# design 1

===== config.mk =====
export PLATFORM = sky130hd
export DESIGN_NAME = tl_state_out
export DESIGN_NICKNAME = d
export VERILOG_FILES = /design/src/rtl/tl_state_out.sv
export SDC_FILE = /design/constraint.sdc
export NUM_CORES = 1
export LEC_CHECK = 0
export ABC_CLOCK_PERIOD_IN_PS = 5350
export CORE_AREA = 3 3 40 42
export DETAILED_ROUTE_END_ITERATION = 16
export DIE_AREA = 0 0 43 45
export SETUP_SLACK_MARGIN = 0.5
export SKIP_LAST_GASP = 1
export SYNTH_ARGS = -nofsm -noshare
export SYNTH_HDL_FRONTEND = slang
export SYNTH_SLANG_ARGS = --single-unit
export TNS_END_PERCENT = 5

===== constraint.sdc =====
create_clock -name clk -period 5.35 [get_ports clk]
set_input_delay 0.8025 -clock clk [delete_from_list [all_inputs] [get_ports clk]]
set_output_delay 0.8025 -clock clk [all_outputs]
set_load 0.03 [all_outputs]

===== src/rtl/tl_state_out.sv =====
`default_nettype none
// ============================================================================
// Module   : tl_state_out
// Purpose  : State register and light decoder for a two-street traffic light.
//            The upstream next-state logic proposes a state on {D1,D0}. It is
//            loaded only when the current state has dwelt long enough:
//              - green states leave no earlier than MIN_GRN cycles after entry
//              - yellow states leave exactly YEL_CYC cycles after entry
//            The block loads any proposed value. Sequencing legality is the
//            job of the next-state logic.
// Revision : 1.0 - initial release
// ----------------------------------------------------------------------------
// Parameters
//   YEL_CYC  cycles each yellow state is held                (1..15)
//   MIN_GRN  minimum cycles each green state is held         (1..15)
// Ports
//   clk      in   1  rising-edge clock
//   reset    in   1  asynchronous active-high reset
//   D1, D0   in   1  proposed next state from the next-state logic
//   Q1, Q0   out  1  registered current state, fed back upstream
//   La       out  2  street-A light (00 green, 01 yellow, 10 red)
//   Lb       out  2  street-B light, same encoding
//   chg      out  1  one-cycle pulse in the cycle after each state change
// ============================================================================
module tl_state_out #(
    parameter int YEL_CYC = 4,
    parameter int MIN_GRN = 2
) (
    input  logic       clk,
    input  logic       reset,
    input  logic       D1,
    input  logic       D0,
    output logic       Q1,
    output logic       Q0,
    output logic [1:0] La,
    output logic [1:0] Lb,
    output logic       chg
);

    // The state codes are fixed by the feedback contract with the
    // next-state logic, so the enum values are pinned explicitly.
    typedef enum logic [1:0] {
        A_GRN = 2'b00,
        A_YEL = 2'b01,
        B_GRN = 2'b10,
        B_YEL = 2'b11
    } state_t;

    localparam logic [1:0] LIGHT_GRN = 2'b00;
    localparam logic [1:0] LIGHT_YEL = 2'b01;
    localparam logic [1:0] LIGHT_RED = 2'b10;

    localparam logic [3:0] CNT_MAX  = 4'd15;
    // Last counter value of the mandatory dwell in each state class.
    localparam logic [3:0] GRN_LAST = 4'(MIN_GRN - 1);
    localparam logic [3:0] YEL_LAST = 4'(YEL_CYC - 1);

    state_t     state;
    state_t     state_nxt;
    logic [3:0] cnt;
    logic [3:0] cnt_nxt;
    logic       chg_nxt;
    logic       ld;
    logic [1:0] d_vec;

    assign d_vec = {D1, D0};

    // ------------------------------------------------------------------------
    // Load enable.
    // Green uses >= so that a green held past its minimum stays eligible. The
    // counter saturates at 15, and 15 >= any legal GRN_LAST, so the enable
    // never drops however long the green is held.
    // Yellow uses == so the exit happens at exactly YEL_CYC cycles.
    // ------------------------------------------------------------------------
    always_comb begin
        ld = 1'b0;
        if (state[0] == 1'b0) begin
            ld = (cnt >= GRN_LAST);
        end else begin
            ld = (cnt == YEL_LAST);
        end
    end

    // ------------------------------------------------------------------------
    // Next state / next counter / change pulse.
    // D is only looked at when ld is high. A proposal equal to the current
    // state is not a change, so the counter keeps running.
    // ------------------------------------------------------------------------
    always_comb begin
        state_nxt = state;
        cnt_nxt   = (cnt == CNT_MAX) ? cnt : cnt + 4'd1;
        chg_nxt   = 1'b0;
        if (ld && (d_vec != state)) begin
            state_nxt = state_t'(d_vec);
            cnt_nxt   = 4'd0;
            chg_nxt   = 1'b1;
        end
    end

    // ------------------------------------------------------------------------
    // State register. Reset is asynchronous, so an abort in the middle of a
    // yellow takes effect immediately rather than at the next edge.
    // ------------------------------------------------------------------------
    always_ff @(posedge clk or posedge reset) begin
        if (reset) begin
            state <= A_GRN;
            cnt   <= 4'd0;
            chg   <= 1'b0;
        end else begin
            state <= state_nxt;
            cnt   <= cnt_nxt;
            chg   <= chg_nxt;
        end
    end

    assign Q1 = state[1];
    assign Q0 = state[0];

    // ------------------------------------------------------------------------
    // Light decode. It reads only the registered state, so there is no path
    // from D to the lamps.
    // ------------------------------------------------------------------------
    always_comb begin
        La = LIGHT_RED;
        Lb = LIGHT_RED;
        case (state)
            A_GRN: begin
                La = LIGHT_GRN;
                Lb = LIGHT_RED;
            end
            A_YEL: begin
                La = LIGHT_YEL;
                Lb = LIGHT_RED;
            end
            B_GRN: begin
                La = LIGHT_RED;
                Lb = LIGHT_GRN;
            end
            B_YEL: begin
                La = LIGHT_RED;
                Lb = LIGHT_YEL;
            end
            default: begin
                La = LIGHT_RED;
                Lb = LIGHT_RED;
            end
        endcase
    end

endmodule
`default_nettype wire


# design 2

--- src/rtl/chunk_serializer.sv ---
// chunk_serializer
//   Parallel-to-serial converter. A word of REG_WIDTH chunks, each CHUNK_WIDTH
//   bits wide, is captured on a valid/ready handshake and emitted one chunk
//   per beat on a valid/ready output stream. Words can follow each other with
//   no idle cycle because a new word loads on the edge that accepts the last
//   chunk of the current one.
//
//   Optional feature macro: CHUNK_SERIALIZER_MSB_FIRST_EN
//     defined   : chunk REG_WIDTH-1 is emitted first, chunk 0 last
//     undefined : chunk 0 is emitted first (matches shift_register capture)
//
// Ports
//   clk      in   clock, all state on posedge
//   rst_n    in   synchronous active-low reset
//   data_i   in   parallel word [REG_WIDTH-1:0][CHUNK_WIDTH-1:0]
//   valid_i  in   data_i valid
//   ready_o  out  a word can be accepted this cycle
//   data_o   out  current chunk (0 when idle)
//   valid_o  out  data_o valid
//   ready_i  in   downstream accepts data_o this cycle
//   last_o   out  current chunk is the final chunk of the word
module chunk_serializer #(
  parameter int CHUNK_WIDTH = 8,
  parameter int REG_WIDTH   = 4
) (
  input  logic                                  clk,
  input  logic                                  rst_n,
  input  logic [REG_WIDTH-1:0][CHUNK_WIDTH-1:0] data_i,
  input  logic                                  valid_i,
  output logic                                  ready_o,
  output logic [CHUNK_WIDTH-1:0]                data_o,
  output logic                                  valid_o,
  input  logic                                  ready_i,
  output logic                                  last_o
);

  localparam int IDX_W = (REG_WIDTH > 1) ? $clog2(REG_WIDTH) : 1;
  localparam logic [IDX_W-1:0] LAST_IDX = IDX_W'(REG_WIDTH - 1);

  typedef enum logic {
    IDLE = 1'b0,
    SEND = 1'b1
  } state_t;

  state_t                                state, state_n;
  logic [IDX_W-1:0]                      idx, idx_n;
  logic [REG_WIDTH-1:0][CHUNK_WIDTH-1:0] hold, hold_n;
  logic [IDX_W-1:0]                      sel;
  logic                                  beat;
  logic                                  load;

  always_ff @(posedge clk) begin
    if (!rst_n) begin
      state <= IDLE;
      idx   <= '0;
      hold  <= '0;
    end else begin
      state <= state_n;
      idx   <= idx_n;
      hold  <= hold_n;
    end
  end

`ifdef CHUNK_SERIALIZER_MSB_FIRST_EN
  assign sel = LAST_IDX - idx;
`else
  assign sel = idx;
`endif

  always_comb begin
    valid_o = (state == SEND);
    last_o  = (state == SEND) && (idx == LAST_IDX);
    data_o  = (state == SEND) ? hold[sel] : '0;
    beat    = valid_o && ready_i;
    // Only combinational path from ready_i: the last beat frees the holding
    // register in the same cycle so the next word can load on that edge.
    ready_o = (state == IDLE) || (beat && last_o);
    load    = valid_i && ready_o;

    state_n = state;
    idx_n   = idx;
    hold_n  = hold;

    if (beat) begin
      if (idx != LAST_IDX) begin
        idx_n = idx + 1'b1;
      end else begin
        state_n = IDLE;
      end
    end

    // A load can only coincide with a final beat or an idle cycle, so it
    // simply overrides whatever the beat logic chose.
    if (load) begin
      hold_n  = data_i;
      idx_n   = '0;
      state_n = SEND;
    end
  end

endmodule

--- config.mk ---
export PLATFORM = sky130hd
export DESIGN_NAME = chunk_serializer
export DESIGN_NICKNAME = d
export VERILOG_FILES = /design/src/rtl/chunk_serializer.sv
export SDC_FILE = /design/constraint.sdc
export NUM_CORES = 1
export LEC_CHECK = 0
export ABC_AREA = 0
export CAP_MARGIN = 40
export CORE_UTILIZATION = 40
export DETAILED_ROUTE_END_ITERATION = 10
export HOLD_SLACK_MARGIN = 0.08
export PLACE_DENSITY = 0.69
export RECOVER_POWER = 50
export SYNTH_ARGS = -nofsm -noshare
export SYNTH_HDL_FRONTEND = slang
export SYNTH_SLANG_ARGS = --single-unit
--- constraint.sdc ---
create_clock -name clk -period 2.7 [get_ports clk]
set_input_delay 0.54 -clock clk [delete_from_list [all_inputs] [get_ports clk]]
set_output_delay 0.54 -clock clk [all_outputs]
set_load 0.02 [all_outputs]
# design 3

[config.mk]
export PLATFORM = sky130hd
export DESIGN_NAME = writeback_regfile_flat
export DESIGN_NICKNAME = d
export VERILOG_FILES = /design/src/rtl/writeback_regfile_pkg.sv /design/src/rtl/writeback_regfile_if.sv /design/src/rtl/writeback_regfile_regfile_array.sv /design/src/rtl/writeback_regfile.sv /design/src/flat_wrapper.sv
export SDC_FILE = /design/constraint.sdc
export NUM_CORES = 2
export LEC_CHECK = 0
export CAP_MARGIN = 20
export CORE_ASPECT_RATIO = 2
export CORE_UTILIZATION = 33
export CTS_CLUSTER_SIZE = 20
export DETAILED_ROUTE_END_ITERATION = 16
export GPL_ROUTABILITY_DRIVEN = 0
export GPL_TIMING_DRIVEN = 1
export PLACE_DENSITY = 0.49
export SLEW_MARGIN = 30
export SYNTH_ARGS = -nofsm -noshare
export SYNTH_HDL_FRONTEND = slang
export SYNTH_SLANG_ARGS = --single-unit
[constraint.sdc]
create_clock -name Clk -period 65.2 [get_ports Clk]
set_input_delay 19.56 -clock Clk [delete_from_list [all_inputs] [get_ports Clk]]
set_output_delay 19.56 -clock Clk [all_outputs]
set_load 0.05 [all_outputs]
[src/rtl/writeback_regfile_pkg.sv]
// Shared constants for the writeback stage: default widths, register-zero
// index and the MemtoReg source-select encoding.
package writeback_regfile_pkg;
    localparam int DEF_DATA_WIDTH = 32;
    localparam int DEF_ADDR_WIDTH = 5;
    localparam int REG_ZERO       = 0;

    localparam logic SEL_ALU = 1'b0;
    localparam logic SEL_MEM = 1'b1;

    localparam int NUM_RD = 3;  // two decode ports plus the debug port
endpackage

[src/rtl/writeback_regfile_if.sv]
// MEM/WB-to-writeback bus plus the decode read ports and debug taps.
// master = pipeline/decode side, slave = the register file block.
interface writeback_regfile_if #(
    parameter int DATA_WIDTH = 32,
    parameter int ADDR_WIDTH = 5
);
    logic                  MemtoRegW;
    logic                  RegWriteW;
    logic [ADDR_WIDTH-1:0] WriteRegW;
    logic [DATA_WIDTH-1:0] MemReadDataW;
    logic [DATA_WIDTH-1:0] ALUResultW;
    logic [ADDR_WIDTH-1:0] ReadReg1D;
    logic [ADDR_WIDTH-1:0] ReadReg2D;
    logic [DATA_WIDTH-1:0] ReadData1D;
    logic [DATA_WIDTH-1:0] ReadData2D;
    logic [DATA_WIDTH-1:0] ResultW;
    logic [ADDR_WIDTH-1:0] DbgAddr;
    logic [DATA_WIDTH-1:0] DbgData;
    logic [31:0]           WriteCount;

    modport master (
        output MemtoRegW, RegWriteW, WriteRegW, MemReadDataW, ALUResultW,
        output ReadReg1D, ReadReg2D, DbgAddr,
        input  ReadData1D, ReadData2D, ResultW, DbgData, WriteCount
    );

    modport slave (
        input  MemtoRegW, RegWriteW, WriteRegW, MemReadDataW, ALUResultW,
        input  ReadReg1D, ReadReg2D, DbgAddr,
        output ReadData1D, ReadData2D, ResultW, DbgData, WriteCount
    );
endinterface

[src/rtl/writeback_regfile_regfile_array.sv]
// Register storage: async clear, guarded single write port, raw read ports.
// Reads return zero for index 0 and while reset is held.
module regfile_array
    import writeback_regfile_pkg::*;
#(
    parameter int DATA_WIDTH = DEF_DATA_WIDTH,
    parameter int ADDR_WIDTH = DEF_ADDR_WIDTH,
    parameter int RD_PORTS   = NUM_RD
) (
    input  logic                                 clk,
    input  logic                                 rst,
    input  logic                                 we,
    input  logic [ADDR_WIDTH-1:0]                waddr,
    input  logic [DATA_WIDTH-1:0]                wdata,
    input  logic [RD_PORTS-1:0][ADDR_WIDTH-1:0]  raddr,
    output logic [RD_PORTS-1:0][DATA_WIDTH-1:0]  rdata
);
    localparam int DEPTH = 2 ** ADDR_WIDTH;

    logic [DEPTH-1:0][DATA_WIDTH-1:0] mem;

    always_ff @(posedge clk or posedge rst) begin
        if (rst) begin
            mem <= '0;
        end else if (we && waddr != ADDR_WIDTH'(REG_ZERO)) begin
            mem[waddr] <= wdata;
        end
    end

    for (genvar p = 0; p < RD_PORTS; p++) begin : g_rd
        assign rdata[p] = (rst || raddr[p] == ADDR_WIDTH'(REG_ZERO)) ? '0 : mem[raddr[p]];
    end
endmodule

[src/rtl/writeback_regfile.sv]
// Writeback stage: result mux, commit into the register file, decode read
// ports with same-cycle write-through bypass, and a committed-write counter.
module writeback_regfile
    import writeback_regfile_pkg::*;
#(
    parameter int DATA_WIDTH = DEF_DATA_WIDTH,
    parameter int ADDR_WIDTH = DEF_ADDR_WIDTH
) (
    input  logic                 Clk,
    input  logic                 Rst,
    writeback_regfile_if.slave   wb
);
    logic                                 commit;
    logic [DATA_WIDTH-1:0]                result;
    logic [NUM_RD-1:0][ADDR_WIDTH-1:0]    raddr;
    logic [NUM_RD-1:0][DATA_WIDTH-1:0]    rdata;
    logic [1:0][DATA_WIDTH-1:0]           rd_out;
    logic [31:0]                          write_count;

    assign result    = (wb.MemtoRegW == SEL_MEM) ? wb.MemReadDataW : wb.ALUResultW;
    assign wb.ResultW = result;

    assign commit = wb.RegWriteW && (wb.WriteRegW != ADDR_WIDTH'(REG_ZERO)) && !Rst;

    assign raddr[0] = wb.ReadReg1D;
    assign raddr[1] = wb.ReadReg2D;
    assign raddr[2] = wb.DbgAddr;

    regfile_array #(
        .DATA_WIDTH (DATA_WIDTH),
        .ADDR_WIDTH (ADDR_WIDTH),
        .RD_PORTS   (NUM_RD)
    ) u_array (
        .clk   (Clk),
        .rst   (Rst),
        .we    (commit),
        .waddr (wb.WriteRegW),
        .wdata (result),
        .raddr (raddr),
        .rdata (rdata)
    );

    // Decode ports see the value being written this cycle; debug port does not.
    for (genvar p = 0; p < 2; p++) begin : g_byp
        logic hit;
        assign hit       = commit && (raddr[p] == wb.WriteRegW);
        assign rd_out[p] = hit ? result : rdata[p];
    end

    assign wb.ReadData1D = rd_out[0];
    assign wb.ReadData2D = rd_out[1];
    assign wb.DbgData    = rdata[2];

    always_ff @(posedge Clk or posedge Rst) begin
        if (Rst) begin
            write_count <= '0;
        end else if (commit) begin
            write_count <= write_count + 32'd1;
        end
    end

    assign wb.WriteCount = write_count;
endmodule

[src/flat_wrapper.sv]
// flat-port wrapper written by rule: the top's interface ports become plain ports
module writeback_regfile_flat import writeback_regfile_pkg::*;
#(
    parameter int DATA_WIDTH = DEF_DATA_WIDTH,
    parameter int ADDR_WIDTH = DEF_ADDR_WIDTH
)
  (Clk, Rst, wb_MemtoRegW, wb_RegWriteW, wb_WriteRegW, wb_MemReadDataW, wb_ALUResultW, wb_ReadReg1D, wb_ReadReg2D, wb_DbgAddr, wb_ReadData1D, wb_ReadData2D, wb_ResultW, wb_DbgData, wb_WriteCount);
  writeback_regfile_if #(.DATA_WIDTH(DATA_WIDTH), .ADDR_WIDTH(ADDR_WIDTH)) wb_i ();
  input  logic Clk;
  input  logic Rst;
  input wire logic [$bits(wb_i.MemtoRegW)-1:0] wb_MemtoRegW;
  input wire logic [$bits(wb_i.RegWriteW)-1:0] wb_RegWriteW;
  input wire logic [$bits(wb_i.WriteRegW)-1:0] wb_WriteRegW;
  input wire logic [$bits(wb_i.MemReadDataW)-1:0] wb_MemReadDataW;
  input wire logic [$bits(wb_i.ALUResultW)-1:0] wb_ALUResultW;
  input wire logic [$bits(wb_i.ReadReg1D)-1:0] wb_ReadReg1D;
  input wire logic [$bits(wb_i.ReadReg2D)-1:0] wb_ReadReg2D;
  input wire logic [$bits(wb_i.DbgAddr)-1:0] wb_DbgAddr;
  output wire logic [$bits(wb_i.ReadData1D)-1:0] wb_ReadData1D;
  output wire logic [$bits(wb_i.ReadData2D)-1:0] wb_ReadData2D;
  output wire logic [$bits(wb_i.ResultW)-1:0] wb_ResultW;
  output wire logic [$bits(wb_i.DbgData)-1:0] wb_DbgData;
  output wire logic [$bits(wb_i.WriteCount)-1:0] wb_WriteCount;
  assign wb_i.MemtoRegW = wb_MemtoRegW;
  assign wb_i.RegWriteW = wb_RegWriteW;
  assign wb_i.WriteRegW = wb_WriteRegW;
  assign wb_i.MemReadDataW = wb_MemReadDataW;
  assign wb_i.ALUResultW = wb_ALUResultW;
  assign wb_i.ReadReg1D = wb_ReadReg1D;
  assign wb_i.ReadReg2D = wb_ReadReg2D;
  assign wb_i.DbgAddr = wb_DbgAddr;
  assign wb_ReadData1D = wb_i.ReadData1D;
  assign wb_ReadData2D = wb_i.ReadData2D;
  assign wb_ResultW = wb_i.ResultW;
  assign wb_DbgData = wb_i.DbgData;
  assign wb_WriteCount = wb_i.WriteCount;
  writeback_regfile #(.DATA_WIDTH(DATA_WIDTH), .ADDR_WIDTH(ADDR_WIDTH)) u_core (.Clk(Clk), .Rst(Rst), .wb(wb_i));
endmodule
# design 4

--- config.mk ---
export PLATFORM = sky130hd
export DESIGN_NAME = sp_fifo_ctrl
export DESIGN_NICKNAME = d
export VERILOG_FILES = /design/src/rtl/sp_fifo_ctrl.sv
export SDC_FILE = /design/constraint.sdc
export NUM_CORES = 1
export LEC_CHECK = 0
export CAP_MARGIN = 20
export CORE_MARGIN = 2
export CORE_UTILIZATION = 40
export DETAILED_ROUTE_END_ITERATION = 16
export PLACE_DENSITY = 0.68
export SYNTH_ARGS = -nofsm -noshare
export SYNTH_HDL_FRONTEND = slang
export SYNTH_SLANG_ARGS = --single-unit
--- constraint.sdc ---
create_clock -name clk -period 3.6 [get_ports clk]
set_input_delay 0.9 -clock clk [delete_from_list [all_inputs] [get_ports clk]]
set_output_delay 0.9 -clock clk [all_outputs]
set_load 0.02 [all_outputs]
--- src/rtl/sp_fifo_ctrl.sv ---
// Stream FIFO controller for an external single-port synchronous RAM.
// Writes and reads share the RAM port; read data is staged through a 2-entry output queue.
module sp_fifo_ctrl #(
  parameter int AWIDTH = 8,
  parameter int DWIDTH = 32
) (
  input  logic              clk,
  input  logic              rst_n,
  input  logic              s_valid,
  output logic              s_ready,
  input  logic [DWIDTH-1:0] s_data,
  output logic              m_valid,
  input  logic              m_ready,
  output logic [DWIDTH-1:0] m_data,
  output logic              mem_wr,
  output logic [AWIDTH-1:0] mem_addr,
  output logic [DWIDTH-1:0] mem_wdata,
  input  logic [DWIDTH-1:0] mem_rdata,
  output logic [AWIDTH+1:0] count
);

  localparam int DEPTH = 1 << AWIDTH;
  localparam logic [AWIDTH:0]   CNT_FULL = (AWIDTH+1)'(DEPTH);
  localparam logic [AWIDTH:0]   CNT_ONE  = (AWIDTH+1)'(1);
  localparam logic [AWIDTH-1:0] PTR_ONE  = AWIDTH'(1);

  logic [AWIDTH-1:0] r_wr_ptr;
  logic [AWIDTH-1:0] r_rd_ptr;
  logic [AWIDTH:0]   r_ram_cnt;
  logic              r_rd_pend;
  logic              r_prio;
  logic [1:0]        r_oq_cnt;
  logic [DWIDTH-1:0] r_oq_head;
  logic [DWIDTH-1:0] r_oq_tail;

  logic [1:0] w_inflight;
  logic       w_wreq;
  logic       w_rreq;
  logic       w_conflict;
  logic       w_grant_wr;
  logic       w_grant_rd;
  logic       w_push;
  logic       w_pop;

  // Requests are gated by rst_n so no RAM cycle is granted while reset is held.
  assign w_inflight = r_oq_cnt + {1'b0, r_rd_pend};
  assign w_wreq     = rst_n && s_valid && (r_ram_cnt != CNT_FULL);
  assign w_rreq     = rst_n && (r_ram_cnt != '0) && (w_inflight < 2'd2);
  assign w_conflict = w_wreq && w_rreq;
  assign w_grant_wr = w_wreq && (!w_rreq || !r_prio);
  assign w_grant_rd = w_rreq && (!w_wreq || r_prio);

  assign mem_wr    = w_grant_wr;
  assign s_ready   = w_grant_wr;
  assign mem_addr  = w_grant_wr ? r_wr_ptr : r_rd_ptr;
  assign mem_wdata = s_data;

  assign w_push  = r_rd_pend;
  assign m_valid = (r_oq_cnt != 2'd0);
  assign w_pop   = m_valid && m_ready;
  assign m_data  = r_oq_head;
  assign count   = (AWIDTH+2)'(r_ram_cnt) + (AWIDTH+2)'(r_rd_pend) + (AWIDTH+2)'(r_oq_cnt);

  always_ff @(posedge clk or negedge rst_n) begin
    if (!rst_n) begin
      r_wr_ptr  <= '0;
      r_rd_ptr  <= '0;
      r_ram_cnt <= '0;
      r_rd_pend <= 1'b0;
      r_prio    <= 1'b0;
    end else begin
      if (w_grant_wr) begin
        r_wr_ptr  <= r_wr_ptr + PTR_ONE;
        r_ram_cnt <= r_ram_cnt + CNT_ONE;
      end else if (w_grant_rd) begin
        r_rd_ptr  <= r_rd_ptr + PTR_ONE;
        r_ram_cnt <= r_ram_cnt - CNT_ONE;
      end
      r_rd_pend <= w_grant_rd;
      if (w_conflict) begin
        r_prio <= ~r_prio;
      end
    end
  end

  // Output queue: head is what m_data shows, tail holds the second word.
  always_ff @(posedge clk or negedge rst_n) begin
    if (!rst_n) begin
      r_oq_cnt  <= 2'd0;
      r_oq_head <= '0;
      r_oq_tail <= '0;
    end else begin
      case ({w_push, w_pop})
        2'b11: begin
          if (r_oq_cnt == 2'd1) begin
            r_oq_head <= mem_rdata;
          end else begin
            r_oq_head <= r_oq_tail;
            r_oq_tail <= mem_rdata;
          end
        end
        2'b10: begin
          if (r_oq_cnt == 2'd0) begin
            r_oq_head <= mem_rdata;
          end else begin
            r_oq_tail <= mem_rdata;
          end
          r_oq_cnt <= r_oq_cnt + 2'd1;
        end
        2'b01: begin
          r_oq_head <= r_oq_tail;
          r_oq_cnt  <= r_oq_cnt - 2'd1;
        end
        default: begin
        end
      endcase
    end
  end

endmodule

Design 1, sizing map:
Drawn at 8 px/µm.
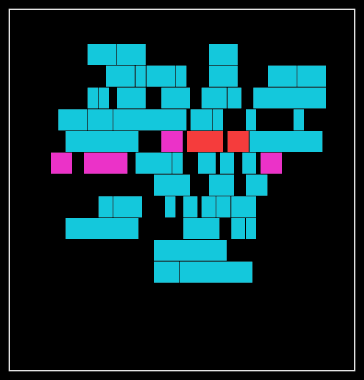
[cyan] _0 and _1 cells | cells: 48
[magenta] _3 and _4 cells | cells: 4
[red] _2 cells | cells: 2

Design 1, placed standard cells:
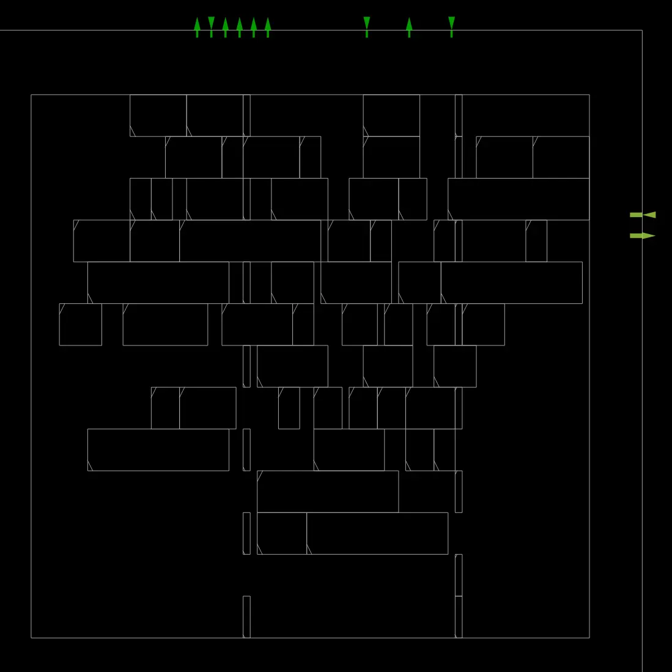
non-filler instance count after layout: 69
well-tap cell count: 15
Std-Cell Core Area: 1285 µm²

==> run notes, design 1 <==
Implementation run completed; key figures follow.

Run status:
- The run finished with clean final reports.

Global routing:
- The run gives the met1 routing resource usage after global routing as 11.06%.
- The number of global-route vias before repair was roughly 300.

Critical path:
- STA classifies the critical path endpoint as an output port.
- According to the timing report, the critical path is launched from state[0]$_DFFE_PP0P_.
- Following the worst setup path forward leads to its endpoint at Lb[0].
- For the worst setup path, the data required time is between 4 and 5 ns.

Final layout:
- The run gives the layout overhead on the synthesized area as 34.45%.
- The run gives the register area as around 180 µm².
- The run gives the share of cells above drive strength 1 as between 10% and 20%.
- The run gives the count of buffers not belonging to the clock network in the layout as 10.
- In the final layout, the registers with the most flip-flops are cnt x4, state x2, chg x1.
- The run gives the most common library cell in the layout ignoring fill and taps as sky130_fd_sc_hd__clkdlybuf4s50_1.
- The run puts the final sequential cell count at 7.

Power and ir drop:
- The run puts the switching share of power at a little under half.
- The run puts the power dissipated in sequential cells at 111 µW.
- The run puts the total combinational power at around 230 µW.

Final timing:
- Once routing completed, OpenROAD measured the worst setup slack at between 2 and 3 ns.
- The run gives the measured slew at the worst slew-check pin as about 0.39 ns.

Floorplanning:
- The run puts the I/O pin total at 11.
- The run gives the vertical extent of the die as 45 µm.

Yosys:
- The run gives the cell count after synthesis as 41.
- The run gives the share of the yosys chip area belonging to registers as between 40% and 50%.
- The synthesized design contains 0 enable-type register cells.
- The run gives the synthesized net count as 48.
- The run gives the number of warnings reported in the yosys synthesis log as 0.
- The run gives the synthesized flop and latch total as 7.

Run:
- The run gives the number of warnings the tools reported as 28.

Placement:
- The run puts the number of instances in the placed design at around 65.
- The run puts the weighted congestion reported at the end of routability-driven placement at approximately 0.65.

CTS:
- Per the CTS log, the root buffer master is sky130_fd_sc_hd__clkbuf_4.
- After clock tree synthesis, the repair step resized 0 gates.
- The run gives the number of CTS-inserted buffers as 3.

Drt:
- The run puts the amount of wire on met3 after detailed routing at around 51 µm.
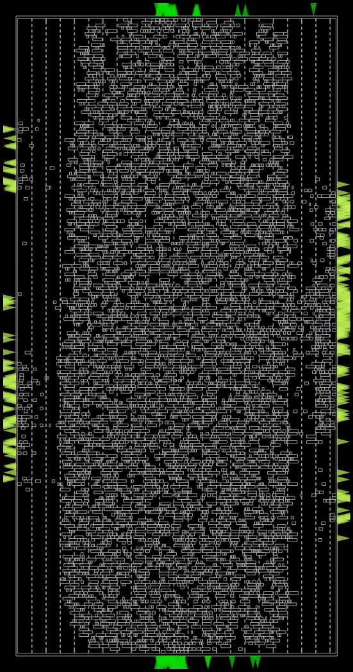
Design 3: placed standard cells
well-tap cell count: 2519
count of flip-flops and latches: 1056
Filler Cells Inserted: 18690

==> run notes, design 3 <==
Implementation run completed; key figures follow.

Run status:
- The flow ran to the end, and the final reports show no timing, DRC or antenna violations.

CTS:
- Once the clock tree was built, the resizer swapped 0 gates to a different size.
- The run puts the clock edge transition at the registers on the reported setup and hold paths at about 0.06 ns.
- Per the skew report, the later register of the worst-skew pair sees a clock latency of approximately 0.72 ns.

Yosys:
- The run gives the biggest area consumer among synthesized cells as sky130_fd_sc_hd__dfrtp_1.
- Ranked by instance count, the synthesized netlist is headed by sky130_fd_sc_hd__dfrtp_1, sky130_fd_sc_hd__nand2_1, sky130_fd_sc_hd__o21ai_0.
- The run puts the post-synthesis cell count from yosys at around 6000.
- The run gives the number of warnings reported in the yosys synthesis log as 0.
- The run gives the synthesized cell area as around 64000 µm².

Final timing:
- The run gives the total of endpoints with negative setup slack in the final report as 0.
- Setup repair after global routing left no endpoint under its margin.
- The run gives the maximum clock frequency as between 20 and 25 MHz.
- The final timing report gives a worst setup slack of 20.96 ns.

Critical path:
- According to the timing report, the critical path is launched from wb_ReadReg2D[0].
- The critical path maximum fanout is approximately 59.
- In this run the critical register-to-register path is captured at u_core.wb.WriteCount[31]$_DFFE_PP0P_.
- The worst setup path is captured at an output port.
- The run gives the cell with the biggest individual delay on the critical path as sky130_fd_sc_hd__clkdlybuf4s50_1.
- The run puts the setup slack of the most critical reg-to-reg path at about 63 ns.
- By startpoint and endpoint, the worst setup path is classified as input port to output port.
- The run gives the data arrival time of the critical path as 24.68 ns.

Hold path:
- The endpoint of the worst hold path is reported as u_core.u_array.mem[12]$_DFFE_PP0P_.

Power and ir drop:
- Of all power groups, the one with the highest power is sequential cells.
- The run puts the ratio of total power to cell area at around 28 nW/µm².
- The run gives the cell internal power dissipation as approximately 1300 µW.

Global routing:
- Entering global routing, the biggest net connects ~160 pins.

Final layout:
- The final report gives the core utilization as 37.61%.
- The run puts the clock network area share at approximately 5%.

Run:
- The run puts the number of warnings the tools reported at 38.

Drt:
- The run gives the initial DRC count as about 4800.
- Per the detail_route log, the uppermost layer with routed signals is met5.
- The run puts the met2 wirelength from detailed routing at between 100 and 150 mm.
- The run gives the detailed-routing wirelength on met1 as 106.4 mm.

Floorplanning:
- The chip occupies roughly 190000 µm².
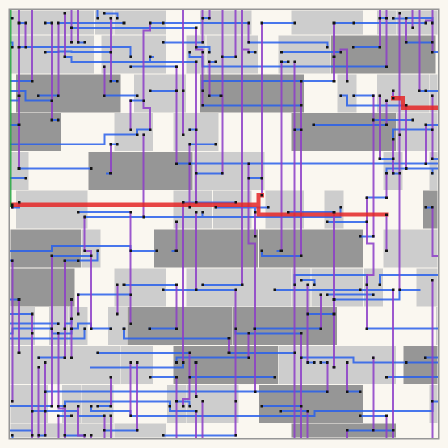
Design 2: layout detail
Window x 18 to 48, y 18 to 48 µm. Cells in grey, sequential cells in the stronger grey; small squares are vias.
[purple] metal 2
[blue] metal 1
[green] metal 4
[red] metal 3
sequential cells in the window: 13
most frequent: nand2_1 (13), dfxtp_1 (13), mux2i_1 (9)
cells with their middle in the window: 54
netlist names of flops here include: hold (11), idx (2)

==> run notes, design 2 <==
Implementation run completed; key figures follow.

Run status:
- The run finished, with violations left.
- The checks that failed: DRC.

Critical path:
- The critical path ends at ready_o.
- Of all nets on the critical path, the largest fanout is 10.
- Counting buffers and inverters, the worst setup path is 4 cells deep.
- Broken down by cell family, the worst path's largest delay share belongs to buffers and inverters.
- The worst setup path is launched from a register.
- The run puts the critical path required time at 2.16 ns.
- The most critical setup path has its startpoint at idx[1]$_SDFFE_PP0P_.

CTS:
- The run puts the clock edge transition at the registers on the reported setup and hold paths at approximately 0.060 ns.
- The run gives the number of CTS-inserted buffers as 5.
- The run puts the latest clock arrival within the worst-skew pair at ~0.27 ns.
- The run puts the CTS H-tree depth at 2.
- The run puts the clock sink total at 35.
- The run puts the total of hold buffers inserted after clock tree synthesis at 0.

Final timing:
- The run gives the setup TNS as 0 ns.
- The max-slew check reports its worst relative slack as between 10% and 20%.
- Across all setup checks in the final design, the least slack found is 0.1598 ns.
- The run gives the minimum period implied by the final worst setup slack as between 2 and 3 ns.

Final layout:
- The run gives the antenna diode count as 0.
- From synthesis to final layout, the design area changed by 31.84%.
- The run gives the final sequential cell count as 35.
- The run puts the fraction of cell area in non-clock buffers at between 20% and 30%.
- The run puts the count of clock-net buffers in the final layout at 6.
- The run puts the count of buffers not belonging to the clock network in the layout at roughly 50.

Power and ir drop:
- The internal portion of the total power is 829.2 µW.
- The run puts the sequential share of power at between 50% and 60%.
- The run gives the clock group power as 336 µW.
- The run gives the total combinational power as roughly 180 µW.
- Of the total power, the clock network draws a little under a third.

Yosys:
- The run puts the share of the yosys chip area belonging to registers at 41.76%.
- Yosys shows that the main logic family after synthesis is multiplexers.
- The run gives the basic-gate share of the synthesized area counting and, or, nand and nor cells as about a fifth.
- By area the synthesized netlist is led by sky130_fd_sc_hd__dfxtp_1, sky130_fd_sc_hd__mux2i_1, sky130_fd_sc_hd__nand2_1.
- Counting instances in the post-synthesis netlist gives the leading cell types as sky130_fd_sc_hd__nand2_1, sky130_fd_sc_hd__dfxtp_1, sky130_fd_sc_hd__mux2i_1.
- The run gives the area fraction in compound gates as under 10%.
- Yosys instantiated no cell more often than sky130_fd_sc_hd__nand2_1.

Drt:
- The run gives the detailed-route via count as between 1000 and 1500.
- Per the post-route antenna check, the number of violating nets is 0.
- The run puts the number of remaining DRC errors at 2.

Global routing:
- The run gives the overall track demand over capacity in global routing as between 15 and 20%.
- The run puts the met1 routing resource usage after global routing at roughly 18%.
- The run puts the initial antenna violation count at 0.

Placement:
- The run puts the number of instances in the placed design at approximately 260.
- The run puts the half-perimeter wire length after placement at roughly 2.4 mm.

Run:
- The run gives the count of maximum capacitance violations as 0.
Design 4, layout detail:
Window x 45 to 75, y 45 to 75 µm. Cells in grey, sequential cells in the stronger grey; small squares are vias.
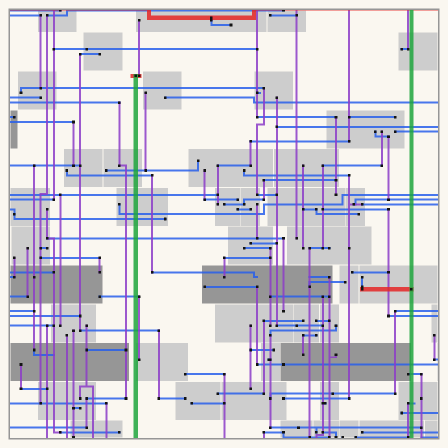
[green] metal 4
[purple] metal 2
[red] metal 3
[blue] metal 1
most frequent: buf_4 (8), inv_1 (4), dfrtp_1 (4)
sequential cells in the window: 4
cells with their middle in the window: 38
netlist names of flops here include: r_oq_cnt (2)

==> run notes, design 4 <==
Implementation run completed; key figures follow.

Critical path:
- STA classifies the critical path startpoint as a register.
- STA classifies the critical path endpoint as an output port.
- Broken down by cell family, the worst path's largest delay share belongs to simple AND/OR/NAND/NOR gates.
- The run puts the buffer-and-inverter tally for the worst setup path at 2.
- The run gives the depth of the worst register-to-register path as 10.

Yosys:
- The synthesized netlist handed to floorplanning was reported with a cell count of a little under 500.
- After synthesis, the design contains between 400 and 500 cells according to Yosys.
- Each instance of the synthesized netlist takes up on average ~11 µm².
- The synthesized design contains 93 register bits.
- For this run, asynchronously set or reset flops after synthesis account for 100.0%.
- Counting the warning lines in the Yosys log gives 0.
- In the synthesized netlist, the dominant kind of combinational cell is AND-OR/OR-AND gates.

Floorplanning:
- According to the floorplan report, the total die area is approximately 14000 µm².
- The run puts the floorplan row count at ~42.

Placement:
- The run gives the post-placement setup slack as -0.1014 ns.
- The run puts the number of buffers added on ports at 88.

Final timing:
- The run gives the maximum clock frequency as 288.2 MHz.
- The run puts the final setup skew at roughly 0.0054 ns.
- Per the slew report, the remaining headroom to the max-slew limit stands at a little under half.
- The run gives the setup TNS as 0 ns.

Drt:
- For this block, wires on met1 add up to 5.722 mm.
- The run gives the detailed-route via count as 4068.
- The routed design shows a wire length per standard cell of ~17 µm.
- TritonRoute reported its final design rule violation total as 0.
- The run gives the amount of wire on met3 after detailed routing as about 490 µm.
- The run puts the met2 wirelength from detailed routing at approximately 6.3 mm.

Final layout:
- The final layout contains a sequential cell count of 93.

Power and ir drop:
- The dominant power group in this design is combinational cells.
- In this run, flip-flops and latches consume approximately 29% of the power.
- The run puts the power consumption at 6812 µW.
- Internal power comes to 4020 µW.

CTS:
- The run puts the total of hold buffers inserted after clock tree synthesis at 0.
- The run puts the latest clock arrival within the worst-skew pair at 0.34 ns.
- TritonCTS built the clock tree.

Hold path:
- Per the hold report, the tightest min-delay path originates at m_data[29]$_DFFE_PN0P_.

Run status:
- The flow ran to the end, and the final reports show no timing, DRC or antenna violations.

Global routing:
- The run puts the initial antenna violation count at 0.
- For this run, global-route usage on met2 was measured as a little under a third.

==> gallery <==
Signal metal coverage by tile.
image #1
Drawn at 0.5 px/µm. 16 x 31 tiles, from dark purple (low) to yellow (high), scaled to the fullest tile. Values are wire area over tile area, all layers added.
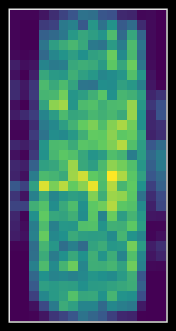
image #2
Drawn at 4 px/µm. 13 x 13 tiles, from dark purple (low) to yellow (high), scaled to the fullest tile. Values are wire area over tile area, all layers added.
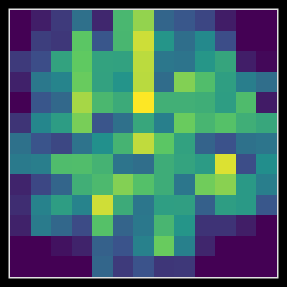
image #3
Drawn at 2 px/µm. 24 x 24 tiles, from dark purple (low) to yellow (high), scaled to the fullest tile. Values are wire area over tile area, all layers added.
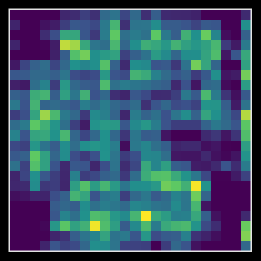
image #4
Drawn at 6 px/µm. 9 x 9 tiles, from dark purple (low) to yellow (high), scaled to the fullest tile. Values are wire area over tile area, all layers added.
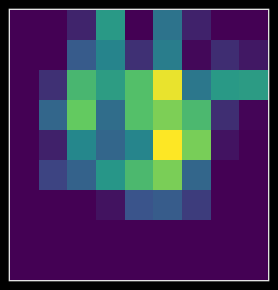
- smallest die: image #4
- largest die: image #1
Image #1 comes from design 3.
Image #2 comes from design 2.
Image #3 comes from design 4.
Image #4 comes from design 1.


# design 5

Design 5, signal metal coverage by tile:
Drawn at 3 px/µm. 17 x 17 tiles, from dark purple (low) to yellow (high), scaled to the fullest tile. Values are wire area over tile area, all layers added.
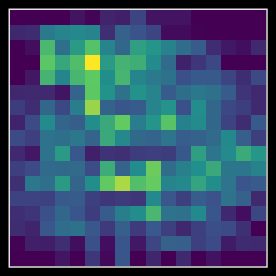

## src/rtl/vec_isa_pkg.sv

```systemverilog
// Shared ISA definitions for the vector decode sequencer: opcodes, field
// positions, decoded-instruction structs and the beat-count rule.
package vec_isa_pkg;

    localparam logic [3:0] OP_VADD = 4'h0;
    localparam logic [3:0] OP_VDOT = 4'h1;
    localparam logic [3:0] OP_SMUL = 4'h2;
    localparam logic [3:0] OP_SST  = 4'h3;
    localparam logic [3:0] OP_VLD  = 4'h4;
    localparam logic [3:0] OP_VST  = 4'h5;
    localparam logic [3:0] OP_SLL  = 4'h6;
    localparam logic [3:0] OP_SLH  = 4'h7;
    localparam logic [3:0] OP_NOP  = 4'hF;

    localparam int OP_LSB = 12;
    localparam int FA_LSB = 9;
    localparam int FB_LSB = 6;
    localparam int FC_LSB = 3;
    localparam int REG_W  = 3;
    localparam int OFF_W  = 6;
    localparam int IMM_W  = 8;

    typedef struct packed {
        logic v_we;
        logic s_we;
        logic s_we_last;   // scalar write only on the reduction beat
        logic mem_re;
        logic mem_we;
    } en_mask_t;

    typedef struct packed {
        logic [3:0]       functype;
        logic [REG_W-1:0] dst;
        logic [REG_W-1:0] s1;
        logic [REG_W-1:0] s2;
        logic [OFF_W-1:0] offset;
        logic [IMM_W-1:0] immediate;
        en_mask_t         en;
        logic             illegal;
    } dec_t;

    function automatic int beats_for(logic [3:0] op, int vlen, int lanes);
        case (op)
            OP_VADD, OP_SMUL: return vlen / lanes;
            OP_VDOT:          return vlen / lanes + 1;
            OP_VLD, OP_VST:   return vlen;
            default:          return 1;
        endcase
    endfunction

endpackage

```

## src/rtl/vec_instr_fields.sv

```systemverilog
// Combinational field extractor: maps a raw instruction word to its decoded
// fields, per-beat enable mask, illegal flag and beat count.
module vec_instr_fields
    import vec_isa_pkg::*;
#(
    parameter int VLEN   = 16,
    parameter int LANES  = 4,
    parameter int BEAT_W = $clog2(VLEN + 2)
) (
    input  logic [15:0]       instr,
    output dec_t              dec,
    output logic [BEAT_W-1:0] beats
);

    logic [REG_W-1:0] fa, fb, fc;

    assign fa = instr[FA_LSB +: REG_W];
    assign fb = instr[FB_LSB +: REG_W];
    assign fc = instr[FC_LSB +: REG_W];

    always_comb begin
        dec          = '0;
        dec.functype = instr[OP_LSB +: 4];
        case (dec.functype)
            OP_VADD, OP_SMUL: begin
                dec.dst = fa; dec.s1 = fb; dec.s2 = fc;
                dec.en.v_we = 1'b1;
            end
            OP_VDOT: begin
                dec.dst = fa; dec.s1 = fb; dec.s2 = fc;
                dec.en.s_we_last = 1'b1;
            end
            OP_SST, OP_VST: begin
                dec.s1 = fa; dec.s2 = fb;
                dec.offset = instr[OFF_W-1:0];
                dec.en.mem_we = 1'b1;
            end
            OP_VLD: begin
                dec.dst = fa; dec.s1 = fb;
                dec.offset = instr[OFF_W-1:0];
                dec.en.mem_re = 1'b1;
                dec.en.v_we   = 1'b1;
            end
            OP_SLL, OP_SLH: begin
                dec.dst = fa; dec.s1 = fa;
                dec.immediate = instr[IMM_W-1:0];
                dec.en.s_we = 1'b1;
            end
            OP_NOP: ;
            default: dec.illegal = 1'b1;
        endcase
        beats = BEAT_W'(beats_for(dec.functype, VLEN, LANES));
    end

endmodule

```

## src/rtl/vec_decode_seq.sv

```systemverilog
// Instruction decoder and multi-beat sequencer: latches decoded fields on a
// valid/ready handshake and walks the beat counter, honouring downstream stall.
module vec_decode_seq
    import vec_isa_pkg::*;
#(
    parameter int VLEN   = 16,
    parameter int LANES  = 4,
    parameter int BEAT_W = $clog2(VLEN + 2)
) (
    input  logic              clk,
    input  logic              rst_n,
    input  logic              instr_valid,
    input  logic [15:0]       instr,
    output logic              instr_ready,
    input  logic              stall,
    output logic              op_valid,
    output logic [3:0]        functype,
    output logic [2:0]        dst_addr,
    output logic [2:0]        src1_addr,
    output logic [2:0]        src2_addr,
    output logic [5:0]        offset,
    output logic [7:0]        immediate,
    output logic [BEAT_W-1:0] beat_idx,
    output logic              first_beat,
    output logic              last_beat,
    output logic              v_we,
    output logic              s_we,
    output logic              mem_re,
    output logic              mem_we,
    output logic              illegal
);

    typedef enum logic {IDLE, EXEC} state_t;

    state_t            state;
    dec_t              dec_in, cur;
    logic [BEAT_W-1:0] beats_in, beats_q;
    logic              is_last, accept, go;

    vec_instr_fields #(.VLEN(VLEN), .LANES(LANES), .BEAT_W(BEAT_W)) u_fields (
        .instr (instr),
        .dec   (dec_in),
        .beats (beats_in)
    );

    assign op_valid = (state == EXEC);
    assign is_last  = op_valid && (beat_idx == beats_q - BEAT_W'(1));
    // Gated by rst_n so every output reads 0 while reset is held.
    assign instr_ready = rst_n & ((state == IDLE) | (is_last & ~stall));
    assign accept      = instr_valid & instr_ready;
    assign go          = op_valid & ~stall;

    always_ff @(posedge clk or negedge rst_n) begin
        if (!rst_n) begin
            state    <= IDLE;
            cur      <= '0;
            beats_q  <= '0;
            beat_idx <= '0;
        end else if (accept) begin
            state    <= EXEC;
            cur      <= dec_in;
            beats_q  <= beats_in;
            beat_idx <= '0;
        end else if (go) begin
            if (is_last) state <= IDLE;
            else         beat_idx <= beat_idx + BEAT_W'(1);
        end
    end

    assign functype   = cur.functype;
    assign dst_addr   = cur.dst;
    assign src1_addr  = cur.s1;
    assign src2_addr  = cur.s2;
    assign offset     = cur.offset;
    assign immediate  = cur.immediate;
    assign first_beat = op_valid && (beat_idx == '0);
    assign last_beat  = is_last;
    assign v_we       = go & cur.en.v_we;
    assign s_we       = go & (cur.en.s_we | (cur.en.s_we_last & is_last));
    assign mem_re     = go & cur.en.mem_re;
    assign mem_we     = go & cur.en.mem_we;
    assign illegal    = op_valid & cur.illegal;

endmodule

```

## config.mk

```make
export PLATFORM = sky130hd
export DESIGN_NAME = vec_decode_seq
export DESIGN_NICKNAME = d
export VERILOG_FILES = /design/src/rtl/vec_isa_pkg.sv /design/src/rtl/vec_instr_fields.sv /design/src/rtl/vec_decode_seq.sv
export SDC_FILE = /design/constraint.sdc
export NUM_CORES = 1
export LEC_CHECK = 0
export CAP_MARGIN = 15
export CORE_MARGIN = 3
export CORE_UTILIZATION = 42
export DETAILED_ROUTE_END_ITERATION = 10
export PLACE_DENSITY_LB_ADDON = 0.05
export SLEW_MARGIN = 10
export SYNTH_ARGS = -nofsm -noshare
export SYNTH_HDL_FRONTEND = slang
export SYNTH_SLANG_ARGS = --single-unit
```

## constraint.sdc

```tcl
create_clock -name clk -period 2.8 [get_ports clk]
set_input_delay 0.84 -clock clk [delete_from_list [all_inputs] [get_ports clk]]
set_output_delay 0.84 -clock clk [all_outputs]
set_load 0.005 [all_outputs]
```

# design 6

===== src/rtl/dac_sample_sequencer.sv =====
// rtl/dac_sample_sequencer.sv - PCM sample FIFO and pacing front end for the sigma-delta DAC
//
// Accepts PCM samples over a valid/ready handshake into a small FIFO and
// presents one sample on dac_din every 2**OSR_LOG2 clocks. Playback starts
// once PRIME_LEVEL samples are buffered. An empty FIFO at a sample boundary
// holds the last output and flags underrun. Dropping enable ramps dac_din
// to midscale in RAMP_STEP increments before returning to idle, so muting
// never produces a step at the DAC output.
//
// Ports:
//   clk          in   system clock, rising edge
//   rst          in   asynchronous reset, active-high
//   enable       in   1 = play, 0 = ramp to midscale then idle
//   s_data       in   [WIDTH-1:0] input sample (offset binary)
//   s_valid      in   s_data valid
//   s_ready      out  FIFO accepts s_data this cycle
//   dac_din      out  [WIDTH-1:0] registered sample to the DAC
//   sample_tick  out  one-cycle pulse at every sample boundary
//   underrun     out  one-cycle pulse: sample boundary hit with FIFO empty
//   fifo_level   out  [$clog2(FIFO_DEPTH):0] current FIFO occupancy
//   active       out  state is RUN or RAMP

module dac_sample_sequencer #(
  parameter int WIDTH       = 16,
  parameter int OSR_LOG2    = 10,
  parameter int FIFO_DEPTH  = 4,
  parameter int PRIME_LEVEL = 2,
  parameter int RAMP_STEP   = 256
) (
  input  logic                          clk,
  input  logic                          rst,
  input  logic                          enable,
  input  logic [WIDTH-1:0]              s_data,
  input  logic                          s_valid,
  output logic                          s_ready,
  output logic [WIDTH-1:0]              dac_din,
  output logic                          sample_tick,
  output logic                          underrun,
  output logic [$clog2(FIFO_DEPTH):0]   fifo_level,
  output logic                          active
);

  localparam int AW = $clog2(FIFO_DEPTH);

  localparam logic [WIDTH-1:0] MID       = {1'b1, {(WIDTH-1){1'b0}}};
  localparam logic [WIDTH-1:0] STEP      = WIDTH'(RAMP_STEP);
  localparam logic [AW:0]      FULL_LVL  = (AW+1)'(FIFO_DEPTH);
  localparam logic [AW:0]      PRIME_LVL = (AW+1)'(PRIME_LEVEL);

  typedef enum logic [1:0] {
    S_IDLE,
    S_PRIME,
    S_RUN,
    S_RAMP
  } state_t;

  state_t state, state_next;

  logic [OSR_LOG2-1:0] counter;
  logic                tick;
  logic                running;

  logic [WIDTH-1:0]    mem [FIFO_DEPTH];
  logic [AW-1:0]       wr_ptr;
  logic [AW-1:0]       rd_ptr;
  logic [AW:0]         level;
  logic                full;
  logic                empty;

  logic                push;
  logic                pop;
  logic                flush;
  logic                starve;
  logic                ramp_tick;
  logic [WIDTH-1:0]    ramp_val;

  assign running    = (state == S_RUN) || (state == S_RAMP);
  // The counter is held at zero outside RUN/RAMP, but on the first cycle
  // after leaving RAMP it still carries the last increment, so the boundary
  // is qualified with the state.
  assign tick       = running && (&counter);
  assign full       = (level == FULL_LVL);
  assign empty      = (level == '0);
  assign fifo_level = level;
  assign active     = running;

  // Step toward midscale without passing it; the distance test happens
  // before the add/subtract, so neither direction can wrap.
  always_comb begin
    ramp_val = dac_din;
    if (dac_din > MID) begin
      if ((dac_din - MID) <= STEP) ramp_val = MID;
      else                         ramp_val = dac_din - STEP;
    end else begin
      if ((MID - dac_din) <= STEP) ramp_val = MID;
      else                         ramp_val = dac_din + STEP;
    end
  end

  always_ff @(posedge clk or posedge rst) begin
    if (rst) state <= S_IDLE;
    else     state <= state_next;
  end

  always_comb begin
    state_next = state;
    pop        = 1'b0;
    flush      = 1'b0;
    starve     = 1'b0;
    ramp_tick  = 1'b0;
    // rst is folded in so the source sees no ready while reset is held,
    // even though the state register already reads IDLE.
    s_ready    = !rst && enable && !full && (state != S_RAMP);
    push       = s_valid && s_ready;

    case (state)
      S_IDLE: begin
        if (enable) state_next = S_PRIME;
      end
      S_PRIME: begin
        if (!enable)                  state_next = S_RAMP;
        else if (level >= PRIME_LVL)  state_next = S_RUN;
      end
      S_RUN: begin
        // Mute wins over the boundary: the sample due now is not played.
        if (!enable) begin
          state_next = S_RAMP;
        end else if (tick) begin
          if (empty) starve = 1'b1;
          else       pop    = 1'b1;
        end
      end
      S_RAMP: begin
        if (dac_din == MID) begin
          state_next = S_IDLE;
          flush      = 1'b1;
        end else if (tick) begin
          ramp_tick = 1'b1;
        end
      end
      default: state_next = S_IDLE;
    endcase
  end

  always_ff @(posedge clk or posedge rst) begin
    if (rst) begin
      counter <= '0;
    end else if (running) begin
      counter <= counter + 1'b1;
    end else begin
      counter <= '0;
    end
  end

  // Storage carries no reset; occupancy is tracked entirely by the pointers.
  always_ff @(posedge clk) begin
    if (push) mem[wr_ptr] <= s_data;
  end

  always_ff @(posedge clk or posedge rst) begin
    if (rst) begin
      wr_ptr <= '0;
      rd_ptr <= '0;
      level  <= '0;
    end else if (flush) begin
      wr_ptr <= '0;
      rd_ptr <= '0;
      level  <= '0;
    end else begin
      if (push) wr_ptr <= wr_ptr + 1'b1;
      if (pop)  rd_ptr <= rd_ptr + 1'b1;
      case ({push, pop})
        2'b10:   level <= level + 1'b1;
        2'b01:   level <= level - 1'b1;
        default: level <= level;
      endcase
    end
  end

  always_ff @(posedge clk or posedge rst) begin
    if (rst) begin
      dac_din     <= MID;
      sample_tick <= 1'b0;
      underrun    <= 1'b0;
    end else begin
      sample_tick <= tick;
      underrun    <= starve;
      if (pop)                  dac_din <= mem[rd_ptr];
      else if (ramp_tick)       dac_din <= ramp_val;
      else if (state == S_IDLE) dac_din <= MID;
    end
  end

endmodule


===== config.mk =====
export PLATFORM = sky130hd
export DESIGN_NAME = dac_sample_sequencer
export DESIGN_NICKNAME = d
export VERILOG_FILES = /design/src/rtl/dac_sample_sequencer.sv
export SDC_FILE = /design/constraint.sdc
export NUM_CORES = 1
export LEC_CHECK = 0
export ABC_CLOCK_PERIOD_IN_PS = 2900
export CAP_MARGIN = 30
export CORE_UTILIZATION = 52
export DETAILED_ROUTE_END_ITERATION = 8
export HOLD_SLACK_MARGIN = 0.05
export PLACE_DENSITY = 0.74
export SETUP_SLACK_MARGIN = 0.4
export SLEW_MARGIN = 10
export SYNTH_ARGS = -nofsm -noshare
export SYNTH_HDL_FRONTEND = slang
export SYNTH_SLANG_ARGS = --single-unit

===== constraint.sdc =====
create_clock -name clk -period 2.9 [get_ports clk]
set_clock_uncertainty 0.2 [all_clocks]
set_input_delay 0.58 -clock clk [delete_from_list [all_inputs] [get_ports clk]]
set_output_delay 0.58 -clock clk [all_outputs]
set_load 0.1 [all_outputs]

# design 7

--- src/rtl/instr_fetch_queue.sv ---
// instr_fetch_queue: in-order instruction fetch with credit-limited request issue, PC-tagged response queue and redirect flush
module instr_fetch_queue #(
  parameter int          DEPTH    = 4,
  parameter logic [31:0] RESET_PC = 32'h0
) (
  input  logic                       clock,
  input  logic                       reset,
  output logic                       imem_req_valid,
  input  logic                       imem_req_ready,
  output logic [31:0]                imem_req_addr,
  input  logic                       imem_resp_valid,
  input  logic [31:0]                imem_resp_data,
  input  logic                       redirect_valid,
  input  logic [31:0]                redirect_pc,
  output logic                       inst_valid,
  input  logic                       inst_ready,
  output logic [31:0]                inst_data,
  output logic [31:0]                inst_pc,
  output logic [$clog2(DEPTH+1)-1:0] occupancy
);
  localparam int W = $clog2(DEPTH+1);
  localparam int P = $clog2(DEPTH);
  logic [31:0]  fetch_pc, resp_pc, target;
  logic [W-1:0] inflight, drop_cnt, count, inflight_after;
  logic [P-1:0] rd_ptr, wr_ptr;
  logic [31:0]  inst_mem [DEPTH];
  logic [31:0]  pc_mem [DEPTH];
  logic         req_fire, resp_fire, push, pop;
  always_comb begin
    imem_req_valid = !reset && !redirect_valid && (({1'b0, count} + {1'b0, inflight}) < (W+1)'(DEPTH));
    imem_req_addr  = fetch_pc;
    req_fire       = imem_req_valid && imem_req_ready;
    resp_fire      = imem_resp_valid && inflight != '0;
    push           = resp_fire && drop_cnt == '0 && !redirect_valid;
    inst_valid     = count != '0;
    pop            = inst_valid && inst_ready && !redirect_valid;
    inflight_after = inflight + W'(req_fire) - W'(resp_fire);
    inst_data      = inst_valid ? inst_mem[rd_ptr] : 32'h0000_0013;
    inst_pc        = inst_valid ? pc_mem[rd_ptr] : 32'h0;
    occupancy      = count;
    target         = redirect_pc & ~32'h3;
  end
  always_ff @(posedge clock) begin
    if (reset) begin
      fetch_pc <= RESET_PC;
      resp_pc  <= RESET_PC;
      inflight <= '0;
      drop_cnt <= '0;
      count    <= '0;
      rd_ptr   <= '0;
      wr_ptr   <= '0;
    end else begin
      inflight <= inflight_after;
      if (redirect_valid) begin
        fetch_pc <= target;
        resp_pc  <= target;
        drop_cnt <= inflight_after;
        count    <= '0;
        rd_ptr   <= '0;
        wr_ptr   <= '0;
      end else begin
        if (req_fire) fetch_pc <= fetch_pc + 32'd4;
        if (resp_fire && drop_cnt != '0) drop_cnt <= drop_cnt - W'(1);
        if (push) resp_pc <= resp_pc + 32'd4;
        if (push) wr_ptr <= wr_ptr + P'(1);
        if (pop) rd_ptr <= rd_ptr + P'(1);
        count <= count + W'(push) - W'(pop);
      end
    end
  end
  always_ff @(posedge clock) begin
    if (push) begin
      inst_mem[wr_ptr] <= imem_resp_data;
      pc_mem[wr_ptr]   <= resp_pc;
    end
  end
endmodule

--- config.mk ---
export PLATFORM = sky130hd
export DESIGN_NAME = instr_fetch_queue
export DESIGN_NICKNAME = d
export VERILOG_FILES = /design/src/rtl/instr_fetch_queue.sv
export SDC_FILE = /design/constraint.sdc
export NUM_CORES = 1
export LEC_CHECK = 0
export ABC_AREA = 1
export ABC_CLOCK_PERIOD_IN_PS = 7600
export CORE_MARGIN = 1.5
export CORE_UTILIZATION = 53
export DETAILED_ROUTE_END_ITERATION = 10
export GPL_ROUTABILITY_DRIVEN = 0
export GPL_TIMING_DRIVEN = 0
export PLACE_DENSITY_LB_ADDON = 0.1
export SYNTH_ARGS = -nofsm -noshare
export SYNTH_HDL_FRONTEND = slang
export SYNTH_SLANG_ARGS = --single-unit
export TNS_END_PERCENT = 50
--- constraint.sdc ---
create_clock -name clock -period 7.6 [get_ports clock]
set_input_delay 1.52 -clock clock [delete_from_list [all_inputs] [get_ports clock]]
set_output_delay 1.52 -clock clock [all_outputs]
set_load 0.005 [all_outputs]
# design 8

$ cat config.mk
export PLATFORM = sky130hd
export DESIGN_NAME = ex_muldiv_unit
export DESIGN_NICKNAME = d
export VERILOG_FILES = /design/src/rtl/ex_pkg.sv /design/src/rtl/ex_divider.sv /design/src/rtl/ex_muldiv_unit.sv
export SDC_FILE = /design/constraint.sdc
export NUM_CORES = 2
export LEC_CHECK = 0
export ABC_AREA = 1
export CORE_MARGIN = 1.5
export CORE_UTILIZATION = 55
export DETAILED_ROUTE_END_ITERATION = 12
export PLACE_DENSITY = 0.76
export SLEW_MARGIN = 0
export SYNTH_ARGS = -nofsm -noshare
export SYNTH_HDL_FRONTEND = slang
export SYNTH_SLANG_ARGS = --single-unit
$ cat constraint.sdc
create_clock -name clk -period 8.75 [get_ports clk]
set_input_delay 0.875 -clock clk [delete_from_list [all_inputs] [get_ports clk]]
set_output_delay 0.875 -clock clk [all_outputs]
set_load 0.01 [all_outputs]
$ cat src/rtl/ex_pkg.sv
// Shared op encodings, exception codes and FSM state for the RV32M multiply/divide unit.
package ex_pkg;

    localparam int OP_MUL    = 0;
    localparam int OP_MULH   = 1;
    localparam int OP_MULHSU = 2;
    localparam int OP_MULHU  = 3;
    localparam int OP_DIV    = 4;
    localparam int OP_DIVU   = 5;
    localparam int OP_REM    = 6;
    localparam int OP_REMU   = 7;

    localparam logic [2:0] EXC_NONE    = 3'd0;
    localparam logic [2:0] EXC_ILLEGAL = 3'd1;

    localparam int DIV_ITERS = 32;

    typedef enum logic [1:0] {
        ST_IDLE = 2'd0,
        ST_MUL  = 2'd1,
        ST_DIV  = 2'd2,
        ST_RESP = 2'd3
    } state_t;

endpackage

$ cat src/rtl/ex_divider.sv
// Unsigned 32-bit radix-2 restoring divider: loads on start, then one quotient bit per cycle.
// Quotient/remainder outputs show the result of the current iteration, so they are final while done=1.
module ex_divider
    import ex_pkg::*;
(
    input  logic        clk,
    input  logic        rstn,
    input  logic        i_start,
    input  logic [31:0] i_dividend,
    input  logic [31:0] i_divisor,
    output logic [31:0] o_quotient,
    output logic [31:0] o_remainder,
    output logic        o_done
);

    logic [5:0]  r_cnt;
    logic [31:0] r_quo;
    logic [31:0] r_rem;
    logic [31:0] r_dvs;

    logic [32:0] w_shift;
    logic [33:0] w_diff;
    logic        w_ge;
    logic [31:0] w_rem_next;
    logic [31:0] w_quo_next;

    // Partial remainder shifted left with the next dividend bit, then trial-subtracted.
    assign w_shift    = {r_rem, r_quo[31]};
    assign w_diff     = {1'b0, w_shift} - {2'b00, r_dvs};
    assign w_ge       = ~w_diff[33];
    assign w_rem_next = w_ge ? w_diff[31:0] : w_shift[31:0];
    assign w_quo_next = {r_quo[30:0], w_ge};

    always_ff @(posedge clk) begin
        if (!rstn) begin
            r_cnt <= '0;
            r_quo <= '0;
            r_rem <= '0;
            r_dvs <= '0;
        end else if (i_start) begin
            r_cnt <= 6'(DIV_ITERS);
            r_quo <= i_dividend;
            r_rem <= '0;
            r_dvs <= i_divisor;
        end else if (r_cnt != 6'd0) begin
            r_cnt <= r_cnt - 6'd1;
            r_quo <= w_quo_next;
            r_rem <= w_rem_next;
        end
    end

    assign o_quotient  = w_quo_next;
    assign o_remainder = w_rem_next;
    assign o_done      = (r_cnt == 6'd1);

endmodule

$ cat src/rtl/ex_muldiv_unit.sv
// RV32M execution unit: multiply in MUL_LATENCY cycles, divide in 34, illegal ops in 1, div special cases in 2.
// No backpressure: one request at a time, ex_busy tells the core to hold off until after ex_in_valid.
module ex_muldiv_unit
    import ex_pkg::*;
#(
    parameter int MUL_LATENCY = 2
) (
    input  logic        clk,
    input  logic        rstn,
    input  logic [19:0] ex_sig,
    input  logic [31:0] ex_src1,
    input  logic [31:0] ex_src2,
    input  logic        ex_out_valid,
    output logic [31:0] ex_result,
    output logic [2:0]  ex_exception,
    output logic        ex_in_valid,
    output logic        ex_busy
);

    localparam bit MUL_REG = (MUL_LATENCY == 2);

    state_t      r_state;
    logic [31:0] r_result;
    logic [2:0]  r_exc;
    logic        r_vld;
    logic        r_busy;
    logic [63:0] r_prod;
    logic        r_mul_hi;
    logic [31:0] r_src1;
    logic [31:0] r_src2;
    logic        r_div_signed;
    logic        r_is_rem;
    logic        r_setup;
    logic        r_neg_q;
    logic        r_neg_r;
    logic [31:0] r_spec;

    logic [7:0]  w_op;
    logic        w_legal;
    logic        w_is_mul;
    logic        w_div_signed;
    logic        w_is_rem;
    logic        w_div0;
    logic        w_ovf;
    logic        w_mul_hi;
    logic [32:0] w_a;
    logic [32:0] w_b;
    logic [65:0] w_prod_full;
    logic [63:0] w_prod;
    logic [31:0] w_mul_word;
    logic        w_unused_sig;

    logic        w_div_start;
    logic [31:0] w_abs1;
    logic [31:0] w_abs2;
    logic [31:0] w_div_quo;
    logic [31:0] w_div_rem;
    logic        w_div_done;
    logic [31:0] w_div_word;

    assign w_op         = ex_sig[7:0];
    assign w_unused_sig = ^ex_sig[19:8];
    assign w_legal      = (w_op != 8'd0) && ((w_op & (w_op - 8'd1)) == 8'd0);
    assign w_is_mul     = |w_op[OP_MULHU:OP_MUL];
    assign w_div_signed = w_op[OP_DIV] | w_op[OP_REM];
    assign w_is_rem     = w_op[OP_REM] | w_op[OP_REMU];
    assign w_div0       = (ex_src2 == 32'd0);
    assign w_ovf        = w_div_signed && (ex_src1 == 32'h8000_0000) && (ex_src2 == 32'hFFFF_FFFF);
    assign w_mul_hi     = ~w_op[OP_MUL];

    // 33-bit operands: the extra top bit is the sign for signed sources, zero otherwise.
    assign w_a         = {(w_op[OP_MULH] | w_op[OP_MULHSU]) & ex_src1[31], ex_src1};
    assign w_b         = {w_op[OP_MULH] & ex_src2[31], ex_src2};
    assign w_prod_full = $signed({{33{w_a[32]}}, w_a}) * $signed({{33{w_b[32]}}, w_b});
    assign w_prod      = w_prod_full[63:0];
    assign w_mul_word  = w_mul_hi ? w_prod[63:32] : w_prod[31:0];

    assign w_div_start = (r_state == ST_DIV) && r_setup;
    assign w_abs1      = (r_div_signed && r_src1[31]) ? (~r_src1 + 32'd1) : r_src1;
    assign w_abs2      = (r_div_signed && r_src2[31]) ? (~r_src2 + 32'd1) : r_src2;

    ex_divider u_divider (
        .clk         (clk),
        .rstn        (rstn),
        .i_start     (w_div_start),
        .i_dividend  (w_abs1),
        .i_divisor   (w_abs2),
        .o_quotient  (w_div_quo),
        .o_remainder (w_div_rem),
        .o_done      (w_div_done)
    );

    assign w_div_word = r_is_rem ? (r_neg_r ? (~w_div_rem + 32'd1) : w_div_rem)
                                 : (r_neg_q ? (~w_div_quo + 32'd1) : w_div_quo);

    always_ff @(posedge clk) begin
        if (!rstn) begin
            r_state      <= ST_IDLE;
            r_result     <= '0;
            r_exc        <= EXC_NONE;
            r_vld        <= 1'b0;
            r_busy       <= 1'b0;
            r_prod       <= '0;
            r_mul_hi     <= 1'b0;
            r_src1       <= '0;
            r_src2       <= '0;
            r_div_signed <= 1'b0;
            r_is_rem     <= 1'b0;
            r_setup      <= 1'b0;
            r_neg_q      <= 1'b0;
            r_neg_r      <= 1'b0;
            r_spec       <= '0;
        end else begin
            r_vld <= 1'b0;
            case (r_state)
                ST_IDLE: begin
                    if (ex_out_valid) begin
                        r_busy <= 1'b1;
                        if (!w_legal) begin
                            r_result <= '0;
                            r_exc    <= EXC_ILLEGAL;
                            r_vld    <= 1'b1;
                            r_state  <= ST_RESP;
                        end else if (w_is_mul) begin
                            if (MUL_REG) begin
                                r_prod   <= w_prod;
                                r_mul_hi <= w_mul_hi;
                                r_state  <= ST_MUL;
                            end else begin
                                r_result <= w_mul_word;
                                r_exc    <= EXC_NONE;
                                r_vld    <= 1'b1;
                                r_state  <= ST_RESP;
                            end
                        end else if (w_div0) begin
                            r_spec  <= w_is_rem ? ex_src1 : 32'hFFFF_FFFF;
                            r_state <= ST_RESP;
                        end else if (w_ovf) begin
                            r_spec  <= w_is_rem ? 32'd0 : 32'h8000_0000;
                            r_state <= ST_RESP;
                        end else begin
                            r_src1       <= ex_src1;
                            r_src2       <= ex_src2;
                            r_div_signed <= w_div_signed;
                            r_is_rem     <= w_is_rem;
                            r_setup      <= 1'b1;
                            r_state      <= ST_DIV;
                        end
                    end
                end
                ST_MUL: begin
                    r_result <= r_mul_hi ? r_prod[63:32] : r_prod[31:0];
                    r_exc    <= EXC_NONE;
                    r_vld    <= 1'b1;
                    r_state  <= ST_RESP;
                end
                ST_DIV: begin
                    r_setup <= 1'b0;
                    if (r_setup) begin
                        r_neg_q <= r_div_signed & (r_src1[31] ^ r_src2[31]);
                        r_neg_r <= r_div_signed & r_src1[31];
                    end else if (w_div_done) begin
                        r_result <= w_div_word;
                        r_exc    <= EXC_NONE;
                        r_vld    <= 1'b1;
                        r_state  <= ST_RESP;
                    end
                end
                ST_RESP: begin
                    // Entered with r_vld already set for normal ops; special divides pulse one cycle later.
                    if (r_vld) begin
                        r_busy  <= 1'b0;
                        r_state <= ST_IDLE;
                    end else begin
                        r_result <= r_spec;
                        r_exc    <= EXC_NONE;
                        r_vld    <= 1'b1;
                    end
                end
                default: r_state <= ST_IDLE;
            endcase
        end
    end

    assign ex_result    = r_result;
    assign ex_exception = r_exc;
    assign ex_in_valid  = r_vld;
    assign ex_busy      = r_busy;

endmodule
Design 6, gate-type map:
Drawn at 4 px/µm.
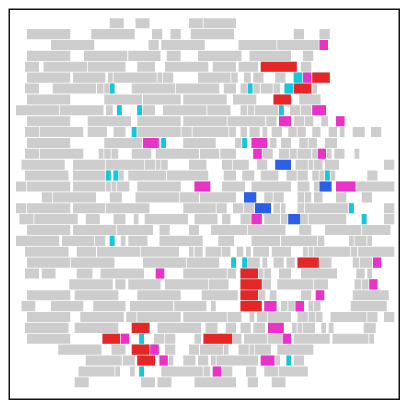
[red] fa/ha/maj cells | cells: 14
[cyan] inv cells | cells: 21
[blue] non-inverting ao/oa cells | cells: 5
[magenta] and/or cells | cells: 25
multi-input gate share of the layout cell area: 31.96%
most frequently placed logic cell in the final layout: sky130_fd_sc_hd__edfxtp_1
non-filler instance count after layout: 543

==> run notes, design 6 <==
Implementation run completed; key figures follow.

Hold path:
- The worst hold path begins at counter[0]$_DFF_PP0_.

Yosys:
- The run puts the number of warnings reported in the yosys synthesis log at 0.
- The run puts the proportion of register bits with asynchronous set or reset after synthesis at 36.63%.
- The run gives the share of the yosys chip area belonging to registers as about three fifths.
- Per the synthesis report, the dominant area consumer among library cells is sky130_fd_sc_hd__edfxtp_1.
- The run puts the cell count after synthesis at approximately 360.

CTS:
- The clock tree synthesis step divided the H-tree into 3 levels.
- The run gives the clock tree from TritonCTS as done.
- The number of clock buffers added by TritonCTS is 9.
- The run puts the buffer count from post-CTS setup fixing at 8.

Drt:
- In the per-layer breakdown of the detailed-route log, met1 shows around 4.2 mm.
- The run gives the highest layer used for signal routing as met4.
- The run gives the post-detailed-route via-to-cell ratio as approximately 5.8.
- The run gives the met2 wirelength from detailed routing as between 4 and 5 mm.
- The run puts the number of nets with antenna violations after routing at 0.

Floorplanning:
- The run puts the starting utilization of the core area at 53.73%.
- The run puts the vertical extent of the die at about 97 µm.
- The run gives the die outline area as ~9400 µm².

Run:
- The run gives the count of maximum capacitance violations as 0.

Final layout:
- Measured on the final layout, buffering overhead outside the clock network stands at around 12%.
- Per the layout report, the design carries about 640 filler cells.
- The run gives the register share of the cell area as roughly half.
- In the final layout, excluding clock inverters the inverter count is 21.
- The largest registers in the layout are mem x64, dac_din x16, counter x10.
- The run gives the count of buffers not belonging to the clock network in the layout as 79.

Critical path:
- The run gives the depth of the worst register-to-register path as 7.
- Broken down by cell family, the worst path's largest delay share belongs to AND-OR/OR-AND gates.

Placement:
- The run gives the half-perimeter wire length after placement as 6.739 mm.
- Per the placement report, the placed cell count is 516.
- The run gives the weighted congestion reported at the end of routability-driven placement as between 0.8 and 0.9.

Global routing:
- The global routing report lists met2 layer usage as a little over a third.
- The run puts the met1 routing resource usage after global routing at around 28%.

Run status:
- The flow ran to the end, and the final reports show no timing, DRC or antenna violations.

Final timing:
- The run puts the worst relative slew slack at a little under three fifths.
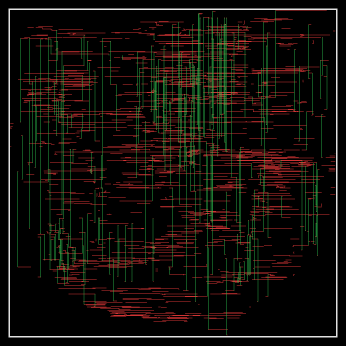
Design 8: metal layers overlaid
Drawn at 1 px/µm. Only two layers are drawn.
[green] metal 4 | wire length: 11400 µm
[red] metal 3 | wire length: 16500 µm
average detailed-routed wire length per instance: 20.07 µm
post-detailed-routing wire length: 184.8 mm
GRT Total Usage: 35.47%

==> run notes, design 8 <==
Implementation run completed; key figures follow.

CTS:
- Counting every sink on the clock net gives approximately 310.
- The run puts the CTS H-tree depth at 1.
- The run gives the latest clock arrival within the worst-skew pair as 0.61 ns.
- The run puts the total of hold buffers inserted after clock tree synthesis at 0.
- The cell sitting at the root of the clock tree is a sky130_fd_sc_hd__clkbuf_16.
- The run gives the number of CTS-inserted buffers as 31.

Critical path:
- The run gives the delay contributed by the slowest stage of the critical path as 0.67 ns.
- The run puts the setup slack of the most critical reg-to-reg path at about 2.3 ns.
- The most critical setup path has its startpoint at ex_src2[3].
- STA lists the endpoint of the worst register-to-register path as ex_result[30]$_SDFFE_PN0P_.
- The critical path's slowest stage uses the library cell sky130_fd_sc_hd__fa_1.
- The worst setup path is launched from an input port.

Final layout:
- The run gives the non-clock inverter total of the final layout as between 1500 and 2000.
- The run puts the count of clock-net buffers in the final layout at 48.
- By area, logic gates come first.
- The run puts the fraction of standard cell area in multi-input logic at 66.90%.
- The run gives the layout multi-input combinational cell count as ~5000.
- Measured on the final layout, buffering overhead outside the clock network stands at around 7.5%.
- The run gives the finished layout cell area as approximately 63000 µm².
- The run puts the final core utilization at between 60 and 70%.
- The run gives the clock network area share as approximately 1.7%.
- The run puts the layout net count at slightly above 9000.

Global routing:
- The global routing report lists met1 layer usage as 46.22%.
- The run puts the number of global-route vias before repair at around 52000.

Run status:
- The run finished with clean final reports.

Final timing:
- The run puts the setup TNS at 0 ns.
- The run puts the measured slew at the worst slew-check pin at about 1.1 ns.

Placement:
- In this run the tool buffered the top-level ports with 109 buffer cells.

Yosys:
- Among the non-sequential cells, adder cells take the most area.
- Sorting the synthesized cells by how often they occur yields sky130_fd_sc_hd__inv_1, sky130_fd_sc_hd__nand2_1, sky130_fd_sc_hd__fa_1.
- Post-synthesis, Yosys gives the total cell area as about 57000 µm².
- For reference, full adder, half adder and majority cells occupy ~45% of the area reported after synthesis.

Drt:
- The run puts the met2 wirelength from detailed routing at between 80 and 90 mm.

Hold path:
- In this run the most critical hold path is launched from r_spec[4]$_SDFFE_PN0P_.

Floorplanning:
- The floorplan step records an initial core utilization of between 50% and 60%.
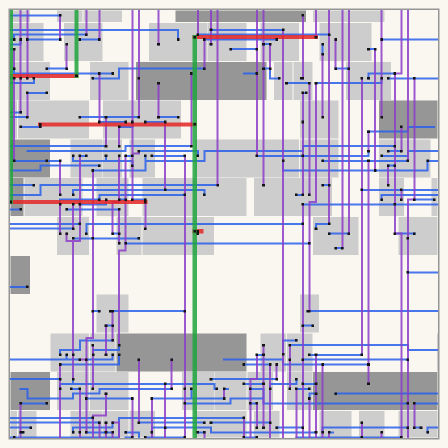
Design 5: layout detail
Window x 28 to 58, y 28 to 58 µm. Cells in grey, sequential cells in the stronger grey; small squares are vias.
[red] metal 3
[blue] metal 1
[purple] metal 2
[green] metal 4
cells with their middle in the window: 54
most frequent: nand2b_1 (7), buf_4 (7), a21oi_1 (6)
sequential cells in the window: 3

Design 5, metal layers overlaid:
Drawn at 4 px/µm. Only two layers are drawn.
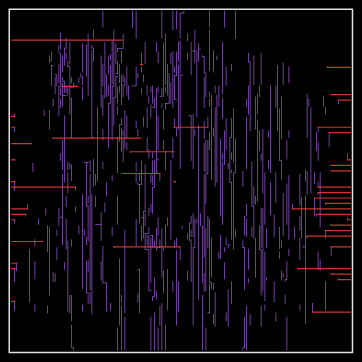
[red] metal 3 | wire length: 290 µm
[purple] metal 2 | wire length: 2770 µm

Notes on 'signal metal coverage by tile' of design 5 above:
tiles over half the peak: 14%
mean over tiles: 0.13
fullest tile: 0.46
densest ninth of the die: centre
emptiest ninth of the die: upper right
routed via count: 2029
post-detailed-routing wire length: 6.100 mm

==> run notes, design 5 <==
Implementation run completed; key figures follow.

Final timing:
- Endpoints with negative setup slack in the final report add up to 1.
- Hold is met by 0.5112 ns.
- The run gives the hold violation count in the final report as 0.
- The run puts the final cycle utilization of the critical path at 101.3%.
- The final timing report gives a worst setup slack of -0.03701 ns.

Final layout:
- The run puts the clock network area share at between 2 and 2.5%.
- Leaving out filler cells and counting taps, the final layout contains 396.
- The run gives the fraction of standard cell area in multi-input logic as between 30 and 40%.
- In the final layout, the clock buffer count is 5.
- The run gives the register area as 1051 µm².
- The run puts the finished layout cell area at about 3400 µm².
- The library cell used most frequently in the layout, excluding fill and tap cells, is sky130_fd_sc_hd__clkdlybuf4s50_1.

Yosys:
- The synthesized netlist occupies a cell area of 2649 µm².
- The run gives the number of distinct standard cells referenced by the synthesized netlist as 43.
- Warnings reported by Yosys during synthesis add up to 0.
- Yosys reports that the most numerous cell types are sky130_fd_sc_hd__dfrtp_1, sky130_fd_sc_hd__buf_4, sky130_fd_sc_hd__inv_1.
- The synthesis report names the predominant flop master as sky130_fd_sc_hd__dfrtp_1.
- The run gives the share of the yosys chip area belonging to registers as between 30% and 40%.

Placement:
- The run puts the total placed instance area at 3248 µm².

CTS:
- The run puts the total of hold buffers inserted after clock tree synthesis at 0.
- The run gives the buffer count from post-CTS setup fixing as 6.
- The run gives the number of CTS-inserted buffers as 5.
- The run puts the clock edge transition at the registers on the reported setup and hold paths at about 0.08 ns.

Floorplanning:
- The run puts the area inside the core boundary at around 6000 µm².
- Per the OpenROAD floorplan log, the area of the die is approximately 7300 µm².

Global routing:
- The run puts the initial antenna violation count at 0.
- The run puts the overall track demand over capacity in global routing at about 18%.

Drt:
- The run gives the detailed-routing wirelength on met1 as ~3.0 mm.
- The run puts the amount of wire on met3 after detailed routing at 289 µm.
- The run gives the post-detailed-route via-to-cell ratio as a little over 5.

Critical path:
- STA classifies the critical path endpoint as an output port.
- The run puts the buffer-and-inverter tally for the worst setup path at 4.
- The run gives the cell with the most instances on the worst path as sky130_fd_sc_hd__buf_6.
- The worst register-to-register path ends at cur[5]$_DFFE_PN0P_.

Run status:
- The run finished, with violations left.
- The final reports fail on setup timing.

Hold path:
- In this run the most critical hold path is launched from functype[1]$_DFFE_PN0P_.
- In the hold timing report, the worst path depth is 1.
Design 7, placed standard cells:
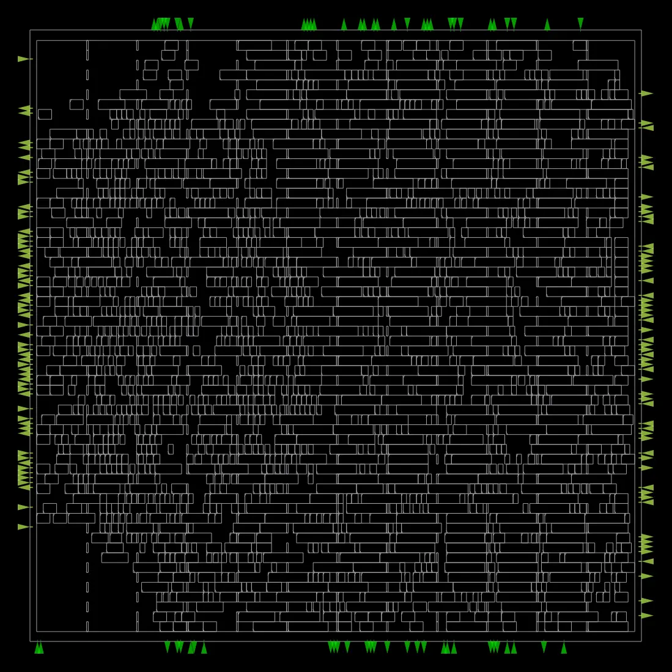
Std-Cell Core Area: 26950 µm²
utilization after layout: 66.76%
well-tap cell count: 341
non-filler instance count after layout: 2137

==> run notes, design 7 <==
Implementation run completed; key figures follow.

Run status:
- The flow ran to the end, and the final reports show no timing, DRC or antenna violations.

Global routing:
- The global router reports that the layer with the highest usage is met2.
- The number of global-route vias before repair is 11290.
- The run puts the global-route wire length before repair at just over 60 mm.
- The initial antenna violation count is 0.

Final layout:
- Once layout is done, the placed cells without fillers occupy 17990 µm².
- The run gives the final sequential cell count as between 300 and 400.
- The run gives the register share of the cell area as between 40% and 50%.
- The run gives the fraction of cell area in non-clock buffers as about an eighth.
- After layout, the buffer instance count without clock buffers stands at approximately 240.
- The largest registers in the layout are inst_mem x128, pc_mem x120.
- The library cells used most frequently in the layout, excluding fill and tap cells, are sky130_fd_sc_hd__nor2_1, sky130_fd_sc_hd__edfxtp_1, sky130_fd_sc_hd__nand2_1.
- Multi-input gates account for a little over a quarter of the area.

Yosys:
- Summing the areas of all and, or, nand and nor instances in the mapped netlist gives 20.19% of the synthesized area.
- Yosys reports a chip area of ~15000 µm².
- The run gives the mean instance size in the synthesized netlist as ~9.3 µm².
- The run puts the number of flops mapped to enable cells by yosys at 248.
- The run gives the adder-cell share of the synthesized area as approximately 1.5%.
- The run gives the number of distinct standard cells referenced by the synthesized netlist as 38.
- The run puts the proportion of register bits with asynchronous set or reset after synthesis at 0%.
- The portion of synthesized area spent on multiplexers is less than 1%.

CTS:
- TritonCTS created 35 clock buffers.
- Per the post-CTS timing run, clock transition at the registers of the reported paths is ~0.060 ns.
- In this run the clock root is driven by a sky130_fd_sc_hd__clkbuf_16.

Critical path:
- STA classifies the critical path startpoint as an input port.
- The worst register-to-register path ends at drop_cnt[2]$_SDFFE_PP0P_.
- The cell family contributing the most delay on the critical path is buffers and inverters.
- Per STA, the highest per-stage delay on the worst path measures 0.56 ns.
- The run puts the depth of the worst register-to-register path at 16.
- The run puts the maximum net fanout on the critical path at 5.

Floorplanning:
- The floorplan step records an initial core utilization of 54.08%.

Drt:
- The run puts the post-detailed-route via-to-cell ratio at 5.479.
- The run puts the number of nets with antenna violations after routing at 0.
- The run gives the detailed-route wire length as 38.62 mm.
- In the final routed layout, each cell accounts on average for 18.07 µm.
- The run gives the highest layer used for signal routing as met4.
- TritonRoute reported its final design rule violation total as 0.

Final timing:
- The run puts the hold violation count in the final report at 0.
- The run gives the measured slew at the worst slew-check pin as 0.7972 ns.
- Hold timing on the final database bottoms out at a slack of around 0.47 ns.
- Setup repair after global routing left no endpoint under its margin.
- The run puts the number of pins with negative max-slew slack in the final report at 0.

Run:
- The run gives the number of warnings the tools reported as 32.


## Gallery

Metal layers overlaid.
Plate I
Drawn at 1 px/µm. Only two layers are drawn.
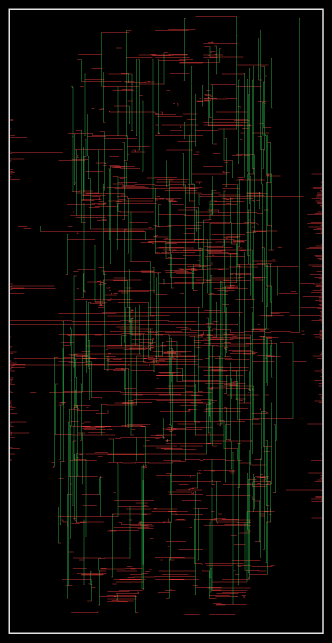
Plate II
Drawn at 2 px/µm. Only two layers are drawn.
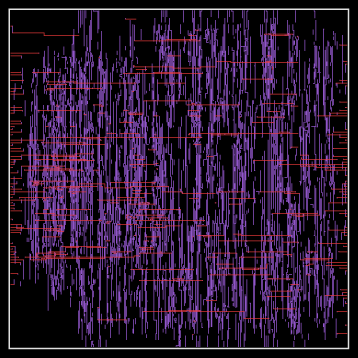
Plate III
Drawn at 8 px/µm. Only two layers are drawn.
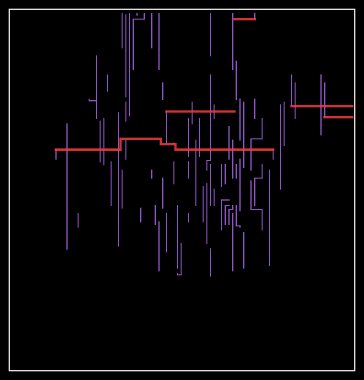
Plate IV
Drawn at 4 px/µm. Only two layers are drawn.
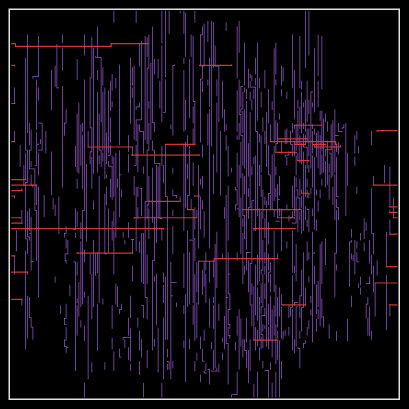
Plate V
Drawn at 3 px/µm. Only two layers are drawn.
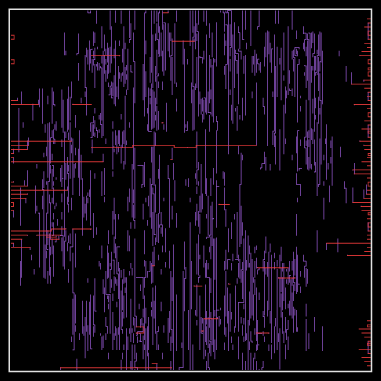
Plate VI
Drawn at 6 px/µm. Only two layers are drawn.
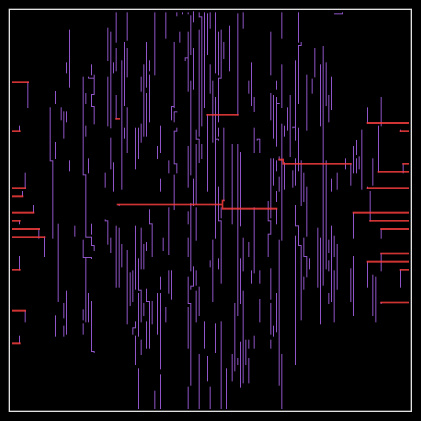
Plate IV -> design 6
Plate I -> design 3
Plate III -> design 1
Plate V -> design 4
Plate VI -> design 2
Plate II -> design 7
- most wire: Plate I

Key to Plate IV:
[red] metal 3 | wire length: 326 µm
[purple] metal 2 | wire length: 4970 µm


==> notes/layouts.md <==
Pictures saved along the way, in no particular order.

Layout detail.
shot_01.png
Window x 148 to 178, y 148 to 178 µm. Cells in grey, sequential cells in the stronger grey; small squares are vias.
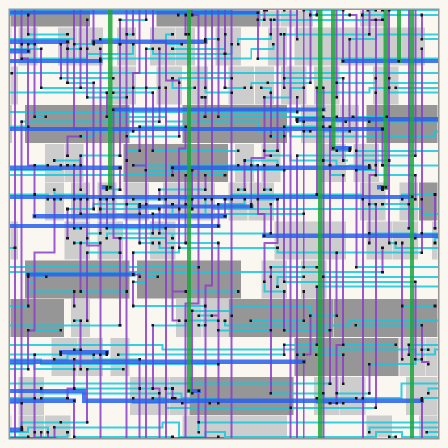
shot_02.png
Window x 34 to 64, y 34 to 64 µm. Cells in grey, sequential cells in the stronger grey; small squares are vias.
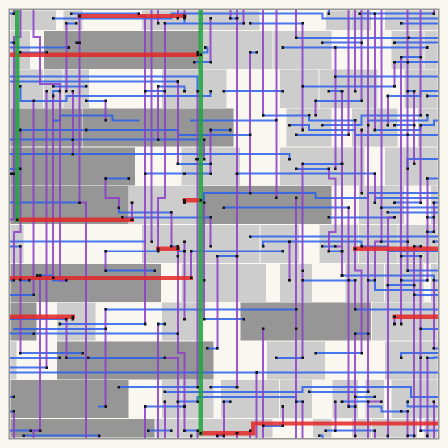
shot_03.png
Window x 69 to 99, y 69 to 99 µm. Cells in grey, sequential cells in the stronger grey; small squares are vias.
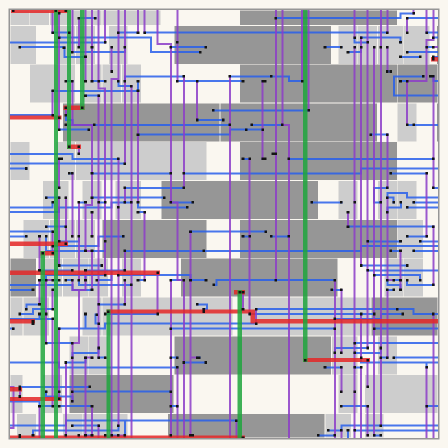
shot_04.png
Window x 141 to 171, y 296 to 326 µm. Cells in grey, sequential cells in the stronger grey; small squares are vias.
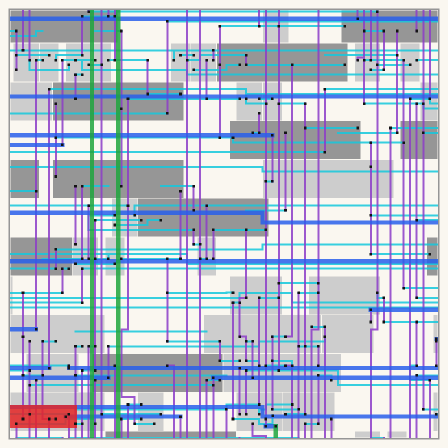
Design 6 is shot_02.png.
Design 7 is shot_03.png.
Design 3 is shot_04.png.
Design 8 is shot_01.png.

Key to shot_04.png:
[red] metal 5
[cyan] metal 1
[blue] metal 3
[purple] metal 2
[green] metal 4
netlist names of flops here include: u_core.u_array.mem (8)
cells with their middle in the window: 36
most frequent: dfrtp_1 (8), a21oi_1 (5)
sequential cells in the window: 8

No activity file was given, so power comes from the tool's default toggle rates.
